######## design 1 ########
Figure 1. Metal 1 (design 1).
Bar = 20 microns.
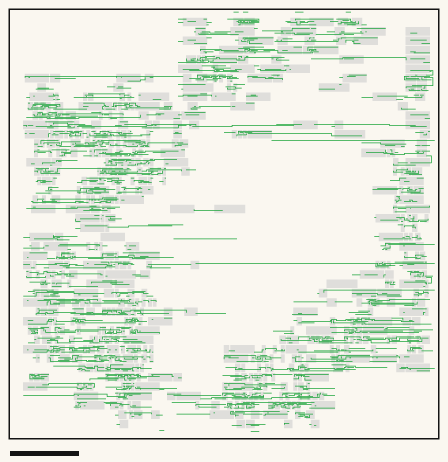
Figure 2. Metal 2 (design 1).
Bar = 20 microns.
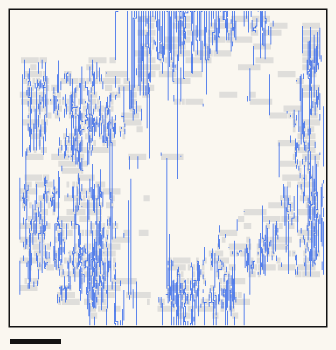
Figure 3. Signal wires on met3 (design 1).
Bar = 20 microns.
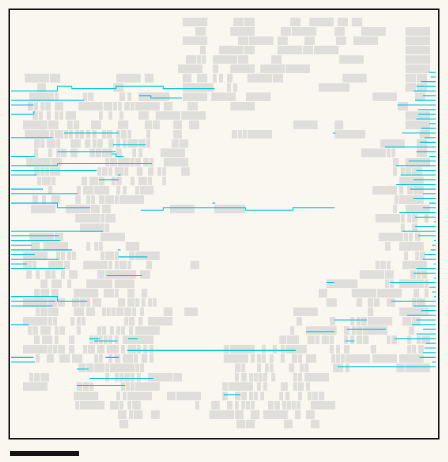
--- src/rtl/if_id_pipeline_ctrl_pkg.sv ---
// if_id_pipeline_ctrl_pkg: shared decode fields, FSM states and NOP word for the IF/ID front end
package if_id_pipeline_ctrl_pkg;
  localparam logic [2:0] ICMD_DP_REG = 3'b000;
  localparam logic [2:0] ICMD_DP_IMM = 3'b001;
  localparam logic [2:0] ICMD_LS_REG = 3'b011;
  localparam logic [2:0] ICMD_BRANCH = 3'b101;
  localparam int ICMD_LSB = 25;
  localparam int RN_LSB = 16;
  localparam int RM_LSB = 0;
  localparam int RD_LSB = 12;
  localparam int L_BIT = 20;
  localparam int S_BIT = 20;
  localparam logic [31:0] NOP_INSTR = 32'h0000_0000;
  typedef enum logic {RUN = 1'b0, STALL = 1'b1} state_t;
endpackage

--- src/rtl/if_id_pipeline_ctrl_sat_counter.sv ---
// sat_counter: event counter that sticks at all-ones instead of wrapping
module sat_counter #(
  parameter int COUNT_WIDTH = 16
) (
  input  logic                   clk,
  input  logic                   reset,
  input  logic                   inc,
  output logic [COUNT_WIDTH-1:0] count
);
  // count events, hold once every bit is set
  always_ff @(posedge clk)
    count <= reset ? '0 : (inc && !(&count)) ? count + 1'b1 : count;
endmodule

--- src/rtl/if_id_pipeline_ctrl.sv ---
// if_id_pipeline_ctrl: IF/ID register with load-use stall, branch flush and event counters
module if_id_pipeline_ctrl
  import if_id_pipeline_ctrl_pkg::*;
#(
  parameter int                    DATA_WIDTH  = 32,
  parameter int                    COUNT_WIDTH = 16,
  parameter logic [DATA_WIDTH-1:0] NOP_WORD    = NOP_INSTR
) (
  input  logic                   clk,
  input  logic                   reset,
  input  logic [DATA_WIDTH-1:0]  IF_PC,
  input  logic [DATA_WIDTH-1:0]  IF_instruction,
  input  logic [3:0]             EXE_Rd_num,
  input  logic                   EXE_load_instr,
  input  logic                   EXE_RF_enable,
  input  logic                   branch_taken,
  output logic [DATA_WIDTH-1:0]  ID_instruction,
  output logic [DATA_WIDTH-1:0]  ID_PC,
  output logic                   ID_valid,
  output logic                   PC_enable,
  output logic                   ID_bubble,
  output logic [COUNT_WIDTH-1:0] stall_count,
  output logic [COUNT_WIDTH-1:0] flush_count
);
  state_t state, state_nxt;
  logic [2:0] icmd;
  logic rn_hit, rm_hit, rd_hit, hazard, stall, flush;
  assign icmd = ID_instruction[ICMD_LSB +: 3];
  assign rn_hit = icmd != ICMD_BRANCH && EXE_Rd_num == ID_instruction[RN_LSB +: 4];
  assign rm_hit = (icmd == ICMD_DP_REG || icmd == ICMD_LS_REG) && EXE_Rd_num == ID_instruction[RM_LSB +: 4];
  assign rd_hit = icmd[2:1] == 2'b01 && !ID_instruction[L_BIT] && EXE_Rd_num == ID_instruction[RD_LSB +: 4];
  assign hazard = ID_valid && EXE_load_instr && EXE_RF_enable && (rn_hit || rm_hit || rd_hit);
  // the STALL state masks the hazard: EXE then holds the bubble and MEM forwarding covers the load
  always_comb begin
    stall = !reset && state == RUN && hazard;
    flush = !reset && !stall && branch_taken && ID_valid;
    PC_enable = !stall;
    ID_bubble = reset || stall || !ID_valid;
    state_nxt = stall ? STALL : RUN;
  end
  // FSM state register
  always_ff @(posedge clk)
    state <= reset ? RUN : state_nxt;
  // IF/ID register: hold on stall, squash the fetched word on flush
  always_ff @(posedge clk) begin
    if (reset) begin
      ID_instruction <= NOP_WORD;
      ID_PC <= '0;
      ID_valid <= 1'b0;
    end else if (!stall) begin
      ID_instruction <= flush ? NOP_WORD : IF_instruction;
      ID_PC <= IF_PC;
      ID_valid <= !flush;
    end
  end
  sat_counter #(.COUNT_WIDTH(COUNT_WIDTH)) u_stall_cnt (
    .clk(clk), .reset(reset), .inc(stall), .count(stall_count)
  );
  sat_counter #(.COUNT_WIDTH(COUNT_WIDTH)) u_flush_cnt (
    .clk(clk), .reset(reset), .inc(flush), .count(flush_count)
  );
endmodule

--- config.mk ---
export PLATFORM = sky130hd
export DESIGN_NAME = if_id_pipeline_ctrl
export DESIGN_NICKNAME = d
export VERILOG_FILES = /design/src/rtl/if_id_pipeline_ctrl_pkg.sv /design/src/rtl/if_id_pipeline_ctrl_sat_counter.sv /design/src/rtl/if_id_pipeline_ctrl.sv
export SDC_FILE = /design/constraint.sdc
export NUM_CORES = 1
export LEC_CHECK = 0
export ABC_AREA = 1
export CAP_MARGIN = 20
export CORE_MARGIN = 2
export CORE_UTILIZATION = 30
export DETAILED_ROUTE_END_ITERATION = 8
export DONT_BUFFER_PORTS = 1
export SLEW_MARGIN = 20
export SYNTH_ARGS = -nofsm -noshare
export SYNTH_HDL_FRONTEND = slang
export SYNTH_SLANG_ARGS = --single-unit
--- constraint.sdc ---
create_clock -name clk -period 2.3 [get_ports clk]
set_clock_uncertainty 0.05 [all_clocks]
set_input_delay 0.46 -clock clk [delete_from_list [all_inputs] [get_ports clk]]
set_output_delay 0.46 -clock clk [all_outputs]
set_load 0.03 [all_outputs]
==> flow_summary.ini <==
; implementation run metrics
[worst_setup_path]
critPathMaxFanout = 15
critical_path_cell_list = buf_4, nand2_1, nor4_4, nand2_4, buf_6
crit_reg_reg_endpoint = u_stall_cnt.count[6]$_SDFFE_PP0P_
critical_path.top_delay_family = simple AND/OR/NAND/NOR gates
worstSetupPathDepth = 5
cp.required_ps = 1790
timing.rr.start = ID_valid$_SDFFE_PP0N_
end_kind = output pin
setup.reg_to_reg.worst_slack_ps = 360

[timing]
finalCriticalPeriod_ps = 2167
finalSetupViolations = 0
finalHoldWorstSlack_ps = 121.5
tightest_slew_margin_relative_to_the_limit = 0.6612
final.setup.tns_ps = 0
max_clock_freq_mhz = 461.4

[route]
routed_wire_length_per_instance_microns = 14.75
postRouteAntennaNets = 0
wl_met2_mm = 5.539
drt_pass1_iterations = 4
route.met3.wl_mm = 1.048
routed_wirelength_mm = 11.67
top_metal_layer_carrying_routed_signals = met5

[power_and_ir_drop]
maxPowerGroup = registers
p_int_w = 0.002620
comb_power_w = 0.000264
p_clk_w = 0.00145
pwr_density_cell_mw_per_mm2 = 704.4
power.share.sequential = 0.527
max-vdd-ir-drop_mv = 0.3164
clkPwrFrac = 0.400

[synthesis]
async_flop_share = 0
synth_chip_area_sq_mm = 0.004359
yosysWarningCount = 0
ys_cells = 562
synth.avg_cell_area_sq_um = 7.757
synthDominantCellAreaShare = 0.4501
post_synth_cell_types = 35
ys_sh_simple = 0.2902

[cells_and_area]
utilization = 0.3588
layout.clock.cell_area_share = 0.05508
seq_area_frac = 0.3805
finalNetCount = 677
numSequentialCells = 98
n_clock_buffer = 9
drive_above_1_share = 0.1582
stdcell_area_sq_mm = 0.005156
buffers_excl_clock = 55
number_of_fill_cells = 1496
area.growth.synth_to_final_pct = 18.28

[clock_tree]
cts_resized = 1
cts_hold_buffers = 0
tritoncts = done

[floorplan]
taps = 184
fp.dieW_microns = 124.5

[placement]
gp_congestion = 0.9387
dp_slack_ps = 305.0

[worst_hold_path]
worst_hold_path_type = in2reg
hold_depth = 1

[run_status]
run_status = completed
## Picture notes: Figure 1
share of all routed wire: 42%
main direction: horizontal
wire length on this layer: 4880 microns

## Picture notes: Figure 2
main direction: vertical
wire length on this layer: 5540 microns
share of all routed wire: 47%
nets with wire on the layer: 560
longest straight run: 51.3 microns

## Picture notes: Figure 3
share of all routed wire: 9.0%
wire length on this layer: 1050 microns
longest straight run: 48.8 microns
nets with wire on the layer: 107
main direction: horizontal


######## design 2 ########
<file path="config.mk">
export PLATFORM = sky130hd
export DESIGN_NAME = reg_file_mp
export DESIGN_NICKNAME = d
export VERILOG_FILES = /design/src/rtl/reg_file_mp.sv
export SDC_FILE = /design/constraint.sdc
export NUM_CORES = 2
export LEC_CHECK = 0
export ABC_AREA = 1
export CORE_MARGIN = 10
export CORE_UTILIZATION = 40
export CTS_BUF_LIST = sky130_fd_sc_hd__clkbuf_2 sky130_fd_sc_hd__clkbuf_4 sky130_fd_sc_hd__clkbuf_8
export CTS_CLUSTER_SIZE = 28
export DETAILED_ROUTE_END_ITERATION = 8
export SLEW_MARGIN = 20
export SYNTH_ARGS = -nofsm -noshare
export SYNTH_HDL_FRONTEND = slang
export SYNTH_SLANG_ARGS = --single-unit
</file>
<file path="constraint.sdc">
create_clock -name clk -period 3.7 [get_ports clk]
set_clock_uncertainty 0.15 [all_clocks]
set_input_delay 0.37 -clock clk [delete_from_list [all_inputs] [get_ports clk]]
set_output_delay 0.37 -clock clk [all_outputs]
set_load 0.03 [all_outputs]
</file>
<file path="src/rtl/reg_file_mp.sv">
`default_nettype none
// ============================================================================
// Module      : reg_file_mp
// Description : Two-write-port, multi-read-port register file with byte
//               strobes, optional zero register, write-to-read forwarding
//               and optional registered read.
// Revision    : 1.0 - initial release
// ============================================================================
module reg_file_mp #(
    parameter int DATA_WIDTH   = 32,
    parameter int ADDR_WIDTH   = 5,
    parameter int NUM_READ     = 2,
    parameter int ZERO_REG     = 1,
    parameter int BYPASS       = 1,
    parameter int READ_LATENCY = 0
) (
    input  logic                           clk,
    input  logic                           rst,
    input  logic [1:0]                     wen,
    input  logic [2*ADDR_WIDTH-1:0]        waddr,
    input  logic [2*DATA_WIDTH-1:0]        wdata,
    input  logic [2*(DATA_WIDTH/8)-1:0]    wstrb,
    input  logic [NUM_READ*ADDR_WIDTH-1:0] raddr,
    output logic [NUM_READ*DATA_WIDTH-1:0] rdata
);

    localparam int c_depth  = 2 ** ADDR_WIDTH;
    localparam int c_nbytes = DATA_WIDTH / 8;

    logic [DATA_WIDTH-1:0] r_mem  [c_depth];
    logic [DATA_WIDTH-1:0] w_next [c_depth];

    // Port 1 is applied after port 0 so it wins any byte both ports strobe.
    always_comb begin
        for (int e = 0; e < c_depth; e++) begin
            w_next[e] = r_mem[e];
            for (int p = 0; p < 2; p++) begin
                for (int b = 0; b < c_nbytes; b++) begin
                    if (wen[p] && (waddr[p*ADDR_WIDTH +: ADDR_WIDTH] == ADDR_WIDTH'(e))
                        && wstrb[p*c_nbytes + b]) begin
                        w_next[e][b*8 +: 8] = wdata[p*DATA_WIDTH + b*8 +: 8];
                    end
                end
            end
        end
    end

    always_ff @(posedge clk or negedge rst) begin
        if (!rst) begin
            for (int e = 0; e < c_depth; e++) begin
                r_mem[e] <= '0;
            end
        end else begin
            for (int e = 0; e < c_depth; e++) begin
                if ((ZERO_REG == 0) || (e != 0)) begin
                    r_mem[e] <= w_next[e];
                end
            end
        end
    end

    for (genvar r = 0; r < NUM_READ; r++) begin : g_rd
        logic [ADDR_WIDTH-1:0] w_addr;
        logic [DATA_WIDTH-1:0] w_rd;

        assign w_addr = raddr[r*ADDR_WIDTH +: ADDR_WIDTH];

        always_comb begin
            w_rd = (BYPASS != 0) ? w_next[w_addr] : r_mem[w_addr];
            if ((ZERO_REG != 0) && (w_addr == '0)) begin
                w_rd = '0;
            end
        end

        if (READ_LATENCY == 0) begin : g_comb
            // Forwarded write data must not leak out while reset is held.
            assign rdata[r*DATA_WIDTH +: DATA_WIDTH] = rst ? w_rd : '0;
        end else begin : g_reg
            logic [DATA_WIDTH-1:0] r_rd;

            always_ff @(posedge clk or negedge rst) begin
                if (!rst) begin
                    r_rd <= '0;
                end else begin
                    r_rd <= w_rd;
                end
            end

            assign rdata[r*DATA_WIDTH +: DATA_WIDTH] = r_rd;
        end
    end

endmodule
`default_nettype wire

</file>
Figure 4. Metal 1 (design 2).
Bar = 100 microns.
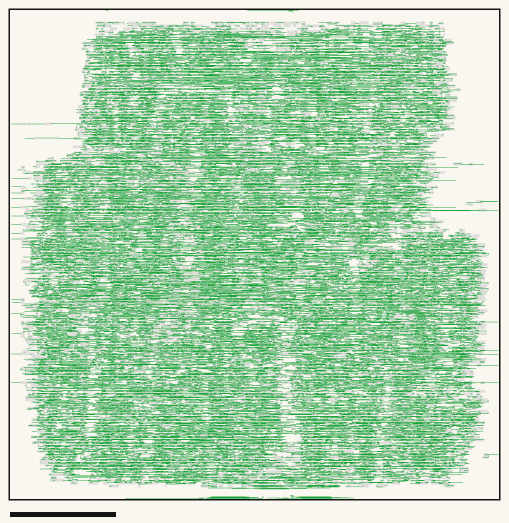
longest straight run: 104 microns
main direction: horizontal
nets with wire on the layer: 12632
wire length on this layer: 169 mm
share of all routed wire: 38%

Figure 5. Metal 2 (design 2).
Bar = 100 microns.
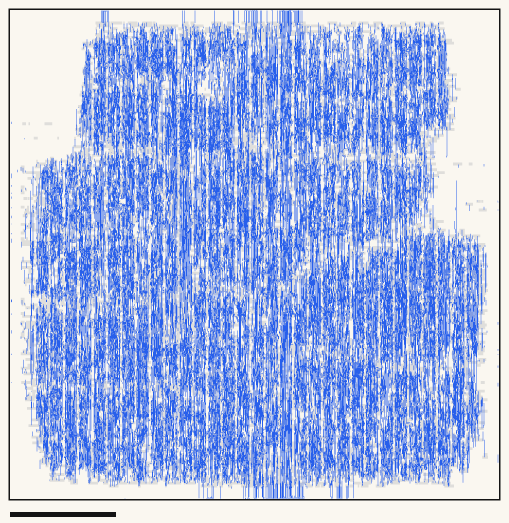
longest straight run: 128 microns
share of all routed wire: 41%
wire length on this layer: 181 mm
main direction: vertical
nets with wire on the layer: 11077

Figure 6. Signal wires on met3 (design 2).
Bar = 100 microns.
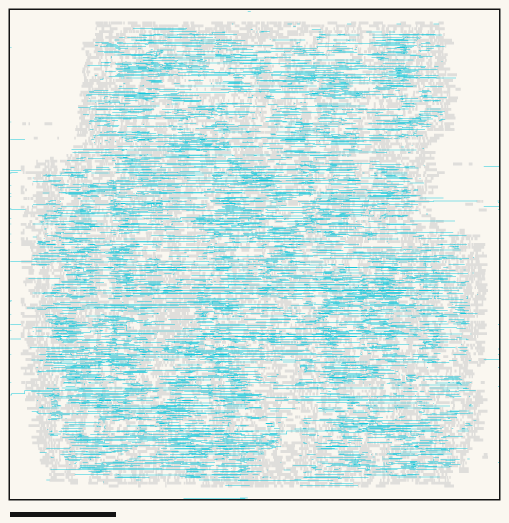
main direction: horizontal
nets with wire on the layer: 1953
wire length on this layer: 61.9 mm
share of all routed wire: 14%
longest straight run: 233 microns

==> flow_summary.ini <==
; implementation run metrics
[worst_setup_path]
critical_path_cell_list = dlygate4sd3_1, clkbuf_4, buf_4, nand4_1, nand3_1, nand3_1, nand3_1, nand3_1, nand3_2, a21oi_2, nor2_4, buf_4
worstSetupPathDepth = 12
timing.rr.start = r_mem[312]$_DFF_PN0_
critical_path.top_delay_family = buffers and inverters

[timing]
finalSetupViolations = 12
timing.final.ws_setup_ps = -72.53
finalHoldWorstSlack_ps = -26.65
total_count_of_hold_check_failures_in_the_final_report = 18

[synthesis]
ys_cells = 12070

[power_and_ir_drop]
power.share.combinational = 0.386

[route]
detailedRoute.firstIterationViolations = 17150

[floorplan]
core-area_sq_mm = 0.1948

[cells_and_area]
dominant_cells = logic gates
n_clock_buffer = 336
layout.cells.most_common = sky130_fd_sc_hd__nand3_1
numSequentialCells = 992

[run_status]
run_status = finished, violations left
violated_checks = negative hold slack, negative setup slack

######## design 3 ########
Figure 7. Metal 1 (design 3).
Bar = 20 microns.
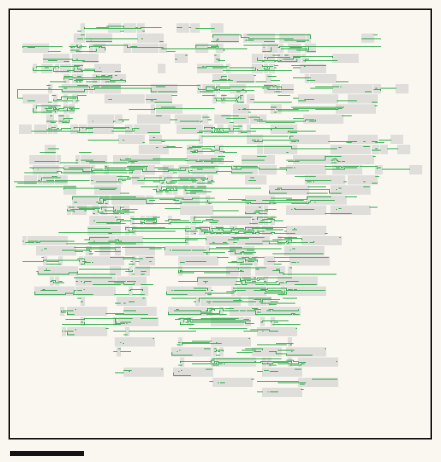
Figure 8. Metal 2 (design 3).
Bar = 20 microns.
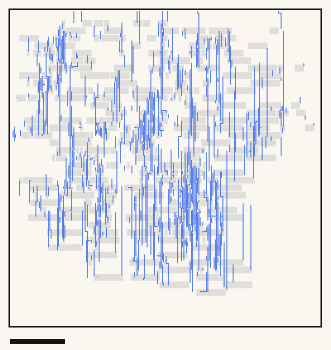
`config.mk`:
```
export PLATFORM = sky130hd
export DESIGN_NAME = btn_event_scheduler
export DESIGN_NICKNAME = d
export VERILOG_FILES = /design/src/rtl/btn_evt_pkg.sv /design/src/rtl/btn_event_scheduler_evt_fifo.sv /design/src/rtl/btn_event_scheduler.sv
export SDC_FILE = /design/constraint.sdc
export NUM_CORES = 1
export LEC_CHECK = 0
export CORE_AREA = 2 2 111 113
export DETAILED_ROUTE_END_ITERATION = 12
export DIE_AREA = 0 0 113 115
export PLACE_DENSITY = 0.53
export SLEW_MARGIN = 0
export SYNTH_ARGS = -nofsm -noshare
export SYNTH_HDL_FRONTEND = slang
export SYNTH_SLANG_ARGS = --single-unit
```
`constraint.sdc`:
```
create_clock -name clk -period 4.4 [get_ports clk]
set_input_delay 0.44 -clock clk [delete_from_list [all_inputs] [get_ports clk]]
set_output_delay 0.44 -clock clk [all_outputs]
set_load 0.005 [all_outputs]
```
`src/rtl/btn_evt_pkg.sv`:
```
// Shared types for the button event scheduler: event kinds, scan states
// and the event record carried through the FIFO.
package btn_evt_pkg;

  // Wide enough for the largest supported bank (16 channels)
  localparam int BTN_W = 4;

  typedef enum logic [1:0] {
    EVT_PRESS   = 2'd0,
    EVT_RELEASE = 2'd1,
    EVT_LONG    = 2'd2
  } evt_type_e;

  typedef enum logic {
    IDLE = 1'b0,
    SCAN = 1'b1
  } scan_state_e;

  typedef struct packed {
    logic [BTN_W-1:0] btn;
    evt_type_e        kind;
  } evt_t;

endpackage

```
`src/rtl/btn_event_scheduler_evt_fifo.sv`:
```
// First-word-fall-through event FIFO. A push while full is taken only when
// the head is popped in the same cycle, so the freed slot absorbs it.
module evt_fifo
  import btn_evt_pkg::*;
#(
  parameter int DEPTH = 4
) (
  input  logic clk,
  input  logic reset,
  input  logic push,
  input  evt_t push_data,
  output logic full,
  input  logic pop,
  output logic empty,
  output evt_t head
);

  localparam int AW = $clog2(DEPTH);

  logic [AW:0] wr_ptr;
  logic [AW:0] rd_ptr;
  evt_t        mem [DEPTH];
  logic        rd_en;
  logic        wr_en;

  assign empty = (wr_ptr == rd_ptr);
  assign full  = (wr_ptr[AW] != rd_ptr[AW]) && (wr_ptr[AW-1:0] == rd_ptr[AW-1:0]);
  assign rd_en = pop && !empty;
  assign wr_en = push && (!full || rd_en);
  assign head  = mem[rd_ptr[AW-1:0]];

  // Pointer bookkeeping; the extra MSB distinguishes full from empty
  always_ff @(posedge clk) begin
    if (reset) begin
      wr_ptr <= '0;
      rd_ptr <= '0;
    end else begin
      if (wr_en) wr_ptr <= wr_ptr + (AW+1)'(1);
      if (rd_en) rd_ptr <= rd_ptr + (AW+1)'(1);
    end
  end

  // Storage is plain data and needs no reset; empty slots are never exposed
  always_ff @(posedge clk) begin
    if (wr_en) mem[wr_ptr[AW-1:0]] <= push_data;
  end

endmodule

```
`src/rtl/btn_event_scheduler.sv`:
```
// Time-shared debounce scheduler: one prescaler and one scan FSM visit each
// button channel once per sample tick, debouncing it and timing long holds.
// Accepted transitions and long holds are queued as events in a small FIFO.
module btn_event_scheduler
  import btn_evt_pkg::*;
#(
  parameter int NUM_BTNS     = 4,
  parameter int TICK_DIV     = 1000,
  parameter int STABLE_TICKS = 8,
  parameter int LONG_TICKS   = 64,
  parameter int FIFO_DEPTH   = 4,
  localparam int IDX_W       = (NUM_BTNS > 1) ? $clog2(NUM_BTNS) : 1
) (
  input  logic                clk,
  input  logic                reset,
  input  logic [NUM_BTNS-1:0] btn_in,
  output logic [NUM_BTNS-1:0] btn_state,
  output logic                evt_valid,
  input  logic                evt_ready,
  output logic [IDX_W-1:0]    evt_btn,
  output logic [1:0]          evt_type,
  output logic                evt_overflow,
  input  logic                clear_overflow
);

  localparam int PW = (TICK_DIV > 1) ? $clog2(TICK_DIV) : 1;
  localparam int DW = (STABLE_TICKS > 1) ? $clog2(STABLE_TICKS) : 1;
  localparam int HW = (LONG_TICKS > 1) ? $clog2(LONG_TICKS) : 1;

  logic [NUM_BTNS-1:0] sync_p0;
  logic [NUM_BTNS-1:0] sync_p1;

  logic [PW-1:0]       presc;
  logic                tick;
  scan_state_e         state;
  logic [IDX_W-1:0]    idx;

  logic [NUM_BTNS-1:0] stable;
  logic [NUM_BTNS-1:0] long_fired;
  logic [DW-1:0]       deb_cnt  [NUM_BTNS];
  logic [HW-1:0]       hold_cnt [NUM_BTNS];

  logic                visit;
  logic                cur_sync;
  logic                cur_stable;
  logic                accept;
  logic                long_hit;
  logic                push_req;
  evt_t                push_data;

  logic                fifo_full;
  logic                fifo_empty;
  logic                pop_ok;
  logic                drop;
  evt_t                head;

  // Two-stage synchronizer on the raw pins
  always_ff @(posedge clk) begin
    if (reset) begin
      sync_p0 <= '0;
      sync_p1 <= '0;
    end else begin
      sync_p0 <= btn_in;
      sync_p1 <= sync_p0;
    end
  end

  assign tick = (presc == PW'(TICK_DIV-1));

  // Free-running sample prescaler
  always_ff @(posedge clk) begin
    if (reset) begin
      presc <= '0;
    end else if (tick) begin
      presc <= '0;
    end else begin
      presc <= presc + PW'(1);
    end
  end

  // Scan FSM: each tick starts one pass over all channels, one per cycle
  always_ff @(posedge clk) begin
    if (reset) begin
      state <= IDLE;
      idx   <= '0;
    end else begin
      case (state)
        IDLE: begin
          if (tick) begin
            state <= SCAN;
            idx   <= '0;
          end
        end
        SCAN: begin
          if (idx == IDX_W'(NUM_BTNS-1)) begin
            state <= IDLE;
            idx   <= '0;
          end else begin
            idx <= idx + IDX_W'(1);
          end
        end
        default: begin
          state <= IDLE;
          idx   <= '0;
        end
      endcase
    end
  end

  // Decide what the current visit produces
  always_comb begin
    visit      = (state == SCAN);
    cur_sync   = sync_p1[idx];
    cur_stable = stable[idx];
    accept     = visit && (cur_sync != cur_stable) &&
                 (deb_cnt[idx] == DW'(STABLE_TICKS-1));
    long_hit   = visit && (cur_sync == cur_stable) && cur_stable &&
                 !long_fired[idx] && (hold_cnt[idx] == HW'(LONG_TICKS-1));
    push_req   = accept || long_hit;
    push_data.btn  = BTN_W'(idx);
    push_data.kind = long_hit ? EVT_LONG : (cur_sync ? EVT_PRESS : EVT_RELEASE);
  end

  // Per-channel debounce and hold counters, updated only on that channel's visit
  always_ff @(posedge clk) begin
    if (reset) begin
      stable     <= '0;
      long_fired <= '0;
      for (int i = 0; i < NUM_BTNS; i++) begin
        deb_cnt[i]  <= '0;
        hold_cnt[i] <= '0;
      end
    end else if (visit) begin
      if (cur_sync != cur_stable) begin
        if (accept) begin
          stable[idx]     <= cur_sync;
          deb_cnt[idx]    <= '0;
          hold_cnt[idx]   <= '0;
          long_fired[idx] <= 1'b0;
        end else begin
          deb_cnt[idx] <= deb_cnt[idx] + DW'(1);
        end
      end else begin
        // Any visit agreeing with the accepted level restarts the debounce
        deb_cnt[idx] <= '0;
        if (cur_stable && !long_fired[idx]) begin
          if (long_hit) begin
            long_fired[idx] <= 1'b1;
          end else begin
            hold_cnt[idx] <= hold_cnt[idx] + HW'(1);
          end
        end
      end
    end
  end

  assign pop_ok = !fifo_empty && evt_ready;
  assign drop   = push_req && fifo_full && !pop_ok;

  // Sticky overflow flag; a drop in the same cycle as a clear keeps it set
  always_ff @(posedge clk) begin
    if (reset) begin
      evt_overflow <= 1'b0;
    end else if (drop) begin
      evt_overflow <= 1'b1;
    end else if (clear_overflow) begin
      evt_overflow <= 1'b0;
    end
  end

  evt_fifo #(
    .DEPTH (FIFO_DEPTH)
  ) u_fifo (
    .clk       (clk),
    .reset     (reset),
    .push      (push_req),
    .push_data (push_data),
    .full      (fifo_full),
    .pop       (evt_ready),
    .empty     (fifo_empty),
    .head      (head)
  );

  assign btn_state = stable;
  assign evt_valid = !fifo_empty;
  assign evt_btn   = evt_valid ? IDX_W'(head.btn) : '0;
  assign evt_type  = evt_valid ? head.kind : 2'd0;

endmodule

```
==> flow_summary.ini <==
; implementation run metrics
[synthesis]
synth-xor-area-share = 0.03703
yosysWarningCount = 0

[timing]
total_count_of_hold_check_failures_in_the_final_report = 0
max_clock_freq_mhz = 275.5
final.setup.tns_ps = 0
tightest_slew_margin_relative_to_the_limit = 0.4048
finalCriticalPeriod_ps = 3629

[worst_setup_path]
crit_path_end = hold_cnt[0][4]$_SDFFCE_PN0P_
end_kind = register
setup.reg_to_reg.worst_slack_ps = 770

[floorplan]
fp.dieW_microns = 113

[clock_tree]
tritoncts_buffer_count = 9
cts_hold_buffers = 0
cts_num_sinks = 92

[cells_and_area]
finish.cell_count_without_fillers = 502

[global_route]
vias_in_the_first_global_route = 2485
globalRouteMet3Util = 0.02530

[run_status]
run_status = completed
Notes on Figure 7 above:
nets with wire on the layer: 351
share of all routed wire: 48%
wire length on this layer: 3780 microns
longest straight run: 35.0 microns
main direction: horizontal

Notes on Figure 8 above:
longest straight run: 50.7 microns
share of all routed wire: 47%


######## design 4 ########
Figure 9. Routing congestion (design 4).
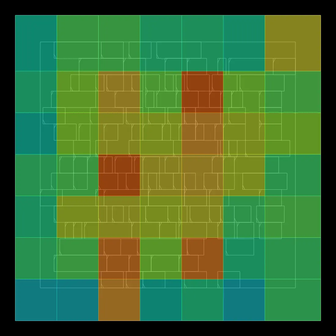
## config.mk

```make
export PLATFORM = sky130hd
export DESIGN_NAME = sum_accumulator
export DESIGN_NICKNAME = d
export VERILOG_FILES = /design/src/rtl/sum_accumulator.sv
export SDC_FILE = /design/constraint.sdc
export NUM_CORES = 1
export LEC_CHECK = 0
export CAP_MARGIN = 20
export CORE_MARGIN = 4
export CORE_UTILIZATION = 44
export DETAILED_ROUTE_END_ITERATION = 10
export PLACE_DENSITY = 0.76
export SYNTH_ARGS = -nofsm -noshare
export SYNTH_HDL_FRONTEND = slang
export SYNTH_SLANG_ARGS = --single-unit
```

## constraint.sdc

```tcl
create_clock -name clk -period 1.8 [get_ports clk]
set_input_delay 0.18 -clock clk [delete_from_list [all_inputs] [get_ports clk]]
set_output_delay 0.18 -clock clk [all_outputs]
set_load 0.05 [all_outputs]
```

## src/rtl/sum_accumulator.sv

```systemverilog
// Accumulates COUNT 5-bit adder results ({cout, sum}) into an ACC_W-bit total behind valid/ready handshakes.
// Optional macro ACC_SATURATE_EN: clamp the total at 2^ACC_W-1 on overflow instead of wrapping.
module sum_accumulator #(
   parameter int ACC_W = 8,
   parameter int COUNT = 4
) (
   input  logic             clk,
   input  logic             rst_n,
   input  logic             clear,
   input  logic             in_valid,
   output logic             in_ready,
   input  logic [3:0]       sum_in,
   input  logic             cout_in,
   output logic             out_valid,
   input  logic             out_ready,
   output logic [ACC_W-1:0] out_data,
   output logic             out_ovf,
   output logic [3:0]       out_cnt
);

   typedef enum logic [0:0] {ACCUM = 1'b0, OUTPUT = 1'b1} state_t;

   localparam logic [3:0]       LAST_CNT = 4'(COUNT - 1);
   localparam logic [ACC_W-1:0] ACC_MAX  = {ACC_W{1'b1}};

   function automatic logic [ACC_W:0] widen_sample(input logic c, input logic [3:0] s);
      return {{(ACC_W-4){1'b0}}, c, s};
   endfunction

   state_t           state_r, state_s;
   logic [ACC_W-1:0] acc_r, acc_s, acc_add_s;
   logic [3:0]       cnt_r, cnt_s;
   logic             ovf_r, ovf_s;
   logic             valid_r, valid_s;
   logic [ACC_W:0]   sum_s;
   logic             carry_s;

   assign sum_s   = {1'b0, acc_r} + widen_sample(cout_in, sum_in);
   assign carry_s = sum_s[ACC_W];

   // Value the accumulator takes on an accepted sample
   always_comb begin
      acc_add_s = sum_s[ACC_W-1:0];
`ifdef ACC_SATURATE_EN
      if (carry_s || ovf_r) begin
         acc_add_s = ACC_MAX;
      end else begin
         acc_add_s = sum_s[ACC_W-1:0];
      end
`endif
   end

   // Next-state and next-register values; clear outranks both handshakes
   always_comb begin
      state_s = state_r;
      acc_s   = acc_r;
      cnt_s   = cnt_r;
      ovf_s   = ovf_r;
      valid_s = valid_r;
      if (clear) begin
         state_s = ACCUM;
         acc_s   = '0;
         cnt_s   = 4'd0;
         ovf_s   = 1'b0;
         valid_s = 1'b0;
      end else begin
         case (state_r)
            ACCUM: begin
               if (in_valid) begin
                  acc_s = acc_add_s;
                  cnt_s = cnt_r + 4'd1;
                  ovf_s = ovf_r | carry_s;
                  if (cnt_r == LAST_CNT) begin
                     state_s = OUTPUT;
                     valid_s = 1'b1;
                  end else begin
                     state_s = ACCUM;
                  end
               end else begin
                  state_s = ACCUM;
               end
            end
            OUTPUT: begin
               if (out_ready) begin
                  state_s = ACCUM;
                  acc_s   = '0;
                  cnt_s   = 4'd0;
                  ovf_s   = 1'b0;
                  valid_s = 1'b0;
               end else begin
                  state_s = OUTPUT;
               end
            end
            default: begin
               state_s = ACCUM;
               acc_s   = '0;
               cnt_s   = 4'd0;
               ovf_s   = 1'b0;
               valid_s = 1'b0;
            end
         endcase
      end
   end

   // State and datapath registers with synchronous active-low reset
   always_ff @(posedge clk) begin
      if (!rst_n) begin
         state_r <= ACCUM;
         acc_r   <= '0;
         cnt_r   <= 4'd0;
         ovf_r   <= 1'b0;
         valid_r <= 1'b0;
      end else begin
         state_r <= state_s;
         acc_r   <= acc_s;
         cnt_r   <= cnt_s;
         ovf_r   <= ovf_s;
         valid_r <= valid_s;
      end
   end

   assign in_ready  = rst_n & (state_r == ACCUM);
   assign out_valid = valid_r;
   assign out_data  = acc_r;
   assign out_ovf   = ovf_r;
   assign out_cnt   = cnt_r;

endmodule

```

==> flow_summary.ini <==
; implementation run metrics
[cells_and_area]
layout.non_clock_inverters = 0
area_share_nonclk_buffers = 0.2583
layout.clock.cell_area_share = 0.02348
area.growth.synth_to_final_pct = 46.41
comb-cell-share = 0.4312
layout.cells.most_common = sky130_fd_sc_hd__clkdlybuf4s50_1
drive_above_1_share = 0.1639
dominant_cells = logic gates
buffers_excl_clock = 31
number_of_fill_cells = 165
numSequentialCells = 15
layout_top_cells_excl_fill_tap = sky130_fd_sc_hd__clkdlybuf4s50_1 (23), sky130_fd_sc_hd__dfxtp_1 (13), sky130_fd_sc_hd__nand2_1 (10)

[run_status]
run_status = completed

[synthesis]
post_synth_cell_types = 27
synth_chip_area_sq_um = 800.8
synth.area.top_cells = sky130_fd_sc_hd__dfxtp_1 (38%), sky130_fd_sc_hd__ha_1 (9.4%), sky130_fd_sc_hd__a21oi_1 (5.0%)
synth.top_cells.by_count = sky130_fd_sc_hd__dfxtp_1 (15), sky130_fd_sc_hd__nand2_1 (10), sky130_fd_sc_hd__nor2_1 (9)
syn_nets = 106
synthDominantCellAreaShare = 0.3750
ys_sh_aoi = 0.2312
top_area_cell = sky130_fd_sc_hd__dfxtp_1
syn-instance-count = 89
synth-xor-area-share = 0.03281

[global_route]
groute.layer.met2.usage = 0.2543
groute.layer.met1.usage = 0.2051

[timing]
fin_crit_sh = 0.9628
final.setup.tns_ps = 0
finalCriticalPeriod_ps = 1733
finalHoldWorstSlack_ps = 471.3

[route]
wl_met1_microns = 852
route.met3.wl_microns = 74
top_metal_layer_carrying_routed_signals = met3
drc = 0
detailedRoute.firstIterationViolations = 17
drt_pass1_iterations = 4
routed_wirelength_mm = 1.827
wl_met2_microns = 900

[worst_setup_path]
worstSetupPathDepth = 6
end_kind = register
depth_of_the_worst_register_to_register_path = 6
critical_path.top_delay_family = AND-OR/OR-AND gates
critical_path_cell_list = ha_1, fa_2, a21o_1, a211o_1, a32oi_2, nor2_1
worstPathArrival_ps = 1910
crit_path_end = out_data[4]$_SDFFE_PP0P_
path_class = reg2reg

[clock_tree]
cts_num_sinks = 15
clkLatencyLatePin_ps = 280
clk_root_buffer_cell = sky130_fd_sc_hd__clkbuf_4

[power_and_ir_drop]
power.share.combinational = 0.222
power.share.sequential = 0.501
power.total_w = 0.0006853

[placement]
placed_cells = 143
dp_slack_ps = -292.9

[worst_hold_path]
min-delay-start = out_valid$_SDFFE_PP0P_

[floorplan]
fp_util = 0.4638
## Picture notes: Figure 9
Final Util: 0.6790
peak-usage layer in the global routing report: met2
aggregate global-route resource usage: 0.1544


######## design 5 ########
Figure 10. Metal 1 (design 5).
Bar = 20 microns.
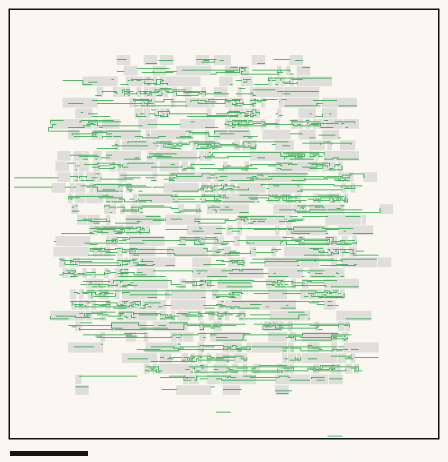
Figure 11. Metal 2 (design 5).
Bar = 20 microns.
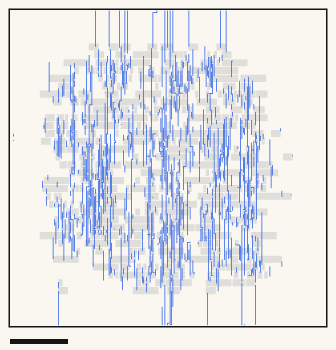
Figure 12. Signal wires on met3 (design 5).
Bar = 20 microns.
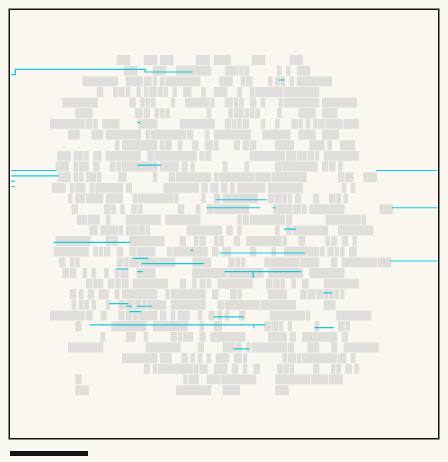
`src/rtl/bitplane_accumulator.sv`:
```
// Bit-plane shift-and-add accumulator with a show-ahead result FIFO.
// Takes per-plane ones-counts (MSB plane first) from the thermometer
// encoder, combines IN_BITS planes into one MAC result and queues it.
//
// Handshakes:
//   plane input : a beat transfers on a rising edge where cnt_valid_i and
//                 cnt_ready_o are both high (and start_i/flush_i are low).
//   result out  : the head entry transfers on a rising edge where valid_o
//                 and ready_i are both high (and flush_i is low); data_o is
//                 stable and valid for as long as valid_o is high.
module bitplane_accumulator #(
   parameter int IN_BITS   = 8,
   parameter bit SIGNED_IN = 1'b0,
   parameter int DEPTH     = 4,
   parameter int ACC_W     = IN_BITS + 4
) (
   input  logic                     clk_i,
   input  logic                     rst_ni,
   input  logic                     start_i,
   input  logic                     flush_i,
   input  logic                     cnt_valid_i,
   input  logic [3:0]               cnt_i,
   output logic                     cnt_ready_o,
   output logic                     busy_o,
   output logic                     err_o,
   output logic [ACC_W-1:0]         data_o,
   output logic                     valid_o,
   input  logic                     ready_i,
   output logic [$clog2(DEPTH):0]   level_o
);

   localparam int AW   = $clog2(DEPTH);
   localparam int PC_W = $clog2(IN_BITS);

   typedef enum logic [1:0] {
      IDLE  = 2'd0,
      ACCUM = 2'd1,
      PUSH  = 2'd2
   } state_t;

   state_t            state;
   logic [ACC_W-1:0]  acc;
   logic [PC_W-1:0]   plane_cnt;

   logic [ACC_W-1:0]  mem [DEPTH];
   logic [AW-1:0]     wr_ptr;
   logic [AW-1:0]     rd_ptr;

   logic              cnt_legal;
   logic [ACC_W-1:0]  mag;
   logic [ACC_W-1:0]  term;
   logic [ACC_W-1:0]  acc_nxt;
   logic              last_plane;
   logic              push;
   logic              pop;

   // Status outputs decoded straight from the state register.
   assign cnt_ready_o = (state == ACCUM);
   assign busy_o      = (state != IDLE);

   // FIFO status and show-ahead head.
   assign valid_o = (level_o != '0);
   assign data_o  = mem[rd_ptr];

   // Push only when the FIFO had room at the start of the cycle; a pop in
   // the same cycle does not count as room.
   assign push = (state == PUSH) && (level_o < (AW+1)'(DEPTH));
   assign pop  = valid_o && ready_i;

   assign last_plane = (plane_cnt == PC_W'(IN_BITS - 1));

   // Plane term: illegal counts contribute 0; the MSB plane of a signed
   // vector carries negative weight.
   always_comb begin
      cnt_legal = (cnt_i <= 4'd8);
      mag       = cnt_legal ? ACC_W'(cnt_i) : '0;
      term      = (SIGNED_IN && (plane_cnt == '0)) ? (~mag + 1'b1) : mag;
      acc_nxt   = (acc << 1) + term;
   end

   // Control FSM: accumulate IN_BITS planes, then hand the result to the FIFO.
   always_ff @(posedge clk_i or negedge rst_ni) begin
      if (!rst_ni) begin
         state     <= IDLE;
         acc       <= '0;
         plane_cnt <= '0;
         err_o     <= 1'b0;
      end else if (flush_i) begin
         state     <= IDLE;
         acc       <= '0;
         plane_cnt <= '0;
         err_o     <= 1'b0;
      end else begin
         case (state)
            IDLE: begin
               if (start_i) begin
                  state     <= ACCUM;
                  acc       <= '0;
                  plane_cnt <= '0;
                  err_o     <= 1'b0;
               end
            end
            ACCUM: begin
               if (start_i) begin
                  // Abort: discard the partial result and any beat this cycle.
                  acc       <= '0;
                  plane_cnt <= '0;
                  err_o     <= 1'b0;
               end else if (cnt_valid_i) begin
                  acc       <= acc_nxt;
                  plane_cnt <= plane_cnt + 1'b1;
                  if (!cnt_legal) begin
                     err_o <= 1'b1;
                  end
                  if (last_plane) begin
                     state <= PUSH;
                  end
               end
            end
            PUSH: begin
               if (push) begin
                  state <= IDLE;
               end
            end
            default: state <= IDLE;
         endcase
      end
   end

   // Result FIFO: circular buffer, pointers wrap naturally at DEPTH.
   always_ff @(posedge clk_i or negedge rst_ni) begin
      if (!rst_ni) begin
         wr_ptr  <= '0;
         rd_ptr  <= '0;
         level_o <= '0;
         for (int i = 0; i < DEPTH; i++) begin
            mem[i] <= '0;
         end
      end else if (flush_i) begin
         wr_ptr  <= '0;
         rd_ptr  <= '0;
         level_o <= '0;
      end else begin
         if (push) begin
            mem[wr_ptr] <= acc;
            wr_ptr      <= wr_ptr + 1'b1;
         end
         if (pop) begin
            rd_ptr <= rd_ptr + 1'b1;
         end
         case ({push, pop})
            2'b10:   level_o <= level_o + 1'b1;
            2'b01:   level_o <= level_o - 1'b1;
            default: level_o <= level_o;
         endcase
      end
   end

endmodule
```
`config.mk`:
```
export PLATFORM = sky130hd
export DESIGN_NAME = bitplane_accumulator
export DESIGN_NICKNAME = d
export VERILOG_FILES = /design/src/rtl/bitplane_accumulator.sv
export SDC_FILE = /design/constraint.sdc
export NUM_CORES = 1
export LEC_CHECK = 0
export ABC_AREA = 1
export CORE_MARGIN = 10
export CORE_UTILIZATION = 45
export CTS_CLUSTER_SIZE = 20
export DETAILED_ROUTE_END_ITERATION = 8
export PLACE_DENSITY = 0.65
export SLEW_MARGIN = 30
export SYNTH_ARGS = -nofsm -noshare
export SYNTH_HDL_FRONTEND = slang
export SYNTH_SLANG_ARGS = --single-unit
```
`constraint.sdc`:
```
create_clock -name clk_i -period 2.3 [get_ports clk_i]
set_input_delay 0.345 -clock clk_i [delete_from_list [all_inputs] [get_ports clk_i]]
set_output_delay 0.345 -clock clk_i [all_outputs]
set_load 0.005 [all_outputs]
```
==> flow_summary.ini <==
; implementation run metrics
[route]
postRouteAntennaNets = 0
drt_pass1_iterations = 4
routed_wire_length_per_instance_microns = 14.43
detailedRoute.firstIterationViolations = 161
routed_wirelength_mm = 8.053

[worst_setup_path]
depth_of_the_worst_register_to_register_path = 10
critPathMaxFanout = 25
worstPathArrival_ps = 1860
crit_reg_reg_endpoint = acc[11]$_DFFE_PN0P_
setup.reg_to_reg.worst_slack_ps = 540
crit_path_end = data_o[11]

[clock_tree]
cts_hold_buffers = 1
clk_root_buffer_cell = sky130_fd_sc_hd__clkbuf_8
max-clock-path-buffers = 2
postCtsSetupRepairBufs = 0
cts_htree_levels = 3

[synthesis]
synth-xor-area-share = 0.004876
mux_area_frac = 0
ys_cells = 413
synthDominantCellAreaShare = 0.5085
synth_chip_area_sq_mm = 0.003592
mappedNetlistArea_sq_mm = 0.003592
synth.top_cells.by_count = sky130_fd_sc_hd__nand2_1 (95), sky130_fd_sc_hd__dfrtp_1 (73), sky130_fd_sc_hd__o21ai_1 (44)
yosysWarningCount = 0
synth.avg_cell_area_sq_um = 8.698

[cells_and_area]
diodes = 0
comb-cell-share = 0.3586
number_of_fill_cells = 720
n_multi_input_combinational_cell = 290
drive_above_1_share = 0.1031
finish.cell_count_without_fillers = 558
layout.cells.most_common = sky130_fd_sc_hd__nand2_1
biggestRegsByFlops = mem x48, acc x12
layout_top_cells_excl_fill_tap = sky130_fd_sc_hd__nand2_1 (95), sky130_fd_sc_hd__dfrtp_1 (72), sky130_fd_sc_hd__o21ai_1 (44)

[power_and_ir_drop]
p_clk_w = 0.00104
p_int_w = 0.002100
power.share.combinational = 0.161
pwr_density_cell_mw_per_mm2 = 667.3

[placement]
gp_congestion = 0.8400
dpl.hpwl_mm = 5.519

[global_route]
overflow = 0
grt_pass1_wl_mm = 13.62
grt_busiest_layer = met2

[floorplan]
die_area_sq_mm = 0.01196
fp_util = 0.4649

[timing]
worst_clock_skew_ps = 8.642
fin_crit_sh = 0.9572
finalSetupViolations = 0
final.setup.tns_ps = 0
finalCriticalPeriod_ps = 2202
timing.final.ws_setup_ps = 98.40

[worst_hold_path]
worst_hold_path_type = in2async

[run_status]
run_status = completed
About Figure 10:
wire length on this layer: 3900 microns
longest straight run: 58.9 microns
nets with wire on the layer: 424

About Figure 11:
wire length on this layer: 3730 microns
share of all routed wire: 46%
longest straight run: 31.6 microns

About Figure 12:
share of all routed wire: 3.8%
main direction: horizontal
longest straight run: 44.6 microns


######## design 6 ########
## config.mk

```make
export PLATFORM = sky130hd
export DESIGN_NAME = norm_sum_link
export DESIGN_NICKNAME = d
export VERILOG_FILES = /design/src/rtl/norm_pkg.sv /design/src/rtl/hs4_rx.sv /design/src/rtl/norm_sum_link.sv
export SDC_FILE = /design/constraint.sdc
export NUM_CORES = 1
export LEC_CHECK = 0
export CAP_MARGIN = 5
export CORE_UTILIZATION = 51
export DETAILED_ROUTE_END_ITERATION = 8
export PLACE_DENSITY = 0.9
export SYNTH_ARGS = -nofsm -noshare
export SYNTH_HDL_FRONTEND = slang
export SYNTH_SLANG_ARGS = --single-unit
```

## constraint.sdc

```tcl
create_clock -name clk -period 3.7 [get_ports clk]
set_clock_uncertainty 0.1 [all_clocks]
set_input_delay 0.555 -clock clk [delete_from_list [all_inputs] [get_ports clk]]
set_output_delay 0.555 -clock clk [all_outputs]
set_load 0.01 [all_outputs]
```

## src/rtl/norm_pkg.sv

```systemverilog
// -----------------------------------------------------------------------------
// norm_pkg
// Shared definitions for the normalizer's cross-core sum exchange.
//   - exchanged-sum width derivation from the activation width
//   - TX / RX handshake state encodings
//   - default round timeout
// -----------------------------------------------------------------------------
package norm_pkg;

    localparam int BW_DEFAULT      = 8;
    localparam int TIMEOUT_DEFAULT = 255;

    // Exchanged sum is the partial-sum width (2*bw+4) plus 4 guard bits.
    function automatic int sum_width(input int bw);
        return (2 * bw + 4) + 4;
    endfunction

    typedef enum logic [1:0] {
        T_IDLE = 2'd0,
        T_REQ  = 2'd1,
        T_REL  = 2'd2
    } tx_state_t;

    typedef enum logic {
        R_IDLE = 1'b0,
        R_HOLD = 1'b1
    } rx_state_t;

endpackage

```

## src/rtl/hs4_rx.sv

```systemverilog
// -----------------------------------------------------------------------------
// hs4_rx
// 4-phase receiver with a one-entry buffer. A request is only accepted while
// the buffer is empty; otherwise rx_ack stays low and the peer waits.
// Ports:
//   clk, reset      clock, synchronous active-high reset
//   i_rx_req        peer request
//   i_rx_data       peer data, captured on acceptance
//   i_consume       owner takes the buffered value this edge
//   o_rx_ack        acknowledge to peer
//   o_full          buffer holds an unconsumed value
//   o_data          buffered value
// -----------------------------------------------------------------------------
module hs4_rx
    import norm_pkg::*;
#(
    parameter int sw = 24
) (
    input  logic          clk,
    input  logic          reset,
    input  logic          i_rx_req,
    input  logic [sw-1:0] i_rx_data,
    input  logic          i_consume,
    output logic          o_rx_ack,
    output logic          o_full,
    output logic [sw-1:0] o_data
);

    rx_state_t     r_state;
    logic          r_ack;
    logic          r_full;
    logic [sw-1:0] r_data;
    logic          w_capture;

    assign w_capture = (r_state == R_IDLE) && i_rx_req && !r_full;

    always_ff @(posedge clk) begin
        if (reset) begin
            r_state <= R_IDLE;
            r_ack   <= 1'b0;
            r_full  <= 1'b0;
            r_data  <= '0;
        end else begin
            case (r_state)
                R_IDLE: begin
                    if (w_capture) begin
                        r_data  <= i_rx_data;
                        r_ack   <= 1'b1;
                        r_state <= R_HOLD;
                    end
                end
                R_HOLD: begin
                    if (!i_rx_req) begin
                        r_ack   <= 1'b0;
                        r_state <= R_IDLE;
                    end
                end
                default: begin
                    r_ack   <= 1'b0;
                    r_state <= R_IDLE;
                end
            endcase
            // A capture only happens into an empty buffer, so when it lands on
            // the same edge as a consume the new value must survive.
            if (w_capture)
                r_full <= 1'b1;
            else if (i_consume)
                r_full <= 1'b0;
        end
    end

    assign o_rx_ack = r_ack;
    assign o_full   = r_full;
    assign o_data   = r_data;

endmodule

```

## src/rtl/norm_sum_link.sv

```systemverilog
// -----------------------------------------------------------------------------
// norm_sum_link
// Cross-core partner for the normalizer's sum exchange. Ships the local row
// sum to the peer over a 4-phase link, receives the peer's sum, and returns
// it to the normalizer once both directions are done. Solo mode skips the
// link; a timeout force-completes a round so the normalizer never hangs.
// Ports:
//   clk, reset          clock, synchronous active-high reset
//   solo                single-core mode, peer link ignored
//   loc_sum/_valid      local sum and round-start pulse
//   sum_in/_valid       peer sum to normalizer, one-cycle valid pulse
//   tx_data/req, tx_ack outgoing 4-phase link
//   rx_data/req, rx_ack incoming 4-phase link
//   busy                round open
//   err                 sticky timeout flag
//   round_cnt           completed rounds (wraps)
// -----------------------------------------------------------------------------
module norm_sum_link
    import norm_pkg::*;
#(
    parameter int bw      = BW_DEFAULT,
    parameter int bw_psum = 2 * bw + 4,
    parameter int sw      = bw_psum + 4,
    parameter int timeout = TIMEOUT_DEFAULT
) (
    input  logic          clk,
    input  logic          reset,
    input  logic          solo,
    input  logic [sw-1:0] loc_sum,
    input  logic          loc_sum_valid,
    output logic [sw-1:0] sum_in,
    output logic          sum_in_valid,
    output logic [sw-1:0] tx_data,
    output logic          tx_req,
    input  logic          tx_ack,
    input  logic [sw-1:0] rx_data,
    input  logic          rx_req,
    output logic          rx_ack,
    output logic          busy,
    output logic          err,
    output logic [15:0]   round_cnt
);

    // Counter value seen at the edge where the round has been open 'timeout' cycles.
    localparam logic [15:0] TO_LAST = 16'(timeout - 1);

    tx_state_t     r_tx_state;
    logic          r_tx_req;
    logic          r_tx_done;
    logic [sw-1:0] r_tx_data;
    logic          r_busy;
    logic          r_err;
    logic [15:0]   r_tcnt;
    logic [15:0]   r_rounds;
    logic [sw-1:0] r_sum_in;
    logic          r_sum_in_valid;

    logic          w_rx_full;
    logic [sw-1:0] w_rx_buf;
    logic          w_start;
    logic          w_done;
    logic          w_force;
    logic          w_complete;
    logic [sw-1:0] w_sum_next;

    hs4_rx #(.sw(sw)) u_rx (
        .clk       (clk),
        .reset     (reset),
        .i_rx_req  (rx_req),
        .i_rx_data (rx_data),
        .i_consume (w_complete),
        .o_rx_ack  (rx_ack),
        .o_full    (w_rx_full),
        .o_data    (w_rx_buf)
    );

    // loc_sum_valid during an open round (including the completion edge) is dropped.
    assign w_start    = loc_sum_valid && !r_busy;
    assign w_done     = r_busy && r_tx_done && (w_rx_full || solo);
    // A regular completion on the timeout edge wins; err is only for rounds that stalled.
    assign w_force    = r_busy && !w_done && (r_tcnt == TO_LAST);
    assign w_complete = w_done || w_force;

    always_comb begin
        w_sum_next = '0;
        if (w_done)
            w_sum_next = solo ? '0 : w_rx_buf;
        else if (w_rx_full)
            w_sum_next = w_rx_buf;
    end

    // TX handshake; any completion (regular or forced) returns it to idle.
    always_ff @(posedge clk) begin
        if (reset) begin
            r_tx_state <= T_IDLE;
            r_tx_req   <= 1'b0;
            r_tx_done  <= 1'b0;
        end else if (w_complete) begin
            r_tx_state <= T_IDLE;
            r_tx_req   <= 1'b0;
            r_tx_done  <= 1'b0;
        end else begin
            case (r_tx_state)
                T_IDLE: begin
                    if (w_start) begin
                        if (solo) begin
                            r_tx_done <= 1'b1;
                        end else begin
                            r_tx_state <= T_REQ;
                            r_tx_req   <= 1'b1;
                        end
                    end
                end
                T_REQ: begin
                    if (tx_ack) begin
                        r_tx_state <= T_REL;
                        r_tx_req   <= 1'b0;
                    end
                end
                T_REL: begin
                    if (!tx_ack) begin
                        r_tx_state <= T_IDLE;
                        r_tx_done  <= 1'b1;
                    end
                end
                default: begin
                    r_tx_state <= T_IDLE;
                    r_tx_req   <= 1'b0;
                end
            endcase
        end
    end

    // Round bookkeeping: start latch, timeout counter, completion outputs.
    always_ff @(posedge clk) begin
        if (reset) begin
            r_tx_data      <= '0;
            r_busy         <= 1'b0;
            r_err          <= 1'b0;
            r_tcnt         <= '0;
            r_rounds       <= '0;
            r_sum_in       <= '0;
            r_sum_in_valid <= 1'b0;
        end else begin
            r_sum_in_valid <= w_complete;
            if (w_complete) begin
                r_sum_in <= w_sum_next;
                r_busy   <= 1'b0;
                r_tcnt   <= '0;
                r_rounds <= r_rounds + 16'd1;
                if (w_force)
                    r_err <= 1'b1;
            end else if (w_start) begin
                r_tx_data <= loc_sum;
                r_busy    <= 1'b1;
                r_tcnt    <= '0;
            end else if (r_busy) begin
                r_tcnt <= r_tcnt + 16'd1;
            end
        end
    end

    assign sum_in       = r_sum_in;
    assign sum_in_valid = r_sum_in_valid;
    assign tx_data      = r_tx_data;
    assign tx_req       = r_tx_req;
    assign busy         = r_busy;
    assign err          = r_err;
    assign round_cnt    = r_rounds;

endmodule

```

Figure 13. Metal 1 (design 6).
Bar = 20 microns.
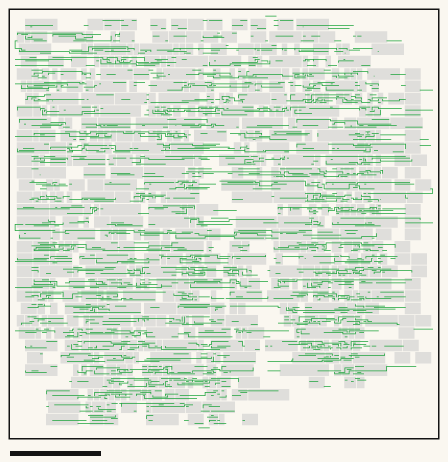
nets with wire on the layer: 635
main direction: horizontal
wire length on this layer: 4570 microns
share of all routed wire: 41%

Figure 14. Metal 2 (design 6).
Bar = 20 microns.
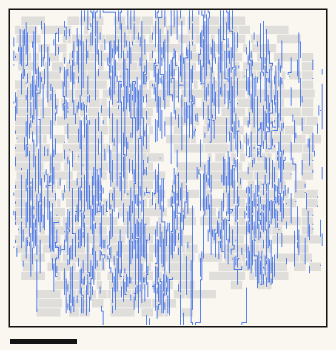
longest straight run: 31.3 microns
main direction: vertical
nets with wire on the layer: 613
wire length on this layer: 5630 microns

==> flow_summary.ini <==
; implementation run metrics
[worst_setup_path]
critPathMaxFanout = 37
cp.buffers_inverters = 1
cp.required_ps = 4030
setup.reg_to_reg.worst_slack_ps = 990
depth_of_the_worst_register_to_register_path = 5
critical_path.max_stage_delay_ps = 630
critical_path.top_delay_family = simple AND/OR/NAND/NOR gates
worstPathArrival_ps = 3040

[global_route]
grt_busiest_layer = met2
globalRouteMet3Util = 0.09662
overflow = 0
grt_pass1_wl_mm = 17.79

[timing]
max_clock_freq_mhz = 368.9
tightest_slew_margin_relative_to_the_limit = 0.3522
slew_violations = 0
finalCriticalPeriod_ps = 2711
tightestPinTransition_ps = 969.0
total_count_of_hold_check_failures_in_the_final_report = 0

[synthesis]
ys_sh_aoi = 0.1447
enable_flop_cells = 0
synth_dominant_cell_count = sky130_fd_sc_hd__nand2_1
synth.avg_cell_area_sq_um = 8.022
seq_area_frac_synth = 0.5249
synth_chip_area_sq_mm = 0.004348
synth.top_cells.by_count = sky130_fd_sc_hd__nand2_1 (137), sky130_fd_sc_hd__dfxtp_1 (114), sky130_fd_sc_hd__a21oi_1 (97)
mappedNetlistArea_sq_mm = 0.004348
yosysWarningCount = 0
synth-xor-area-share = 0.02820
async_flop_share = 0

[power_and_ir_drop]
maxPowerGroup = the clock network
power_leakage_nw = 2.150
power.total_w = 0.003114

[route]
routed_wirelength_mm = 11.23
vias = 4207
postRouteAntennaNets = 0

[placement]
placement.io_buffers = 122

[floorplan]
fp.dieW_microns = 94.33
io-pin-count = 123
die_area_sq_mm = 0.008898

[clock_tree]
clk_root_buffer_cell = sky130_fd_sc_hd__clkbuf_8
clkLatencyLatePin_ps = 500
cts_resized = 0
cts_htree_levels = 4

[worst_hold_path]
hold_depth = 2

[run_status]
run_status = completed

[cells_and_area]
stdcell_area_sq_mm = 0.006233
diodes = 0
layout_top_cells_excl_fill_tap = sky130_fd_sc_hd__nand2_1 (137), sky130_fd_sc_hd__clkdlybuf4s50_1 (121), sky130_fd_sc_hd__dfxtp_1 (114)
number_of_fill_cells = 577
finalNetCount = 715
area_share_nonclk_buffers = 0.2047
numSequentialCells = 114
utilization = 0.7586
sequential_cell_area_sq_mm = 0.002282
layout.cells.most_common = sky130_fd_sc_hd__nand2_1

######## design 7 ########
Figure 15. Metal 2 (design 7).
Bar = 50 microns.
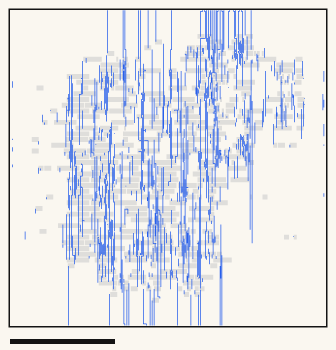
Figure 16. Metal 1 (design 7).
Bar = 50 microns.
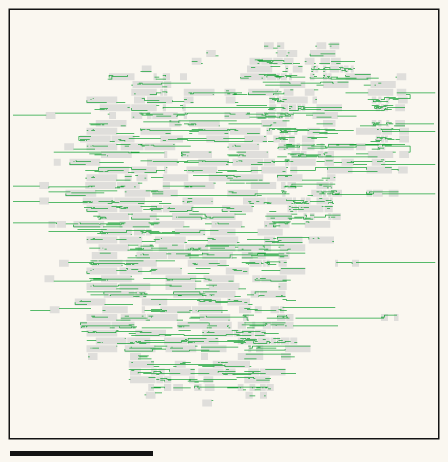
Figure 17. Routing congestion (design 7).
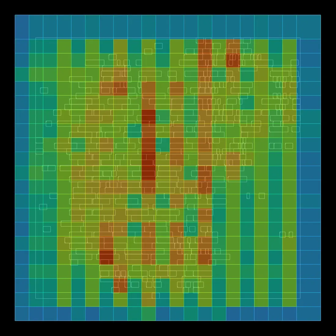
## config.mk

```make
export PLATFORM = sky130hd
export DESIGN_NAME = alu_cmd_sequencer
export DESIGN_NICKNAME = d
export VERILOG_FILES = /design/src/rtl/alu_cmd_sequencer.sv
export SDC_FILE = /design/constraint.sdc
export NUM_CORES = 1
export LEC_CHECK = 0
export ABC_CLOCK_PERIOD_IN_PS = 4300
export CAP_MARGIN = 20
export CORE_MARGIN = 10
export CORE_UTILIZATION = 30
export CTS_CLUSTER_SIZE = 25
export DETAILED_ROUTE_END_ITERATION = 6
export PLACE_DENSITY = 0.58
export SLEW_MARGIN = 20
export SYNTH_ARGS = -nofsm -noshare
export SYNTH_HDL_FRONTEND = slang
export SYNTH_SLANG_ARGS = --single-unit
```

## constraint.sdc

```tcl
create_clock -name clk -period 4.3 [get_ports clk]
set_clock_uncertainty 0.05 [all_clocks]
set_input_delay 0.645 -clock clk [delete_from_list [all_inputs] [get_ports clk]]
set_output_delay 0.645 -clock clk [all_outputs]
set_load 0.1 [all_outputs]
```

## src/rtl/alu_cmd_sequencer.sv

```systemverilog
// Command sequencer for the three-register ALU datapath: buffers host commands in
// a FIFO, drives the datapath control pins one command at a time, returns READ results.
module alu_cmd_sequencer #(
  parameter int WIDTH      = 8,
  parameter int FIFO_DEPTH = 4,
  parameter int CNT_W      = 4
) (
  input  logic             clk,
  input  logic             rst_n,
  input  logic             cmd_valid,
  output logic             cmd_ready,
  input  logic [1:0]       cmd_op,
  input  logic [1:0]       cmd_reg,
  input  logic [2:0]       cmd_alu_op,
  input  logic             cmd_cin,
  input  logic [WIDTH-1:0] cmd_imm,
  input  logic [CNT_W-1:0] cmd_cnt,
  output logic             rsp_valid,
  input  logic             rsp_ready,
  output logic [WIDTH-1:0] rsp_data,
  output logic [2:0]       rsp_flags,
  output logic [WIDTH-1:0] dp_data_in,
  output logic [1:0]       dp_reg_sel,
  output logic [2:0]       dp_alu_op,
  output logic             dp_write_en,
  output logic             dp_alu_en,
  output logic             dp_cin,
  input  logic [WIDTH-1:0] dp_data_out,
  input  logic             dp_zero,
  input  logic             dp_neg,
  input  logic             dp_ovf,
  output logic             busy,
  output logic             sticky_ovf,
  output logic             sticky_err,
  input  logic             clr_sticky,
  output logic [1:0]       dbg_state
);
  // Handshakes: a command transfers on cmd_valid && cmd_ready, a response on
  // rsp_valid && rsp_ready; a raised valid holds its payload stable until the transfer.
  localparam int PTR_W = $clog2(FIFO_DEPTH);
  localparam logic [1:0] OP_LOAD = 2'b00, OP_EXEC = 2'b01, OP_READ = 2'b10, OP_REPEAT = 2'b11;

  typedef enum logic [1:0] {S_IDLE, S_ISSUE, S_REPEAT, S_RESP} state_t;

  typedef struct packed {
    logic [1:0]       op;
    logic [1:0]       rsel;
    logic [2:0]       alu_op;
    logic             cin;
    logic [WIDTH-1:0] imm;
    logic [CNT_W-1:0] cnt;
  } cmd_t;

  state_t           state, state_nxt;
  cmd_t             mem [FIFO_DEPTH];
  cmd_t             cmd_in, cmd_q;
  logic [PTR_W:0]   wr_ptr, rd_ptr;
  logic             fifo_empty, fifo_full, push, pop;
  logic [CNT_W-1:0] cnt_q;
  logic [2:0]       flags_q;
  logic             reg_ok, ovf_set, err_set;

  assign cmd_in     = {cmd_op, cmd_reg, cmd_alu_op, cmd_cin, cmd_imm, cmd_cnt};
  assign fifo_empty = (wr_ptr == rd_ptr);
  assign fifo_full  = (wr_ptr[PTR_W] != rd_ptr[PTR_W]) &&
                      (wr_ptr[PTR_W-1:0] == rd_ptr[PTR_W-1:0]);
  assign cmd_ready  = !fifo_full;
  assign push       = cmd_valid && cmd_ready;
  assign pop        = (state == S_IDLE) && !fifo_empty;
  assign busy       = (state != S_IDLE) || !fifo_empty;
  assign reg_ok     = (cmd_q.rsel != 2'd3);
  assign rsp_flags  = flags_q;
  assign dbg_state  = state;

  // Flags and overflow only count on cycles that actually write an ALU result.
  assign ovf_set = dp_write_en && dp_alu_en && dp_ovf;
  assign err_set = (state == S_ISSUE) && (cmd_q.op != OP_REPEAT) && !reg_ok;

  always_ff @(posedge clk) begin
    if (push) mem[wr_ptr[PTR_W-1:0]] <= cmd_in;
  end

  always_ff @(posedge clk or negedge rst_n) begin
    if (!rst_n) begin
      wr_ptr <= '0;
      rd_ptr <= '0;
    end else begin
      if (push) wr_ptr <= wr_ptr + 1'b1;
      if (pop)  rd_ptr <= rd_ptr + 1'b1;
    end
  end

  always_ff @(posedge clk or negedge rst_n) begin
    if (!rst_n) state <= S_IDLE;
    else        state <= state_nxt;
  end

  always_comb begin
    state_nxt = state;
    case (state)
      S_IDLE:   if (!fifo_empty) state_nxt = S_ISSUE;
      S_ISSUE: begin
        case (cmd_q.op)
          OP_READ:   state_nxt = S_RESP;
          OP_REPEAT: state_nxt = (cmd_q.cnt != '0) ? S_REPEAT : S_IDLE;
          default:   state_nxt = S_IDLE;
        endcase
      end
      S_REPEAT: if (cnt_q == CNT_W'(1)) state_nxt = S_IDLE;
      S_RESP:   if (rsp_ready) state_nxt = S_IDLE;
      default:  state_nxt = S_IDLE;
    endcase
  end

  always_comb begin
    dp_data_in  = '0;
    dp_reg_sel  = '0;
    dp_alu_op   = '0;
    dp_write_en = 1'b0;
    dp_alu_en   = 1'b0;
    dp_cin      = 1'b0;
    rsp_valid   = 1'b0;
    case (state)
      S_ISSUE: begin
        case (cmd_q.op)
          OP_LOAD: begin
            dp_write_en = reg_ok;
            dp_reg_sel  = cmd_q.rsel;
            dp_data_in  = cmd_q.imm;
          end
          OP_EXEC: begin
            dp_write_en = reg_ok;
            dp_alu_en   = reg_ok;
            dp_reg_sel  = cmd_q.rsel;
            dp_data_in  = cmd_q.imm;
            dp_alu_op   = cmd_q.alu_op;
            dp_cin      = cmd_q.cin;
          end
          OP_READ:  dp_reg_sel = cmd_q.rsel;
          default: ;
        endcase
      end
      S_REPEAT: begin
        dp_write_en = 1'b1;
        dp_alu_en   = 1'b1;
        dp_reg_sel  = 2'd2;
        dp_data_in  = cmd_q.imm;
        dp_alu_op   = cmd_q.alu_op;
        dp_cin      = cmd_q.cin;
      end
      S_RESP:   rsp_valid = 1'b1;
      default: ;
    endcase
  end

  always_ff @(posedge clk or negedge rst_n) begin
    if (!rst_n) begin
      cmd_q      <= '0;
      cnt_q      <= '0;
      flags_q    <= '0;
      rsp_data   <= '0;
      sticky_ovf <= 1'b0;
      sticky_err <= 1'b0;
    end else begin
      if (pop) cmd_q <= mem[rd_ptr[PTR_W-1:0]];
      if ((state == S_ISSUE) && (cmd_q.op == OP_REPEAT)) cnt_q <= cmd_q.cnt;
      else if (state == S_REPEAT)                        cnt_q <= cnt_q - 1'b1;
      if (dp_write_en && dp_alu_en) flags_q <= {dp_ovf, dp_neg, dp_zero};
      if ((state == S_ISSUE) && (cmd_q.op == OP_READ))
        rsp_data <= reg_ok ? dp_data_out : '0;
      sticky_ovf <= ovf_set || (sticky_ovf && !clr_sticky);
      sticky_err <= err_set || (sticky_err && !clr_sticky);
    end
  end
endmodule

```

==> flow_summary.ini <==
; implementation run metrics
[timing]
slew_violations = 0
final.setup.tns_ps = 0
total_count_of_hold_check_failures_in_the_final_report = 0
finalSetupViolations = 0
timing.final.ws_setup_ps = 1229
unrepaired_setup_endpoints_after_global_routing = no

[placement]
placed_cells = 586
placement.cell_area_sq_mm = 0.005971
placement.io_buffers = 69

[synthesis]
ys_sh_simple = 0.05862
syn-instance-count = 302
synth_dominant_cell_count = sky130_fd_sc_hd__edfxtp_1
synthDominantCellAreaShare = 0.4749
syn_nets = 350
numSynthFlops = 125
synth.top_cells.by_count = sky130_fd_sc_hd__edfxtp_1 (80), sky130_fd_sc_hd__dfrtp_1 (45), sky130_fd_sc_hd__mux2_2 (23)
ys_cells = 302
synth-xor-area-share = 0.01731
synth_top_flop_cell = sky130_fd_sc_hd__edfxtp_1

[job]
max_cap_viol_count = 0

[worst_setup_path]
slowest_stage = sky130_fd_sc_hd__dfrtp_1
worstSetupPathDepth = 6
critical_path.most_common_cell = sky130_fd_sc_hd__inv_1
critical_path.max_stage_delay_ps = 410
depth_of_the_worst_register_to_register_path = 4
cp-startpoint = dbg_state[0]$_DFFE_PN0P_

[run_status]
run_status = completed

[cells_and_area]
stdcell_area_sq_mm = 0.006524
largest_reg_flops = 80
seq_area_frac = 0.5409
layout.non_clock_inverters = 15
n_multi_input_combinational_cell = 152
area_share_nonclk_buffers = 0.1040

[route]
wl_met2_mm = 5.423
postRouteAntennaNets = 0

[global_route]
aggregate_global_route_resource_usage = 0.09518
grt_max_degree = 46
vias_in_the_first_global_route = 2903

[clock_tree]
tritoncts = done
clk_root_buffer_cell = sky130_fd_sc_hd__clkbuf_16
cts_resized = 0

[floorplan]
taps = 220
rows = 47
die_h_microns = 149.9
About Figure 15:
main direction: vertical
wire length on this layer: 5420 microns
nets with wire on the layer: 368

About Figure 16:
share of all routed wire: 41%
longest straight run: 42.3 microns
nets with wire on the layer: 387
wire length on this layer: 4170 microns

About Figure 17:
peak-usage layer in the global routing report: met2
met1 routing resource usage after global routing: 0.09966
global-route met2 utilization: 0.1674
routing usage on met3: 0.03502


######## design 8 ########
Figure 18. Metal 1 (design 8).
Bar = 50 microns.
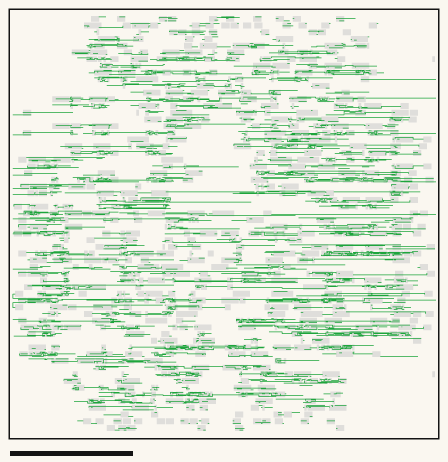
Figure 19. Metal 2 (design 8).
Bar = 50 microns.
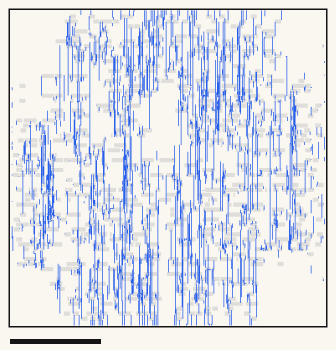
File: src/rtl/demux_n_stream_if.sv
// demux_n_stream_if: word stream bundle (valid/ready/data/last plus per-packet select)
interface demux_n_stream_if #(parameter int WIDTH = 32);
    logic             valid;
    logic             ready;
    logic             last;
    logic             sel;
    logic [WIDTH-1:0] data;
    modport master (output valid, data, last, sel, input ready);
    modport slave (input valid, data, last, sel, output ready);
endinterface

File: src/rtl/demux_n_stream.sv
// demux_n_stream: packet-routed 1-to-2 stream demux with a 2-entry buffer per output
module demux_n_stream_buf #(
    parameter int WIDTH = 32,
    parameter int CNT_W = 16
) (
    input  logic             clk,
    input  logic             rst_n,
    input  logic             push,
    input  logic             lin,
    input  logic [WIDTH-1:0] din,
    input  logic             rdy,
    output logic             full,
    output logic             valid,
    output logic             last,
    output logic [WIDTH-1:0] data,
    output logic [CNT_W-1:0] pc
);
    logic [1:0]       cnt;
    logic [WIDTH-1:0] td;
    logic             tl;
    logic             pop;
    assign valid = cnt != 2'd0;
    assign full  = cnt == 2'd2;
    assign pop   = valid & rdy;
    // data/last form the head entry; td/tl hold the second word while the head stalls
    always_ff @(posedge clk)
        if (!rst_n) begin
            cnt  <= 2'd0;
            data <= '0;
            last <= 1'b0;
            td   <= '0;
            tl   <= 1'b0;
            pc   <= '0;
        end else begin
            cnt <= cnt + 2'(push) - 2'(pop);
            if (push && lin) pc <= pc + CNT_W'(1);
            if (push && (cnt == 2'd0 || (cnt == 2'd1 && pop))) begin
                data <= din;
                last <= lin;
            end else if (pop) begin
                data <= td;
                last <= tl;
            end
            if (push && cnt == 2'd1 && !pop) begin
                td <= din;
                tl <= lin;
            end
        end
endmodule

module demux_n_stream #(
    parameter int WIDTH = 32,
    parameter int CNT_W = 16
) (
    input  logic               clk,
    input  logic               rst_n,
    demux_n_stream_if.slave    in,
    demux_n_stream_if.master   out0,
    demux_n_stream_if.master   out1,
    output logic [CNT_W-1:0]   pkt_cnt0,
    output logic [CNT_W-1:0]   pkt_cnt1,
    output logic               busy
);
    typedef enum logic {IDLE, PKT} st_t;
    st_t  st, st_nx;
    logic dst, route, acc, full0, full1;
    // ready looks only at buffer occupancy, so no path from out*_ready reaches in_ready
    assign route     = (st == PKT) ? dst : in.sel;
    assign in.ready  = route ? !full1 : !full0;
    assign acc       = in.valid & in.ready;
    assign busy      = st == PKT;
    assign out0.sel  = 1'b0;
    assign out1.sel  = 1'b0;
    always_comb begin
        st_nx = st;
        st_nx = acc ? (in.last ? IDLE : PKT) : st;
    end
    always_ff @(posedge clk)
        if (!rst_n) begin
            st  <= IDLE;
            dst <= 1'b0;
        end else begin
            st <= st_nx;
            if (acc && st == IDLE) dst <= in.sel;
        end
    demux_n_stream_buf #(.WIDTH(WIDTH), .CNT_W(CNT_W)) u_buf0 (
        .clk(clk), .rst_n(rst_n), .push(acc & !route), .lin(in.last), .din(in.data),
        .rdy(out0.ready), .full(full0), .valid(out0.valid), .last(out0.last),
        .data(out0.data), .pc(pkt_cnt0)
    );
    demux_n_stream_buf #(.WIDTH(WIDTH), .CNT_W(CNT_W)) u_buf1 (
        .clk(clk), .rst_n(rst_n), .push(acc & route), .lin(in.last), .din(in.data),
        .rdy(out1.ready), .full(full1), .valid(out1.valid), .last(out1.last),
        .data(out1.data), .pc(pkt_cnt1)
    );
endmodule
File: src/flat_wrapper.sv
// flat-port wrapper written by rule: the top's interface ports become plain ports
module demux_n_stream_flat 
#(
    parameter int WIDTH = 32,
    parameter int CNT_W = 16
)
  (clk, rst_n, pkt_cnt0, pkt_cnt1, busy, in_valid, in_data, in_last, in_sel, in_ready, out0_valid, out0_data, out0_last, out0_sel, out0_ready, out1_valid, out1_data, out1_last, out1_sel, out1_ready);
  demux_n_stream_if #(.WIDTH(WIDTH)) in_i ();
  demux_n_stream_if #(.WIDTH(WIDTH)) out0_i ();
  demux_n_stream_if #(.WIDTH(WIDTH)) out1_i ();
  input  logic clk;
  input  logic rst_n;
  output logic [CNT_W-1:0] pkt_cnt0;
  output logic [CNT_W-1:0] pkt_cnt1;
  output logic busy;
  input wire logic [$bits(in_i.valid)-1:0] in_valid;
  input wire logic [$bits(in_i.data)-1:0] in_data;
  input wire logic [$bits(in_i.last)-1:0] in_last;
  input wire logic [$bits(in_i.sel)-1:0] in_sel;
  output wire logic [$bits(in_i.ready)-1:0] in_ready;
  output wire logic [$bits(out0_i.valid)-1:0] out0_valid;
  output wire logic [$bits(out0_i.data)-1:0] out0_data;
  output wire logic [$bits(out0_i.last)-1:0] out0_last;
  output wire logic [$bits(out0_i.sel)-1:0] out0_sel;
  input wire logic [$bits(out0_i.ready)-1:0] out0_ready;
  output wire logic [$bits(out1_i.valid)-1:0] out1_valid;
  output wire logic [$bits(out1_i.data)-1:0] out1_data;
  output wire logic [$bits(out1_i.last)-1:0] out1_last;
  output wire logic [$bits(out1_i.sel)-1:0] out1_sel;
  input wire logic [$bits(out1_i.ready)-1:0] out1_ready;
  assign in_i.valid = in_valid;
  assign in_i.data = in_data;
  assign in_i.last = in_last;
  assign in_i.sel = in_sel;
  assign in_ready = in_i.ready;
  assign out0_valid = out0_i.valid;
  assign out0_data = out0_i.data;
  assign out0_last = out0_i.last;
  assign out0_sel = out0_i.sel;
  assign out0_i.ready = out0_ready;
  assign out1_valid = out1_i.valid;
  assign out1_data = out1_i.data;
  assign out1_last = out1_i.last;
  assign out1_sel = out1_i.sel;
  assign out1_i.ready = out1_ready;
  demux_n_stream #(.WIDTH(WIDTH), .CNT_W(CNT_W)) u_core (.clk(clk), .rst_n(rst_n), .in(in_i), .out0(out0_i), .out1(out1_i), .pkt_cnt0(pkt_cnt0), .pkt_cnt1(pkt_cnt1), .busy(busy));
endmodule
File: config.mk
export PLATFORM = sky130hd
export DESIGN_NAME = demux_n_stream_flat
export DESIGN_NICKNAME = d
export VERILOG_FILES = /design/src/rtl/demux_n_stream_if.sv /design/src/rtl/demux_n_stream.sv /design/src/flat_wrapper.sv
export SDC_FILE = /design/constraint.sdc
export NUM_CORES = 1
export LEC_CHECK = 0
export CAP_MARGIN = 10
export CORE_MARGIN = 1
export CORE_UTILIZATION = 25
export DETAILED_ROUTE_END_ITERATION = 10
export MAX_ROUTING_LAYER = met4
export PLACE_DENSITY_LB_ADDON = 0.1
export SLEW_MARGIN = 20
export SYNTH_ARGS = -nofsm -noshare
export SYNTH_HDL_FRONTEND = slang
export SYNTH_HIERARCHICAL = 1
export SYNTH_SLANG_ARGS = --single-unit
export TNS_END_PERCENT = 1
File: constraint.sdc
create_clock -name clk -period 2.7 [get_ports clk]
set_input_delay 0.54 -clock clk [delete_from_list [all_inputs] [get_ports clk]]
set_output_delay 0.54 -clock clk [all_outputs]
set_load 0.01 [all_outputs]
==> flow_summary.ini <==
; implementation run metrics
[clock_tree]
cts_hold_buffers = 0
cts_num_sinks = 170
tritoncts_buffer_count = 17
clkLatencyLatePin_ps = 430
path_clk_slew_ps = 60
clk_root_buffer_cell = sky130_fd_sc_hd__clkbuf_16

[worst_setup_path]
path_class = in2out
critical_path.startpoint_type = primary input
crit_reg_reg_endpoint = u_core/u_buf1/td[2]$_SDFFE_PN0P_
slowest_stage = sky130_fd_sc_hd__clkdlybuf4s50_1
critPathMaxFanout = 4
cp.buffers_inverters = 2
depth_of_the_worst_register_to_register_path = 7
cp-startpoint = in_sel
cp.required_ps = 2160
timing.rr.start = u_core/u_buf1/cnt[1]$_SDFF_PN0_

[synthesis]
seq_area_frac_synth = 0.4623
mappedNetlistArea_sq_mm = 0.007361
synth-adder-area-share = 0.006799
numSynthFlops = 170
logic_family = simple AND/OR/NAND/NOR gates
yosysWarningCount = 6
ys_sh_aoi = 0.1639
enable_flop_cells = 0
ys_sh_simple = 0.1865
mux_area_frac = 0.1100
async_flop_share = 0
synth.top_cells.by_count = sky130_fd_sc_hd__dfxtp_1 (170), sky130_fd_sc_hd__nand2_1 (155), sky130_fd_sc_hd__nor2_1 (89)
synth_chip_area_sq_mm = 0.007361

[power_and_ir_drop]
p_seq_w = 0.00271
p_int_w = 0.004494
comb_power_w = 0.000987
power.share.sequential = 0.441
p_sw_frac = 0.2693
power.total_w = 0.006151
pwr_density_cell_mw_per_mm2 = 622.4

[global_route]
initial_antenna_violation_count = 0
grt_max_degree = 68
groute.layer.met2.usage = 0.2117

[placement]
dpl.hpwl_mm = 13.04
dp_slack_ps = -7.079
placed_cells = 1295
placement.io_buffers = 140

[cells_and_area]
stdcell_area_sq_mm = 0.009882
seq_area_frac = 0.3445
buffers_excl_clock = 167
multi_input_combinational_cell_area_sq_mm = 0.003674
n_multi_input_combinational_cell = 566
area.growth.synth_to_final_pct = 34.25
comb-cell-share = 0.3717
sequential_cell_area_sq_mm = 0.003405
utilization = 0.3424
diodes = 0
area_share_nonclk_buffers = 0.1737

[timing]
finalCriticalPeriod_ps = 2602
total_count_of_hold_check_failures_in_the_final_report = 0
finalHoldWorstSlack_ps = 452.1
max_clock_freq_mhz = 384.4
unrepaired_setup_endpoints_after_global_routing = no
tightest_slew_margin_relative_to_the_limit = 0.4838
timing.final.ws_setup_ps = 98.37

[worst_hold_path]
hold_depth = 2

[run_status]
run_status = completed

[route]
wl_met2_mm = 9.039
wl_met1_mm = 9.435
top_metal_layer_carrying_routed_signals = met4
detailedRoute.firstIterationViolations = 292
viasPerCell = 4.341
postRouteAntennaNets = 0
vias = 5756
About Figure 18:
nets with wire on the layer: 873
longest straight run: 66.7 microns

About Figure 19:
wire length on this layer: 9040 microns
share of all routed wire: 46%
longest straight run: 67.3 microns
nets with wire on the layer: 756
main direction: vertical


######## design 9 ########
Figure 20. The metal 4 layer (design 9).
Bar = 50 microns.
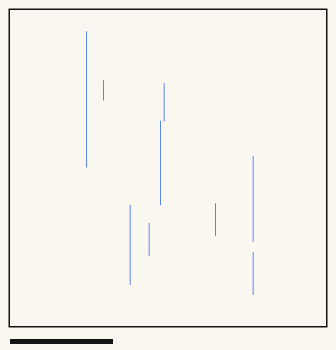
===== src/rtl/fm_mod.sv =====
// fm_mod: DDS FM modulator, quarter-wave sine LUT, offset-binary DAC output.
// A watchdog drops the carrier back to centre frequency when audio stops.
module fm_mod #(
    parameter int PHASE_W      = 32,
    parameter int FCW_CENTER   = 85899346,
    parameter int DEV_GAIN     = 33819,
    parameter int STARVE_LIMIT = 16384
) (
    input  logic       sys_clk,
    input  logic       sys_rst,
    input  logic       enable,
    input  logic [7:0] audio_data,
    input  logic       audio_valid,
    output logic [7:0] da_data,
    output logic       da_valid,
    output logic       starved
);

    localparam int CNT_W = $clog2(STARVE_LIMIT + 1);

    typedef enum logic [1:0] {
        IDLE,
        RUN,
        STARVED
    } state_t;

    localparam logic [6:0] QROM [65] = '{
        7'd0,   7'd3,   7'd6,   7'd9,   7'd12,  7'd16,  7'd19,  7'd22,
        7'd25,  7'd28,  7'd31,  7'd34,  7'd37,  7'd40,  7'd43,  7'd46,
        7'd49,  7'd51,  7'd54,  7'd57,  7'd60,  7'd63,  7'd65,  7'd68,
        7'd71,  7'd73,  7'd76,  7'd78,  7'd81,  7'd83,  7'd85,  7'd88,
        7'd90,  7'd92,  7'd94,  7'd96,  7'd98,  7'd100, 7'd102, 7'd104,
        7'd106, 7'd107, 7'd109, 7'd111, 7'd112, 7'd113, 7'd115, 7'd116,
        7'd117, 7'd118, 7'd120, 7'd121, 7'd122, 7'd122, 7'd123, 7'd124,
        7'd125, 7'd125, 7'd126, 7'd126, 7'd126, 7'd127, 7'd127, 7'd127,
        7'd127
    };

    state_t             state;
    logic [PHASE_W-1:0] acc;
    logic [PHASE_W-1:0] fcw_reg;
    logic [7:0]         audio_reg;
    logic [CNT_W-1:0]   starve_cnt;
    logic               acc_valid;

    logic [7:0]         audio_in;
    logic [7:0]         audio_eff;
    logic [PHASE_W-1:0] audio_ext;
    logic [PHASE_W-1:0] fcw_next;
    logic [7:0]         p;
    logic [6:0]         idx;
    logic [6:0]         q;
    logic [7:0]         sine;

    // -128 would give one extra LSB of negative deviation
    assign audio_in  = (audio_data == 8'h80) ? 8'h81 : audio_data;
    assign audio_eff = (state == STARVED) ? 8'd0 : audio_reg;
    assign audio_ext = {{(PHASE_W-8){audio_eff[7]}}, audio_eff};
    assign fcw_next  = PHASE_W'(FCW_CENTER) + audio_ext * PHASE_W'(DEV_GAIN);

    assign p    = acc[PHASE_W-1 -: 8];
    assign idx  = p[6] ? (7'd64 - {1'b0, p[5:0]}) : {1'b0, p[5:0]};
    assign q    = QROM[idx];
    assign sine = p[7] ? (8'd128 - {1'b0, q}) : (8'd128 + {1'b0, q});

    always_ff @(posedge sys_clk) begin
        if (sys_rst) begin
            state      <= IDLE;
            acc        <= '0;
            audio_reg  <= 8'd0;
            fcw_reg    <= PHASE_W'(FCW_CENTER);
            starve_cnt <= '0;
            acc_valid  <= 1'b0;
            da_data    <= 8'd128;
            da_valid   <= 1'b0;
            starved    <= 1'b0;
        end else begin
            if (audio_valid) audio_reg <= audio_in;
            fcw_reg <= fcw_next;

            // acc_valid marks that acc already holds an accumulated phase
            acc_valid <= enable && (state != IDLE);
            da_valid  <= enable && acc_valid;
            da_data   <= (enable && state != IDLE) ? sine : 8'd128;

            if (!enable) begin
                state      <= IDLE;
                acc        <= '0;
                starve_cnt <= '0;
                starved    <= 1'b0;
            end else begin
                unique case (state)
                    IDLE: begin
                        state      <= RUN;
                        starve_cnt <= '0;
                    end
                    RUN: begin
                        acc <= acc + fcw_reg;
                        if (audio_valid) begin
                            starve_cnt <= '0;
                        end else if (starve_cnt == CNT_W'(STARVE_LIMIT - 1)) begin
                            state      <= STARVED;
                            starved    <= 1'b1;
                            starve_cnt <= CNT_W'(STARVE_LIMIT);
                        end else begin
                            starve_cnt <= starve_cnt + 1'b1;
                        end
                    end
                    STARVED: begin
                        acc <= acc + fcw_reg;
                        if (audio_valid) begin
                            state      <= RUN;
                            starved    <= 1'b0;
                            starve_cnt <= '0;
                        end
                    end
                    default: state <= IDLE;
                endcase
            end
        end
    end

endmodule


===== config.mk =====
export PLATFORM = sky130hd
export DESIGN_NAME = fm_mod
export DESIGN_NICKNAME = d
export VERILOG_FILES = /design/src/rtl/fm_mod.sv
export SDC_FILE = /design/constraint.sdc
export NUM_CORES = 1
export LEC_CHECK = 0
export ABC_AREA = 1
export ABC_CLOCK_PERIOD_IN_PS = 10360
export CORE_MARGIN = 1.5
export CORE_UTILIZATION = 35
export CTS_CLUSTER_DIAMETER = 80
export DETAILED_ROUTE_END_ITERATION = 12
export PLACE_DENSITY = 0.48
export SYNTH_ARGS = -nofsm -noshare
export SYNTH_HDL_FRONTEND = slang
export SYNTH_SLANG_ARGS = --single-unit

===== constraint.sdc =====
create_clock -name sys_clk -period 10.36 [get_ports sys_clk]
set_input_delay 1.036 -clock sys_clk [delete_from_list [all_inputs] [get_ports sys_clk]]
set_output_delay 1.036 -clock sys_clk [all_outputs]
set_load 0.02 [all_outputs]

==> flow_summary.ini <==
; implementation run metrics
[cells_and_area]
seq_area_frac = 0.2159
area.growth.synth_to_final_pct = 9.685
finalNetCount = 1324
layout.non_clock_inverters = 190
layout.clock.cell_area_share = 0.03503
stdcell_area_sq_mm = 0.008715
buffers_excl_clock = 25
number_of_fill_cells = 2412
layout.cells.most_common = sky130_fd_sc_hd__nand2_1
multi_input_combinational_cell_area_sq_mm = 0.005224

[timing]
fin_crit_sh = 0.4751
finalCriticalPeriod_ps = 4922
final.setup.tns_ps = 0

[worst_setup_path]
critPathMaxFanout = 12
end_kind = register
critical_path_cell_list = inv_1, ha_1, nor2_1, nor2_1, nor2_1, ha_1, fa_1, inv_1, fa_1, inv_1, ha_1, inv_1, o21bai_1, a21oi_1, o21ai_0, a21oi_1, o21ai_1, a21oi_1, or2_1, nand3_1
cp.required_ps = 10570
worstSetupPathDepth = 20
setup.reg_to_reg.worst_slack_ps = 5440

[synthesis]
synth_chip_area_sq_mm = 0.007945
ys_sh_aoi = 0.1627
synth_top_flop_cell = sky130_fd_sc_hd__dfxtp_1
logic_family = simple AND/OR/NAND/NOR gates
synth.top_cells.by_count = sky130_fd_sc_hd__nand2_1 (223), sky130_fd_sc_hd__inv_1 (177), sky130_fd_sc_hd__nor2_1 (135)
ys_sh_simple = 0.2776
ys_cells = 1188
synthDominantCellAreaShare = 0.2369
synth.area.top_cells = sky130_fd_sc_hd__dfxtp_1 (24%), sky130_fd_sc_hd__ha_1 (16%), sky130_fd_sc_hd__nand2_1 (11%)

[clock_tree]
cts_num_sinks = 94
clkLatencyLatePin_ps = 360
path_clk_slew_ps = 80
cts_htree_levels = 3

[floorplan]
io-pin-count = 22
fp_util = 0.3607
die_area_sq_mm = 0.02361
taps = 280

[run_status]
run_status = completed

[power_and_ir_drop]
p_sw_frac = 0.3894
maxPowerGroup = combinational logic
max-vdd-ir-drop_mv = 0.08114
comb_power_w = 0.000451

[global_route]
initial_antenna_violation_count = 0
aggregate_global_route_resource_usage = 0.1811

[worst_hold_path]
min-delay-start = acc_valid$_SDFF_PP0_
holdPathEnd = da_valid$_SDFF_PP0_

[route]
detailedRoute.firstIterationViolations = 385
postRouteAntennaNets = 0
routed_wirelength_mm = 20.59
wl_met2_mm = 9.013

[placement]
gp_congestion = 0.8788
Notes on Figure 20 above:
longest straight run: 66.0 microns
share of all routed wire: 1.3%
main direction: vertical


######## design 10 ########
Figure 21. Metal 1 (design 10).
Bar = 20 microns.
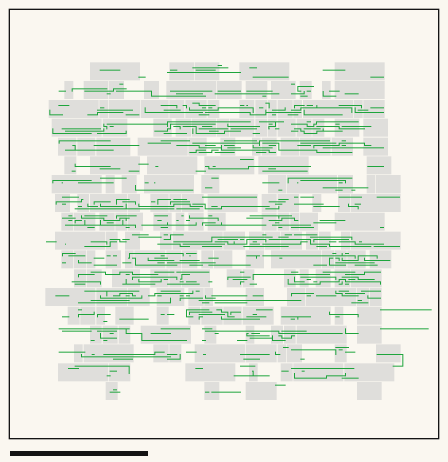
Figure 22. Metal 2 (design 10).
Bar = 20 microns.
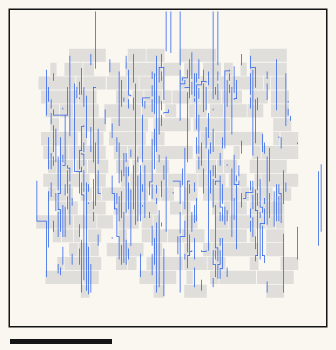
File: config.mk
export PLATFORM = sky130hd
export DESIGN_NAME = pll_reset_sequencer
export DESIGN_NICKNAME = d
export VERILOG_FILES = /design/src/rtl/pll_reset_sequencer.sv
export SDC_FILE = /design/constraint.sdc
export NUM_CORES = 1
export LEC_CHECK = 0
export CAP_MARGIN = 20
export CORE_MARGIN = 5
export CORE_UTILIZATION = 59
export CTS_CLUSTER_DIAMETER = 120
export DETAILED_ROUTE_END_ITERATION = 8
export GPL_TIMING_DRIVEN = 0
export PLACE_DENSITY = 0.89
export SYNTH_ARGS = -nofsm -noshare
export SYNTH_HDL_FRONTEND = slang
export SYNTH_SLANG_ARGS = --single-unit
File: constraint.sdc
create_clock -name clock -period 3.1 [get_ports clock]
set_clock_uncertainty 0.15 [all_clocks]
set_input_delay 0.62 -clock clock [delete_from_list [all_inputs] [get_ports clock]]
set_output_delay 0.62 -clock clock [all_outputs]
set_load 0.02 [all_outputs]
File: src/rtl/pll_reset_sequencer.sv
// pll_reset_sequencer: qualifies raw PLL lock and releases per-domain resets in order
// Ports:
//   clock      - PLL output clock; every flop lives here
//   reset      - synchronous active-high block reset
//   lock_in    - raw PLL LOCK, asynchronous to clock
//   rst_stage  - active-high resets, bit 0 released first
//   ready      - all stages released and lock still held
//   lock_lost  - one-cycle pulse when lock drops after release began
//   loss_count - saturating count of lock_lost pulses
module pll_reset_sequencer #(
   parameter int STABLE_CYCLES = 1024,
   parameter int STAGES        = 3,
   parameter int STAGE_GAP     = 16,
   parameter int CNT_W         = 8
) (
   input  logic              clock,
   input  logic              reset,
   input  logic              lock_in,
   output logic [STAGES-1:0] rst_stage,
   output logic              ready,
   output logic              lock_lost,
   output logic [CNT_W-1:0]  loss_count
);
   localparam int SW = STABLE_CYCLES > 1 ? $clog2(STABLE_CYCLES) : 1;
   localparam int GW = STAGE_GAP > 1 ? $clog2(STAGE_GAP) : 1;
   localparam int IW = STAGES > 1 ? $clog2(STAGES) : 1;
   typedef enum logic [1:0] {WAIT, STABLE, RELEASE, RUN} state_t;
   state_t state, state_n;
   logic sync1, lock_s;
   logic [SW-1:0] stable_cnt, stable_n;
   logic [GW-1:0] gap_cnt, gap_n;
   logic [IW-1:0] idx, idx_n;
   logic loss_evt, loss_n;
   logic [STAGES-1:0] stage_d;
   always_comb begin
      state_n  = state;
      stable_n = stable_cnt;
      gap_n    = gap_cnt;
      idx_n    = idx;
      loss_n   = 1'b0;
      case (state)
         WAIT: begin
            if (lock_s) begin
               state_n  = STABLE;
               stable_n = '0;
            end
         end
         STABLE: begin
            if (!lock_s) state_n = WAIT;
            else if (stable_cnt == SW'(STABLE_CYCLES-1)) begin
               state_n = RELEASE;
               gap_n   = '0;
               idx_n   = '0;
            end else stable_n = stable_cnt + SW'(1);
         end
         RELEASE: begin
            if (!lock_s) begin
               state_n = WAIT;
               loss_n  = 1'b1;
            end else if (gap_cnt == GW'(STAGE_GAP-1)) begin
               gap_n = '0;
               if (idx == IW'(STAGES-1)) state_n = RUN;
               else idx_n = idx + IW'(1);
            end else gap_n = gap_cnt + GW'(1);
         end
         default: begin
            if (!lock_s) begin
               state_n = WAIT;
               loss_n  = 1'b1;
            end
         end
      endcase
   end
   // Stage mask follows the FSM one edge later: in RELEASE, stages below idx are out of reset
   always_comb begin
      stage_d = '1;
      for (int k = 0; k < STAGES; k++)
         stage_d[k] = (state == RUN) ? 1'b0 : (state == RELEASE && k < int'(idx)) ? 1'b0 : 1'b1;
   end
   always_ff @(posedge clock) begin
      if (reset) begin
         sync1      <= 1'b0;
         lock_s     <= 1'b0;
         state      <= WAIT;
         stable_cnt <= '0;
         gap_cnt    <= '0;
         idx        <= '0;
         loss_evt   <= 1'b0;
         rst_stage  <= '1;
         ready      <= 1'b0;
         lock_lost  <= 1'b0;
         loss_count <= '0;
      end else begin
         sync1      <= lock_in;
         lock_s     <= sync1;
         state      <= state_n;
         stable_cnt <= stable_n;
         gap_cnt    <= gap_n;
         idx        <= idx_n;
         loss_evt   <= loss_n;
         rst_stage  <= stage_d;
         ready      <= (state == RUN);
         lock_lost  <= loss_evt;
         if (loss_evt && loss_count != '1) loss_count <= loss_count + CNT_W'(1);
      end
   end
endmodule

==> flow_summary.ini <==
; implementation run metrics
[run_status]
run_status = completed

[power_and_ir_drop]
power.total_w = 0.0007145
p_seq_w = 0.000440
maxPowerGroup = registers
comb_power_w = 0.0000218

[synthesis]
synth.top_cells.by_count = sky130_fd_sc_hd__dfxtp_1 (34), sky130_fd_sc_hd__a21oi_1 (16), sky130_fd_sc_hd__o21ai_0 (11)
syn_nets = 183
mappedNetlistArea_sq_mm = 0.001590
synth.avg_cell_area_sq_um = 9.140
yosysWarningCount = 0
synth-xor-area-share = 0.01101
numSynthFlops = 34

[timing]
timing.final.ws_setup_ps = 911.8
unrepaired_setup_endpoints_after_global_routing = no
tightestPinTransition_ps = 511.9

[clock_tree]
cts_resized = 0
cts_hold_buffers = 0
clk_root_buffer_cell = sky130_fd_sc_hd__clkbuf_4
tritoncts_buffer_count = 5
clkLatencyLatePin_ps = 340
max-clock-path-buffers = 2

[floorplan]
die_h_microns = 61.92
fp_util = 0.6305

[global_route]
grt_busiest_layer = met2
aggregate_global_route_resource_usage = 0.2065
groute.layer.met2.usage = 0.3438
grt_pass1_wl_mm = 5.706
overflow = 0

[route]
viasPerCell = 6.035
drc = 0
route.met3.wl_microns = 147

[cells_and_area]
largest_reg_flops = 10
largest_reg_by_ff_count = stable_cnt
multi_input_combinational_cell_area_sq_um = 844.6
seq_area_frac = 0.3723

[placement]
dp_slack_ps = 1261
## Picture notes: Figure 21
share of all routed wire: 46%
longest straight run: 14.7 microns
main direction: horizontal
nets with wire on the layer: 191
wire length on this layer: 1450 microns

## Picture notes: Figure 22
share of all routed wire: 47%
wire length on this layer: 1490 microns
longest straight run: 27.5 microns


######## design 11 ########
File: src/rtl/alu_pkg.sv
// Shared definitions for the ALU operation sequencer: opcodes, enable
// vector layout, FSM state encoding and settle counter width.
package alu_pkg;

    localparam int CNT_W = 4;

    localparam logic [2:0] OP_AND = 3'b000;
    localparam logic [2:0] OP_OR  = 3'b001;
    localparam logic [2:0] OP_XOR = 3'b010;
    localparam logic [2:0] OP_NOT = 3'b011;
    localparam logic [2:0] OP_ADD = 3'b100;
    localparam logic [2:0] OP_SUB = 3'b101;

    // Bit positions inside the one-hot unit enable vector.
    localparam int EN_AND = 0;
    localparam int EN_OR  = 1;
    localparam int EN_XOR = 2;
    localparam int EN_NOT = 3;
    localparam int EN_ADD = 4;
    localparam int EN_SUB = 5;
    localparam int EN_W   = 6;

    typedef enum logic [1:0] {
        ST_IDLE   = 2'd0,
        ST_ISSUE  = 2'd1,
        ST_SETTLE = 2'd2,
        ST_HOLD   = 2'd3
    } seq_state_t;

endpackage

File: src/rtl/alu_op_decode.sv
// Combinational opcode decode: one-hot function unit enable plus an
// illegal-opcode indication for the two unused encodings.
module alu_op_decode
    import alu_pkg::*;
(
    input  logic [2:0]      op,
    output logic [EN_W-1:0] en_vec,
    output logic            illegal
);

    // Map the operation field onto exactly one unit enable.
    always_comb begin
        en_vec  = '0;
        illegal = 1'b0;
        case (op)
            OP_AND:  en_vec[EN_AND] = 1'b1;
            OP_OR:   en_vec[EN_OR]  = 1'b1;
            OP_XOR:  en_vec[EN_XOR] = 1'b1;
            OP_NOT:  en_vec[EN_NOT] = 1'b1;
            OP_ADD:  en_vec[EN_ADD] = 1'b1;
            OP_SUB:  en_vec[EN_SUB] = 1'b1;
            default: illegal        = 1'b1;
        endcase
    end

endmodule

File: src/rtl/alu_op_sequencer.sv
// Sequencer for the enable-gated 4-bit function unit array.
//
// state  | meaning
// IDLE   | waiting for a command, op_ready high
// ISSUE  | operands latched, decode registered into the unit enables
// SETTLE | one enable high, settle counter running down to zero
// HOLD   | result and flags presented with res_valid until res_ready
module alu_op_sequencer
    import alu_pkg::*;
#(
    parameter int SETTLE_CYCLES = 1,
    parameter bit CHAIN_EN      = 1'b1
) (
    input  logic       clk,
    input  logic       reset,
    input  logic       op_valid,
    output logic       op_ready,
    input  logic [3:0] opcode,
    input  logic [3:0] a_in,
    input  logic [3:0] b_in,
    output logic       A0,
    output logic       A1,
    output logic       A2,
    output logic       A3,
    output logic       B0,
    output logic       B1,
    output logic       B2,
    output logic       B3,
    output logic       en_and,
    output logic       en_or,
    output logic       en_xor,
    output logic       en_not,
    output logic       en_add,
    output logic       en_sub,
    input  logic [3:0] y_in,
    input  logic       cout_in,
    output logic       res_valid,
    input  logic       res_ready,
    output logic [3:0] result,
    output logic       flag_zero,
    output logic       flag_carry,
    output logic       flag_illegal
);

    localparam logic [CNT_W-1:0] SETTLE_LOAD = CNT_W'(SETTLE_CYCLES - 1);

    seq_state_t       state_q, state_n;
    logic [2:0]       op_q, op_n;
    logic [3:0]       a_q, a_n;
    logic [3:0]       b_q, b_n;
    logic [EN_W-1:0]  en_q, en_n;
    logic [CNT_W-1:0] cnt_q, cnt_n;
    logic [3:0]       result_q, result_n;
    logic             zero_q, zero_n;
    logic             carry_q, carry_n;
    logic             illegal_q, illegal_n;
    logic [3:0]       last_q, last_n;

    logic [EN_W-1:0]  dec_en;
    logic             dec_illegal;

    alu_op_decode u_decode (
        .op      (op_q),
        .en_vec  (dec_en),
        .illegal (dec_illegal)
    );

    // Next-state and datapath update; everything holds unless a state acts.
    always_comb begin
        state_n   = state_q;
        op_n      = op_q;
        a_n       = a_q;
        b_n       = b_q;
        en_n      = en_q;
        cnt_n     = cnt_q;
        result_n  = result_q;
        zero_n    = zero_q;
        carry_n   = carry_q;
        illegal_n = illegal_q;
        last_n    = last_q;
        case (state_q)
            ST_IDLE: begin
                if (op_valid) begin
                    a_n     = a_in;
                    b_n     = (CHAIN_EN && opcode[3]) ? last_q : b_in;
                    op_n    = opcode[2:0];
                    state_n = ST_ISSUE;
                end
            end
            ST_ISSUE: begin
                if (dec_illegal) begin
                    result_n  = 4'b0000;
                    zero_n    = 1'b1;
                    carry_n   = 1'b0;
                    illegal_n = 1'b1;
                    state_n   = ST_HOLD;
                end else begin
                    en_n    = dec_en;
                    cnt_n   = SETTLE_LOAD;
                    state_n = ST_SETTLE;
                end
            end
            ST_SETTLE: begin
                if (cnt_q != '0) begin
                    cnt_n = cnt_q - 1'b1;
                end else begin
                    result_n  = y_in;
                    zero_n    = (y_in == 4'b0000);
                    // Logic units have no carry; ignore whatever is on cout_in.
                    carry_n   = cout_in & (dec_en[EN_ADD] | dec_en[EN_SUB]);
                    illegal_n = 1'b0;
                    last_n    = y_in;
                    en_n      = '0;
                    state_n   = ST_HOLD;
                end
            end
            ST_HOLD: begin
                if (res_ready) begin
                    state_n = ST_IDLE;
                end
            end
            default: begin
                en_n    = '0;
                state_n = ST_IDLE;
            end
        endcase
    end

    // State and datapath registers with synchronous reset.
    always_ff @(posedge clk) begin
        if (reset) begin
            state_q   <= ST_IDLE;
            op_q      <= 3'b000;
            a_q       <= 4'b0000;
            b_q       <= 4'b0000;
            en_q      <= '0;
            cnt_q     <= '0;
            result_q  <= 4'b0000;
            zero_q    <= 1'b0;
            carry_q   <= 1'b0;
            illegal_q <= 1'b0;
            last_q    <= 4'b0000;
        end else begin
            state_q   <= state_n;
            op_q      <= op_n;
            a_q       <= a_n;
            b_q       <= b_n;
            en_q      <= en_n;
            cnt_q     <= cnt_n;
            result_q  <= result_n;
            zero_q    <= zero_n;
            carry_q   <= carry_n;
            illegal_q <= illegal_n;
            last_q    <= last_n;
        end
    end

    assign op_ready  = (state_q == ST_IDLE);
    assign res_valid = (state_q == ST_HOLD);

    assign {A3, A2, A1, A0} = a_q;
    assign {B3, B2, B1, B0} = b_q;

    assign en_and = en_q[EN_AND];
    assign en_or  = en_q[EN_OR];
    assign en_xor = en_q[EN_XOR];
    assign en_not = en_q[EN_NOT];
    assign en_add = en_q[EN_ADD];
    assign en_sub = en_q[EN_SUB];

    assign result       = result_q;
    assign flag_zero    = zero_q;
    assign flag_carry   = carry_q;
    assign flag_illegal = illegal_q;

endmodule
File: config.mk
export PLATFORM = sky130hd
export DESIGN_NAME = alu_op_sequencer
export DESIGN_NICKNAME = d
export VERILOG_FILES = /design/src/rtl/alu_pkg.sv /design/src/rtl/alu_op_decode.sv /design/src/rtl/alu_op_sequencer.sv
export SDC_FILE = /design/constraint.sdc
export NUM_CORES = 1
export LEC_CHECK = 0
export ABC_AREA = 1
export CORE_ASPECT_RATIO = 1.25
export CORE_MARGIN = 8
export CORE_UTILIZATION = 43
export DETAILED_ROUTE_END_ITERATION = 7
export PLACE_DENSITY = 0.82
export SLEW_MARGIN = 5
export SYNTH_ARGS = -nofsm -noshare
export SYNTH_HDL_FRONTEND = slang
export SYNTH_SLANG_ARGS = --single-unit
File: constraint.sdc
create_clock -name clk -period 1.8 [get_ports clk]
set_clock_uncertainty 0.15 [all_clocks]
set_input_delay 0.36 -clock clk [delete_from_list [all_inputs] [get_ports clk]]
set_output_delay 0.36 -clock clk [all_outputs]
set_load 0.02 [all_outputs]
Figure 23. Metal 1 (design 11).
Bar = 20 microns.
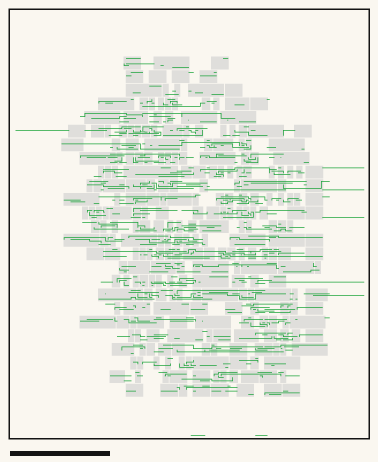
share of all routed wire: 41%
wire length on this layer: 1690 microns

Figure 24. Metal 2 (design 11).
Bar = 20 microns.
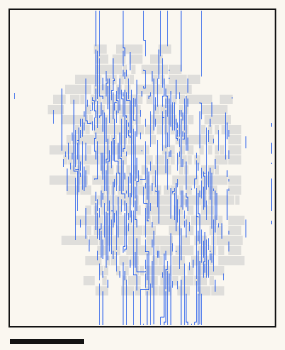
wire length on this layer: 2150 microns
share of all routed wire: 52%

==> flow_summary.ini <==
; implementation run metrics
[timing]
fin_crit_sh = 0.9803
slew_violations = 0
timing.final.ws_setup_ps = 35.43
total_count_of_hold_check_failures_in_the_final_report = 0

[placement]
placement.cell_area_sq_mm = 0.002147

[global_route]
globalRouteMet3Util = 0.04481
grt_busiest_layer = met2
aggregate_global_route_resource_usage = 0.1416

[synthesis]
synth.avg_cell_area_sq_um = 7.260
synth_top_flop_cell = sky130_fd_sc_hd__dfxtp_1
synthDominantCellAreaShare = 0.4112
mappedNetlistArea_sq_mm = 0.001655
post_synth_cell_types = 22

[route]
detailedRoute.firstIterationViolations = 101

[worst_setup_path]
path_class = reg2out
setup.reg_to_reg.worst_slack_ps = 150
critical_path.top_delay_family = buffers and inverters
slowest_stage = sky130_fd_sc_hd__clkdlybuf4s50_1

[power_and_ir_drop]
pwr_density_cell_mw_per_mm2 = 1772
p_seq_w = 0.00117

[cells_and_area]
area_share_nonclk_buffers = 0.2196
numSequentialCells = 34
largest_reg_flops = 6
stdcell_area_sq_mm = 0.002262
finalNetCount = 307

[run_status]
run_status = completed

[job]
max_cap_viol_count = 0

[floorplan]
die_h_microns = 85.37
Figure 25. Signal wires on met3 (design 11).
Bar = 20 microns.
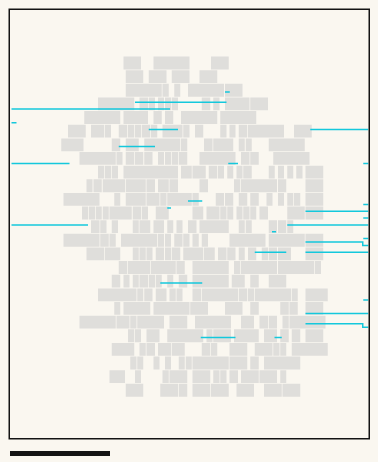
nets with wire on the layer: 22
main direction: horizontal
longest straight run: 31.3 microns
share of all routed wire: 5.0%
wire length on this layer: 209 microns


######## design 12 ########
Figure 26. Metal 1 (design 12).
Bar = 20 microns.
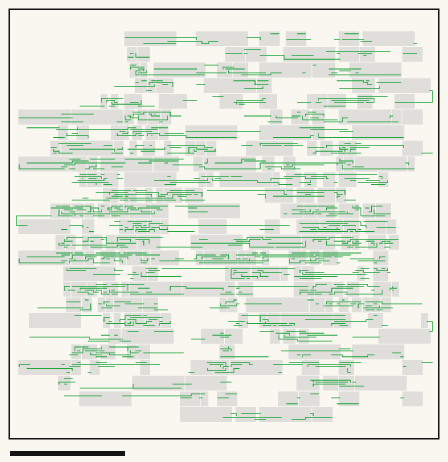
Figure 27. Metal 2 (design 12).
Bar = 20 microns.
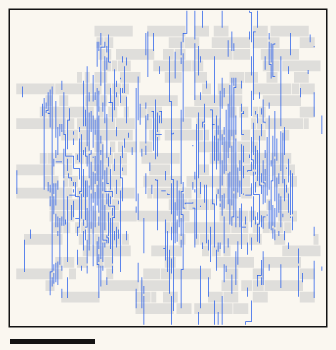
## src/rtl/debounce_timer_scheduler.sv

```systemverilog
// N-channel debouncer sharing one delay counter; a round-robin arbiter hands the
// timer to one waiting channel at a time and each channel runs a 4-state FSM.
module debounce_timer_scheduler #(
    parameter int N            = 4,
    parameter int DELAY_CYCLES = 1000000,
    parameter int TW           = 20
) (
    input  logic                 clk,
    input  logic                 rst,
    input  logic [N-1:0]         noisy,
    output logic [N-1:0]         debounced,
    output logic [N-1:0]         rise,
    output logic [N-1:0]         fall,
    output logic                 timer_busy,
    output logic [$clog2(N)-1:0] owner_id
);

    localparam int IDW = $clog2(N);

    typedef enum logic [1:0] {
        LO      = 2'd0,
        WAIT_HI = 2'd1,
        HI      = 2'd2,
        WAIT_LO = 2'd3
    } state_t;

    state_t         r_state [N];
    state_t         w_state_nxt [N];
    logic [N-1:0]   w_req;
    logic [N-1:0]   w_is_owner;
    logic [N-1:0]   w_rise_nxt;
    logic [N-1:0]   w_fall_nxt;
    logic [N-1:0]   w_deb_nxt;
    logic           w_release;
    logic           w_done;
    logic           w_grant;
    logic           w_found;
    int             w_idx;
    logic [IDW-1:0] w_winner;
    logic [IDW-1:0] w_ptr_nxt;

    logic [TW-1:0]  r_count;
    logic [IDW-1:0] r_owner;
    logic [IDW-1:0] r_ptr;
    logic           r_busy;
    logic [N-1:0]   r_deb;
    logic [N-1:0]   r_rise;
    logic [N-1:0]   r_fall;

    assign w_done = (r_count == TW'(DELAY_CYCLES - 1));

    // Per-channel next state; only the timer owner can complete or free the timer.
    always_comb begin
        w_release  = 1'b0;
        w_req      = '0;
        w_is_owner = '0;
        w_rise_nxt = '0;
        w_fall_nxt = '0;
        w_deb_nxt  = '0;
        for (int i = 0; i < N; i++) begin
            w_is_owner[i]  = r_busy && (r_owner == IDW'(i));
            w_state_nxt[i] = r_state[i];
            case (r_state[i])
                LO: begin
                    if (noisy[i]) w_state_nxt[i] = WAIT_HI;
                end
                WAIT_HI: begin
                    if (!noisy[i]) begin
                        w_state_nxt[i] = LO;
                        if (w_is_owner[i]) w_release = 1'b1;
                    end else if (w_is_owner[i] && w_done) begin
                        w_state_nxt[i] = HI;
                        w_rise_nxt[i]  = 1'b1;
                        w_release      = 1'b1;
                    end
                end
                HI: begin
                    if (!noisy[i]) w_state_nxt[i] = WAIT_LO;
                end
                WAIT_LO: begin
                    if (noisy[i]) begin
                        w_state_nxt[i] = HI;
                        if (w_is_owner[i]) w_release = 1'b1;
                    end else if (w_is_owner[i] && w_done) begin
                        w_state_nxt[i] = LO;
                        w_fall_nxt[i]  = 1'b1;
                        w_release      = 1'b1;
                    end
                end
                default: w_state_nxt[i] = LO;
            endcase
            w_req[i]     = ((r_state[i] == WAIT_HI) || (r_state[i] == WAIT_LO)) && !w_is_owner[i];
            w_deb_nxt[i] = (w_state_nxt[i] == HI) || (w_state_nxt[i] == WAIT_LO);
        end
    end

    // Cyclic search for the first requester at or after the pointer.
    always_comb begin
        w_found  = 1'b0;
        w_winner = '0;
        w_idx    = 0;
        for (int k = 0; k < N; k++) begin
            w_idx = int'(r_ptr) + k;
            if (w_idx >= N) w_idx = w_idx - N;
            if (!w_found && w_req[w_idx]) begin
                w_found  = 1'b1;
                w_winner = IDW'(w_idx);
            end
        end
    end

    assign w_grant   = !r_busy && w_found;
    assign w_ptr_nxt = (w_winner == IDW'(N - 1)) ? '0 : w_winner + IDW'(1);

    // A releasing edge never grants, leaving one idle cycle between windows.
    always_ff @(posedge clk or posedge rst) begin
        if (rst) begin
            r_busy  <= 1'b0;
            r_owner <= '0;
            r_count <= '0;
            r_ptr   <= '0;
        end else if (r_busy) begin
            if (w_release) r_busy <= 1'b0;
            else           r_count <= r_count + TW'(1);
        end else if (w_grant) begin
            r_busy  <= 1'b1;
            r_owner <= w_winner;
            r_count <= '0;
            r_ptr   <= w_ptr_nxt;
        end
    end

    always_ff @(posedge clk or posedge rst) begin
        if (rst) begin
            for (int i = 0; i < N; i++) r_state[i] <= LO;
            r_deb  <= '0;
            r_rise <= '0;
            r_fall <= '0;
        end else begin
            for (int i = 0; i < N; i++) r_state[i] <= w_state_nxt[i];
            r_deb  <= w_deb_nxt;
            r_rise <= w_rise_nxt;
            r_fall <= w_fall_nxt;
        end
    end

    assign debounced  = r_deb;
    assign rise       = r_rise;
    assign fall       = r_fall;
    assign timer_busy = r_busy;
    assign owner_id   = r_owner;

endmodule
```

## config.mk

```make
export PLATFORM = sky130hd
export DESIGN_NAME = debounce_timer_scheduler
export DESIGN_NICKNAME = d
export VERILOG_FILES = /design/src/rtl/debounce_timer_scheduler.sv
export SDC_FILE = /design/constraint.sdc
export NUM_CORES = 1
export LEC_CHECK = 0
export CAP_MARGIN = 10
export CORE_UTILIZATION = 45
export CTS_CLUSTER_SIZE = 12
export DETAILED_ROUTE_END_ITERATION = 12
export GPL_ROUTABILITY_DRIVEN = 1
export GPL_TIMING_DRIVEN = 0
export PLACE_DENSITY = 0.66
export SYNTH_ARGS = -nofsm -noshare
export SYNTH_HDL_FRONTEND = slang
export SYNTH_SLANG_ARGS = --single-unit
```

## constraint.sdc

```tcl
create_clock -name clk -period 3.05 [get_ports clk]
set_input_delay 0.915 -clock clk [delete_from_list [all_inputs] [get_ports clk]]
set_output_delay 0.915 -clock clk [all_outputs]
set_load 0.03 [all_outputs]
```

==> flow_summary.ini <==
; implementation run metrics
[run_status]
run_status = completed

[clock_tree]
clkLatencyLatePin_ps = 300
tritoncts = done
cts_htree_levels = 2
clk_root_buffer_cell = sky130_fd_sc_hd__clkbuf_8

[synthesis]
ys_cells = 242
enable_flop_cells = 0
mappedNetlistArea_sq_mm = 0.002355
syn-instance-count = 242
synthDominantCellAreaShare = 0.4570
yosysWarningCount = 0

[cells_and_area]
n_multi_input_combinational_cell = 181
finalNetCount = 277
multi_input_combinational_cell_area_sq_mm = 0.001207
biggestRegsByFlops = r_count x20, r_state x8

[global_route]
grt_max_degree = 32
vias_in_the_first_global_route = 1788

[power_and_ir_drop]
power.share.sequential = 0.338
comb_power_w = 0.000874
clkPwrFrac = 0.230
p_seq_w = 0.000683
pwr_density_cell_mw_per_mm2 = 725.5

[timing]
finalCriticalPeriod_ps = 2883
total_count_of_hold_check_failures_in_the_final_report = 0

[worst_setup_path]
critical_path.startpoint_type = primary input
cp.required_ps = 3270

[route]
route.met3.wl_microns = 183
postRouteAntennaNets = 0
viasPerCell = 5.796
## Picture notes: Figure 26
main direction: horizontal
share of all routed wire: 47%
wire length on this layer: 2350 microns

## Picture notes: Figure 27
wire length on this layer: 2360 microns
main direction: vertical
share of all routed wire: 48%
nets with wire on the layer: 239


######## design 13 ########
[config.mk]
export PLATFORM = sky130hd
export DESIGN_NAME = updown_counter_param
export DESIGN_NICKNAME = d
export VERILOG_FILES = /design/src/rtl/counter_pkg.sv /design/src/rtl/updown_slice.sv /design/src/rtl/updown_counter_param.sv
export SDC_FILE = /design/constraint.sdc
export NUM_CORES = 1
export LEC_CHECK = 0
export ABC_AREA = 1
export CORE_ASPECT_RATIO = 1.2
export CORE_MARGIN = 4
export CORE_UTILIZATION = 42
export DETAILED_ROUTE_END_ITERATION = 8
export HOLD_SLACK_MARGIN = 0.05
export PLACE_DENSITY = 0.78
export SLEW_MARGIN = 5
export SYNTH_ARGS = -nofsm -noshare
export SYNTH_HDL_FRONTEND = slang
export SYNTH_SLANG_ARGS = --single-unit
[constraint.sdc]
create_clock -name clk -period 4.3 [get_ports clk]
set_input_delay 1.29 -clock clk [delete_from_list [all_inputs] [get_ports clk]]
set_output_delay 1.29 -clock clk [all_outputs]
set_load 0.005 [all_outputs]
[src/rtl/counter_pkg.sv]
// Shared definitions for the up/down counter family: boundary-mode encodings
// and the count vector type used by blocks instantiating a default-width counter.
package counter_pkg;

    localparam logic CNT_WRAP = 1'b0;
    localparam logic CNT_SAT  = 1'b1;

    localparam int CNT_DEF_WIDTH = 8;

    typedef logic [CNT_DEF_WIDTH-1:0] cnt_vec_t;

endpackage

[src/rtl/updown_slice.sv]
// One bit of the ripple incrementer/decrementer. t_in is the toggle request
// from the lower bits; t_out propagates a carry (up) or borrow (down).
module updown_slice (
    input  logic q_i,
    input  logic t_in,
    input  logic up,
    output logic nxt_i,
    output logic t_out
);

    assign nxt_i = q_i ^ t_in;
    assign t_out = t_in & (up ? q_i : ~q_i);

endmodule

[src/rtl/updown_counter_param.sv]
// Parametrised up/down event counter with programmable limit, wrap/saturate
// boundary handling, synchronous clear, cascadable tc and a sticky ovf flag.
module updown_counter_param
    import counter_pkg::*;
#(
    parameter int               WIDTH     = 8,
    parameter logic [WIDTH-1:0] RESET_VAL = '0
) (
    input  logic             clk,
    input  logic             reset,
    input  logic             clr,
    input  logic             load,
    input  logic             enable,
    input  logic             up,
    input  logic             sat_mode,
    input  logic [WIDTH-1:0] limit,
    input  logic [WIDTH-1:0] d,
    output logic [WIDTH-1:0] q,
    output logic             tc,
    output logic             ovf
);

    logic [WIDTH-1:0] q_q, q_d;
    logic             ovf_q, ovf_d;
    logic [WIDTH-1:0] step_val;
    logic [WIDTH:0]   t_chain;
    logic             up_evt, dn_evt, bnd_evt;
    logic             carry_out_unused;

    assign t_chain[0] = 1'b1;

    for (genvar i = 0; i < WIDTH; i++) begin : g_slice
        updown_slice u_slice (
            .q_i   (q_q[i]),
            .t_in  (t_chain[i]),
            .up    (up),
            .nxt_i (step_val[i]),
            .t_out (t_chain[i+1])
        );
    end

    // The final carry/borrow is intentionally dropped: arithmetic is modulo 2^WIDTH.
    assign carry_out_unused = t_chain[WIDTH];

    assign up_evt  = up && (q_q >= limit);
    assign dn_evt  = !up && (q_q == '0);
    assign bnd_evt = up_evt || dn_evt;

    // tc looks only at enable and the current q, so it reflects the pre-load value.
    assign tc = enable && bnd_evt;

    always_comb begin
        q_d   = q_q;
        ovf_d = ovf_q;
        if (clr) begin
            q_d   = '0;
            ovf_d = 1'b0;
        end else if (load) begin
            q_d = d;
        end else if (enable) begin
            if (bnd_evt) begin
                ovf_d = 1'b1;
            end
            if (up_evt) begin
                q_d = (sat_mode == CNT_SAT) ? limit : '0;
            end else if (dn_evt) begin
                q_d = (sat_mode == CNT_SAT) ? '0 : limit;
            end else begin
                q_d = step_val;
            end
        end
    end

    always_ff @(posedge clk or negedge reset) begin
        if (!reset) begin
            q_q   <= RESET_VAL;
            ovf_q <= 1'b0;
        end else begin
            q_q   <= q_d;
            ovf_q <= ovf_d;
        end
    end

    assign q   = q_q;
    assign ovf = ovf_q;

endmodule
Figure 28. Pin map (design 13).
Bar = 20 microns. Pins as bars across the die edge, other pins in grey.
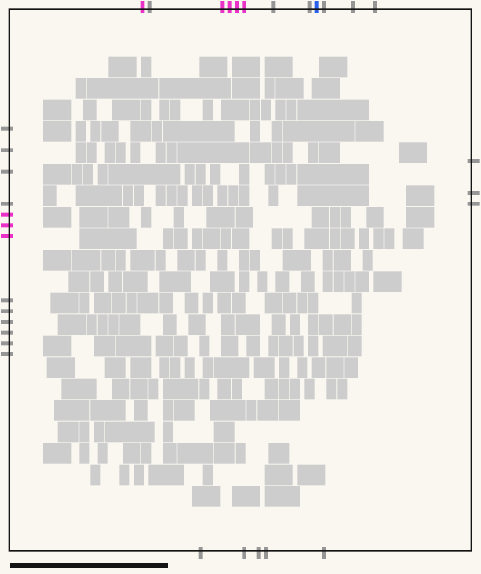
| colour | port | pins | direction | edge |
|---|---|---|---|---|
| magenta | `d` | 8 | input | 5 north, 3 west |
| blue | `reset` | 1 | input | north |
all pins by edge: 13 west, 12 north, 5 south, 3 east

==> flow_summary.ini <==
; implementation run metrics
[route]
vias = 1401
drt_pass1_iterations = 4
viasPerCell = 5.022
routed_wire_length_per_instance_microns = 11.31

[worst_setup_path]
slowest_stage = sky130_fd_sc_hd__clkdlybuf4s50_1
depth_of_the_worst_register_to_register_path = 12

[timing]
tightestPinTransition_ps = 481.9
unrepaired_setup_endpoints_after_global_routing = no
final.setup.tns_ps = 0

[global_route]
overflow = 0
groute.layer.met2.usage = 0.3268

[cells_and_area]
buffers_excl_clock = 47
numSequentialCells = 9
seq_area_frac = 0.1339
largest_reg_flops = 8
finish.cell_count_without_fillers = 279
layout.non_clock_inverters = 30

[synthesis]
synth_chip_area_sq_mm = 0.001277
top_area_cell = sky130_fd_sc_hd__nand2_1
seq_area_frac_synth = 0.1763
ys_sh_aoi = 0.04995
mappedNetlistArea_sq_mm = 0.001277

[power_and_ir_drop]
power.share.combinational = 0.522
comb_power_w = 0.000194
switching_power_w = 0.0001488
p_sw_frac = 0.3996

[clock_tree]
path_clk_slew_ps = 60

[floorplan]
die_area_sq_mm = 0.003992

[run_status]
run_status = completed
Figure 29. Signal wires on met3 (design 13).
Bar = 20 microns.
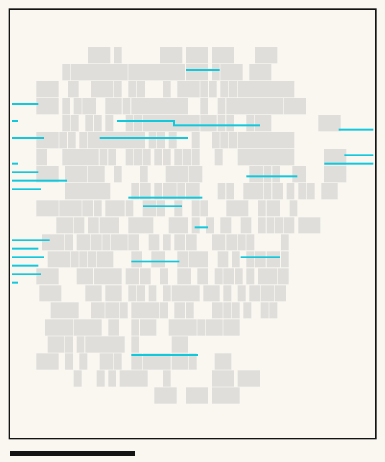
main direction: horizontal
longest straight run: 13.8 microns
nets with wire on the layer: 24
wire length on this layer: 160 microns
share of all routed wire: 5.1%



==> layout pictures side by side <==
Metal 2.
shot_01.png
Bar = 20 microns.
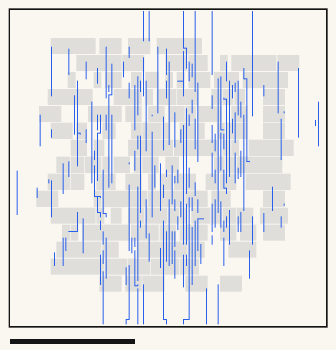
shot_02.png
Bar = 50 microns.
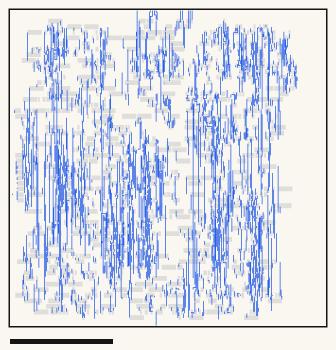
shot_03.png
Bar = 20 microns.
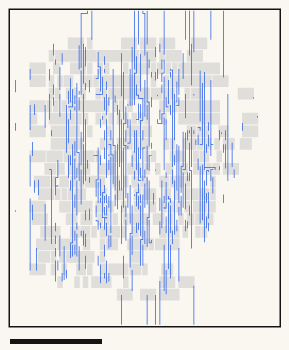
Of these, smallest die: shot_01.png
Of these, largest die: shot_02.png
- shot_01.png = design 4
- shot_03.png = design 13
- shot_02.png = design 9

Key to shot_02.png:
nets with wire on the layer: 991
wire length on this layer: 9010 microns


==> notes/layouts.md <==
Pictures saved along the way, in no particular order.

Metal 1.
picture 1
Bar = 20 microns.
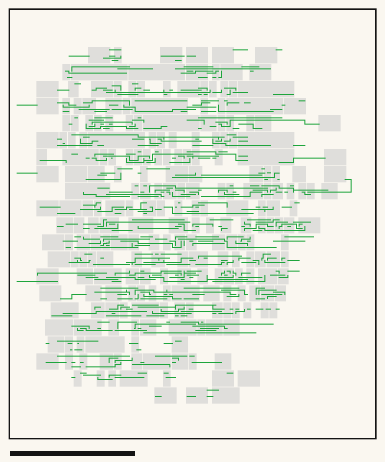
picture 2
Bar = 50 microns.
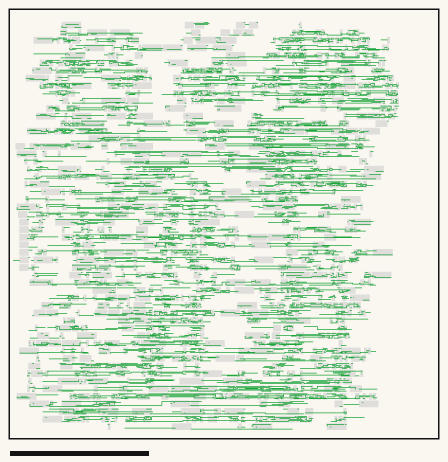
picture 3
Bar = 20 microns.
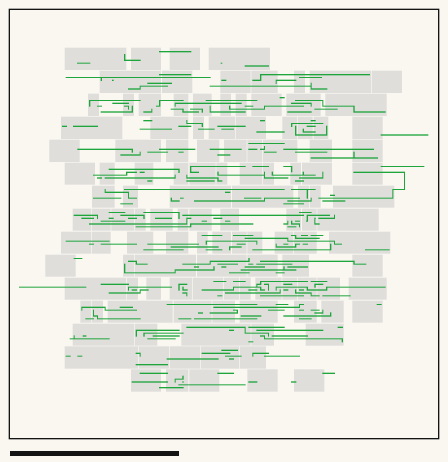
Of these, smallest die: picture 3
picture 3 -> design 4
picture 1 -> design 13
picture 2 -> design 9

Key to picture 2:
longest straight run: 40.0 microns
nets with wire on the layer: 1264
share of all routed wire: 52%

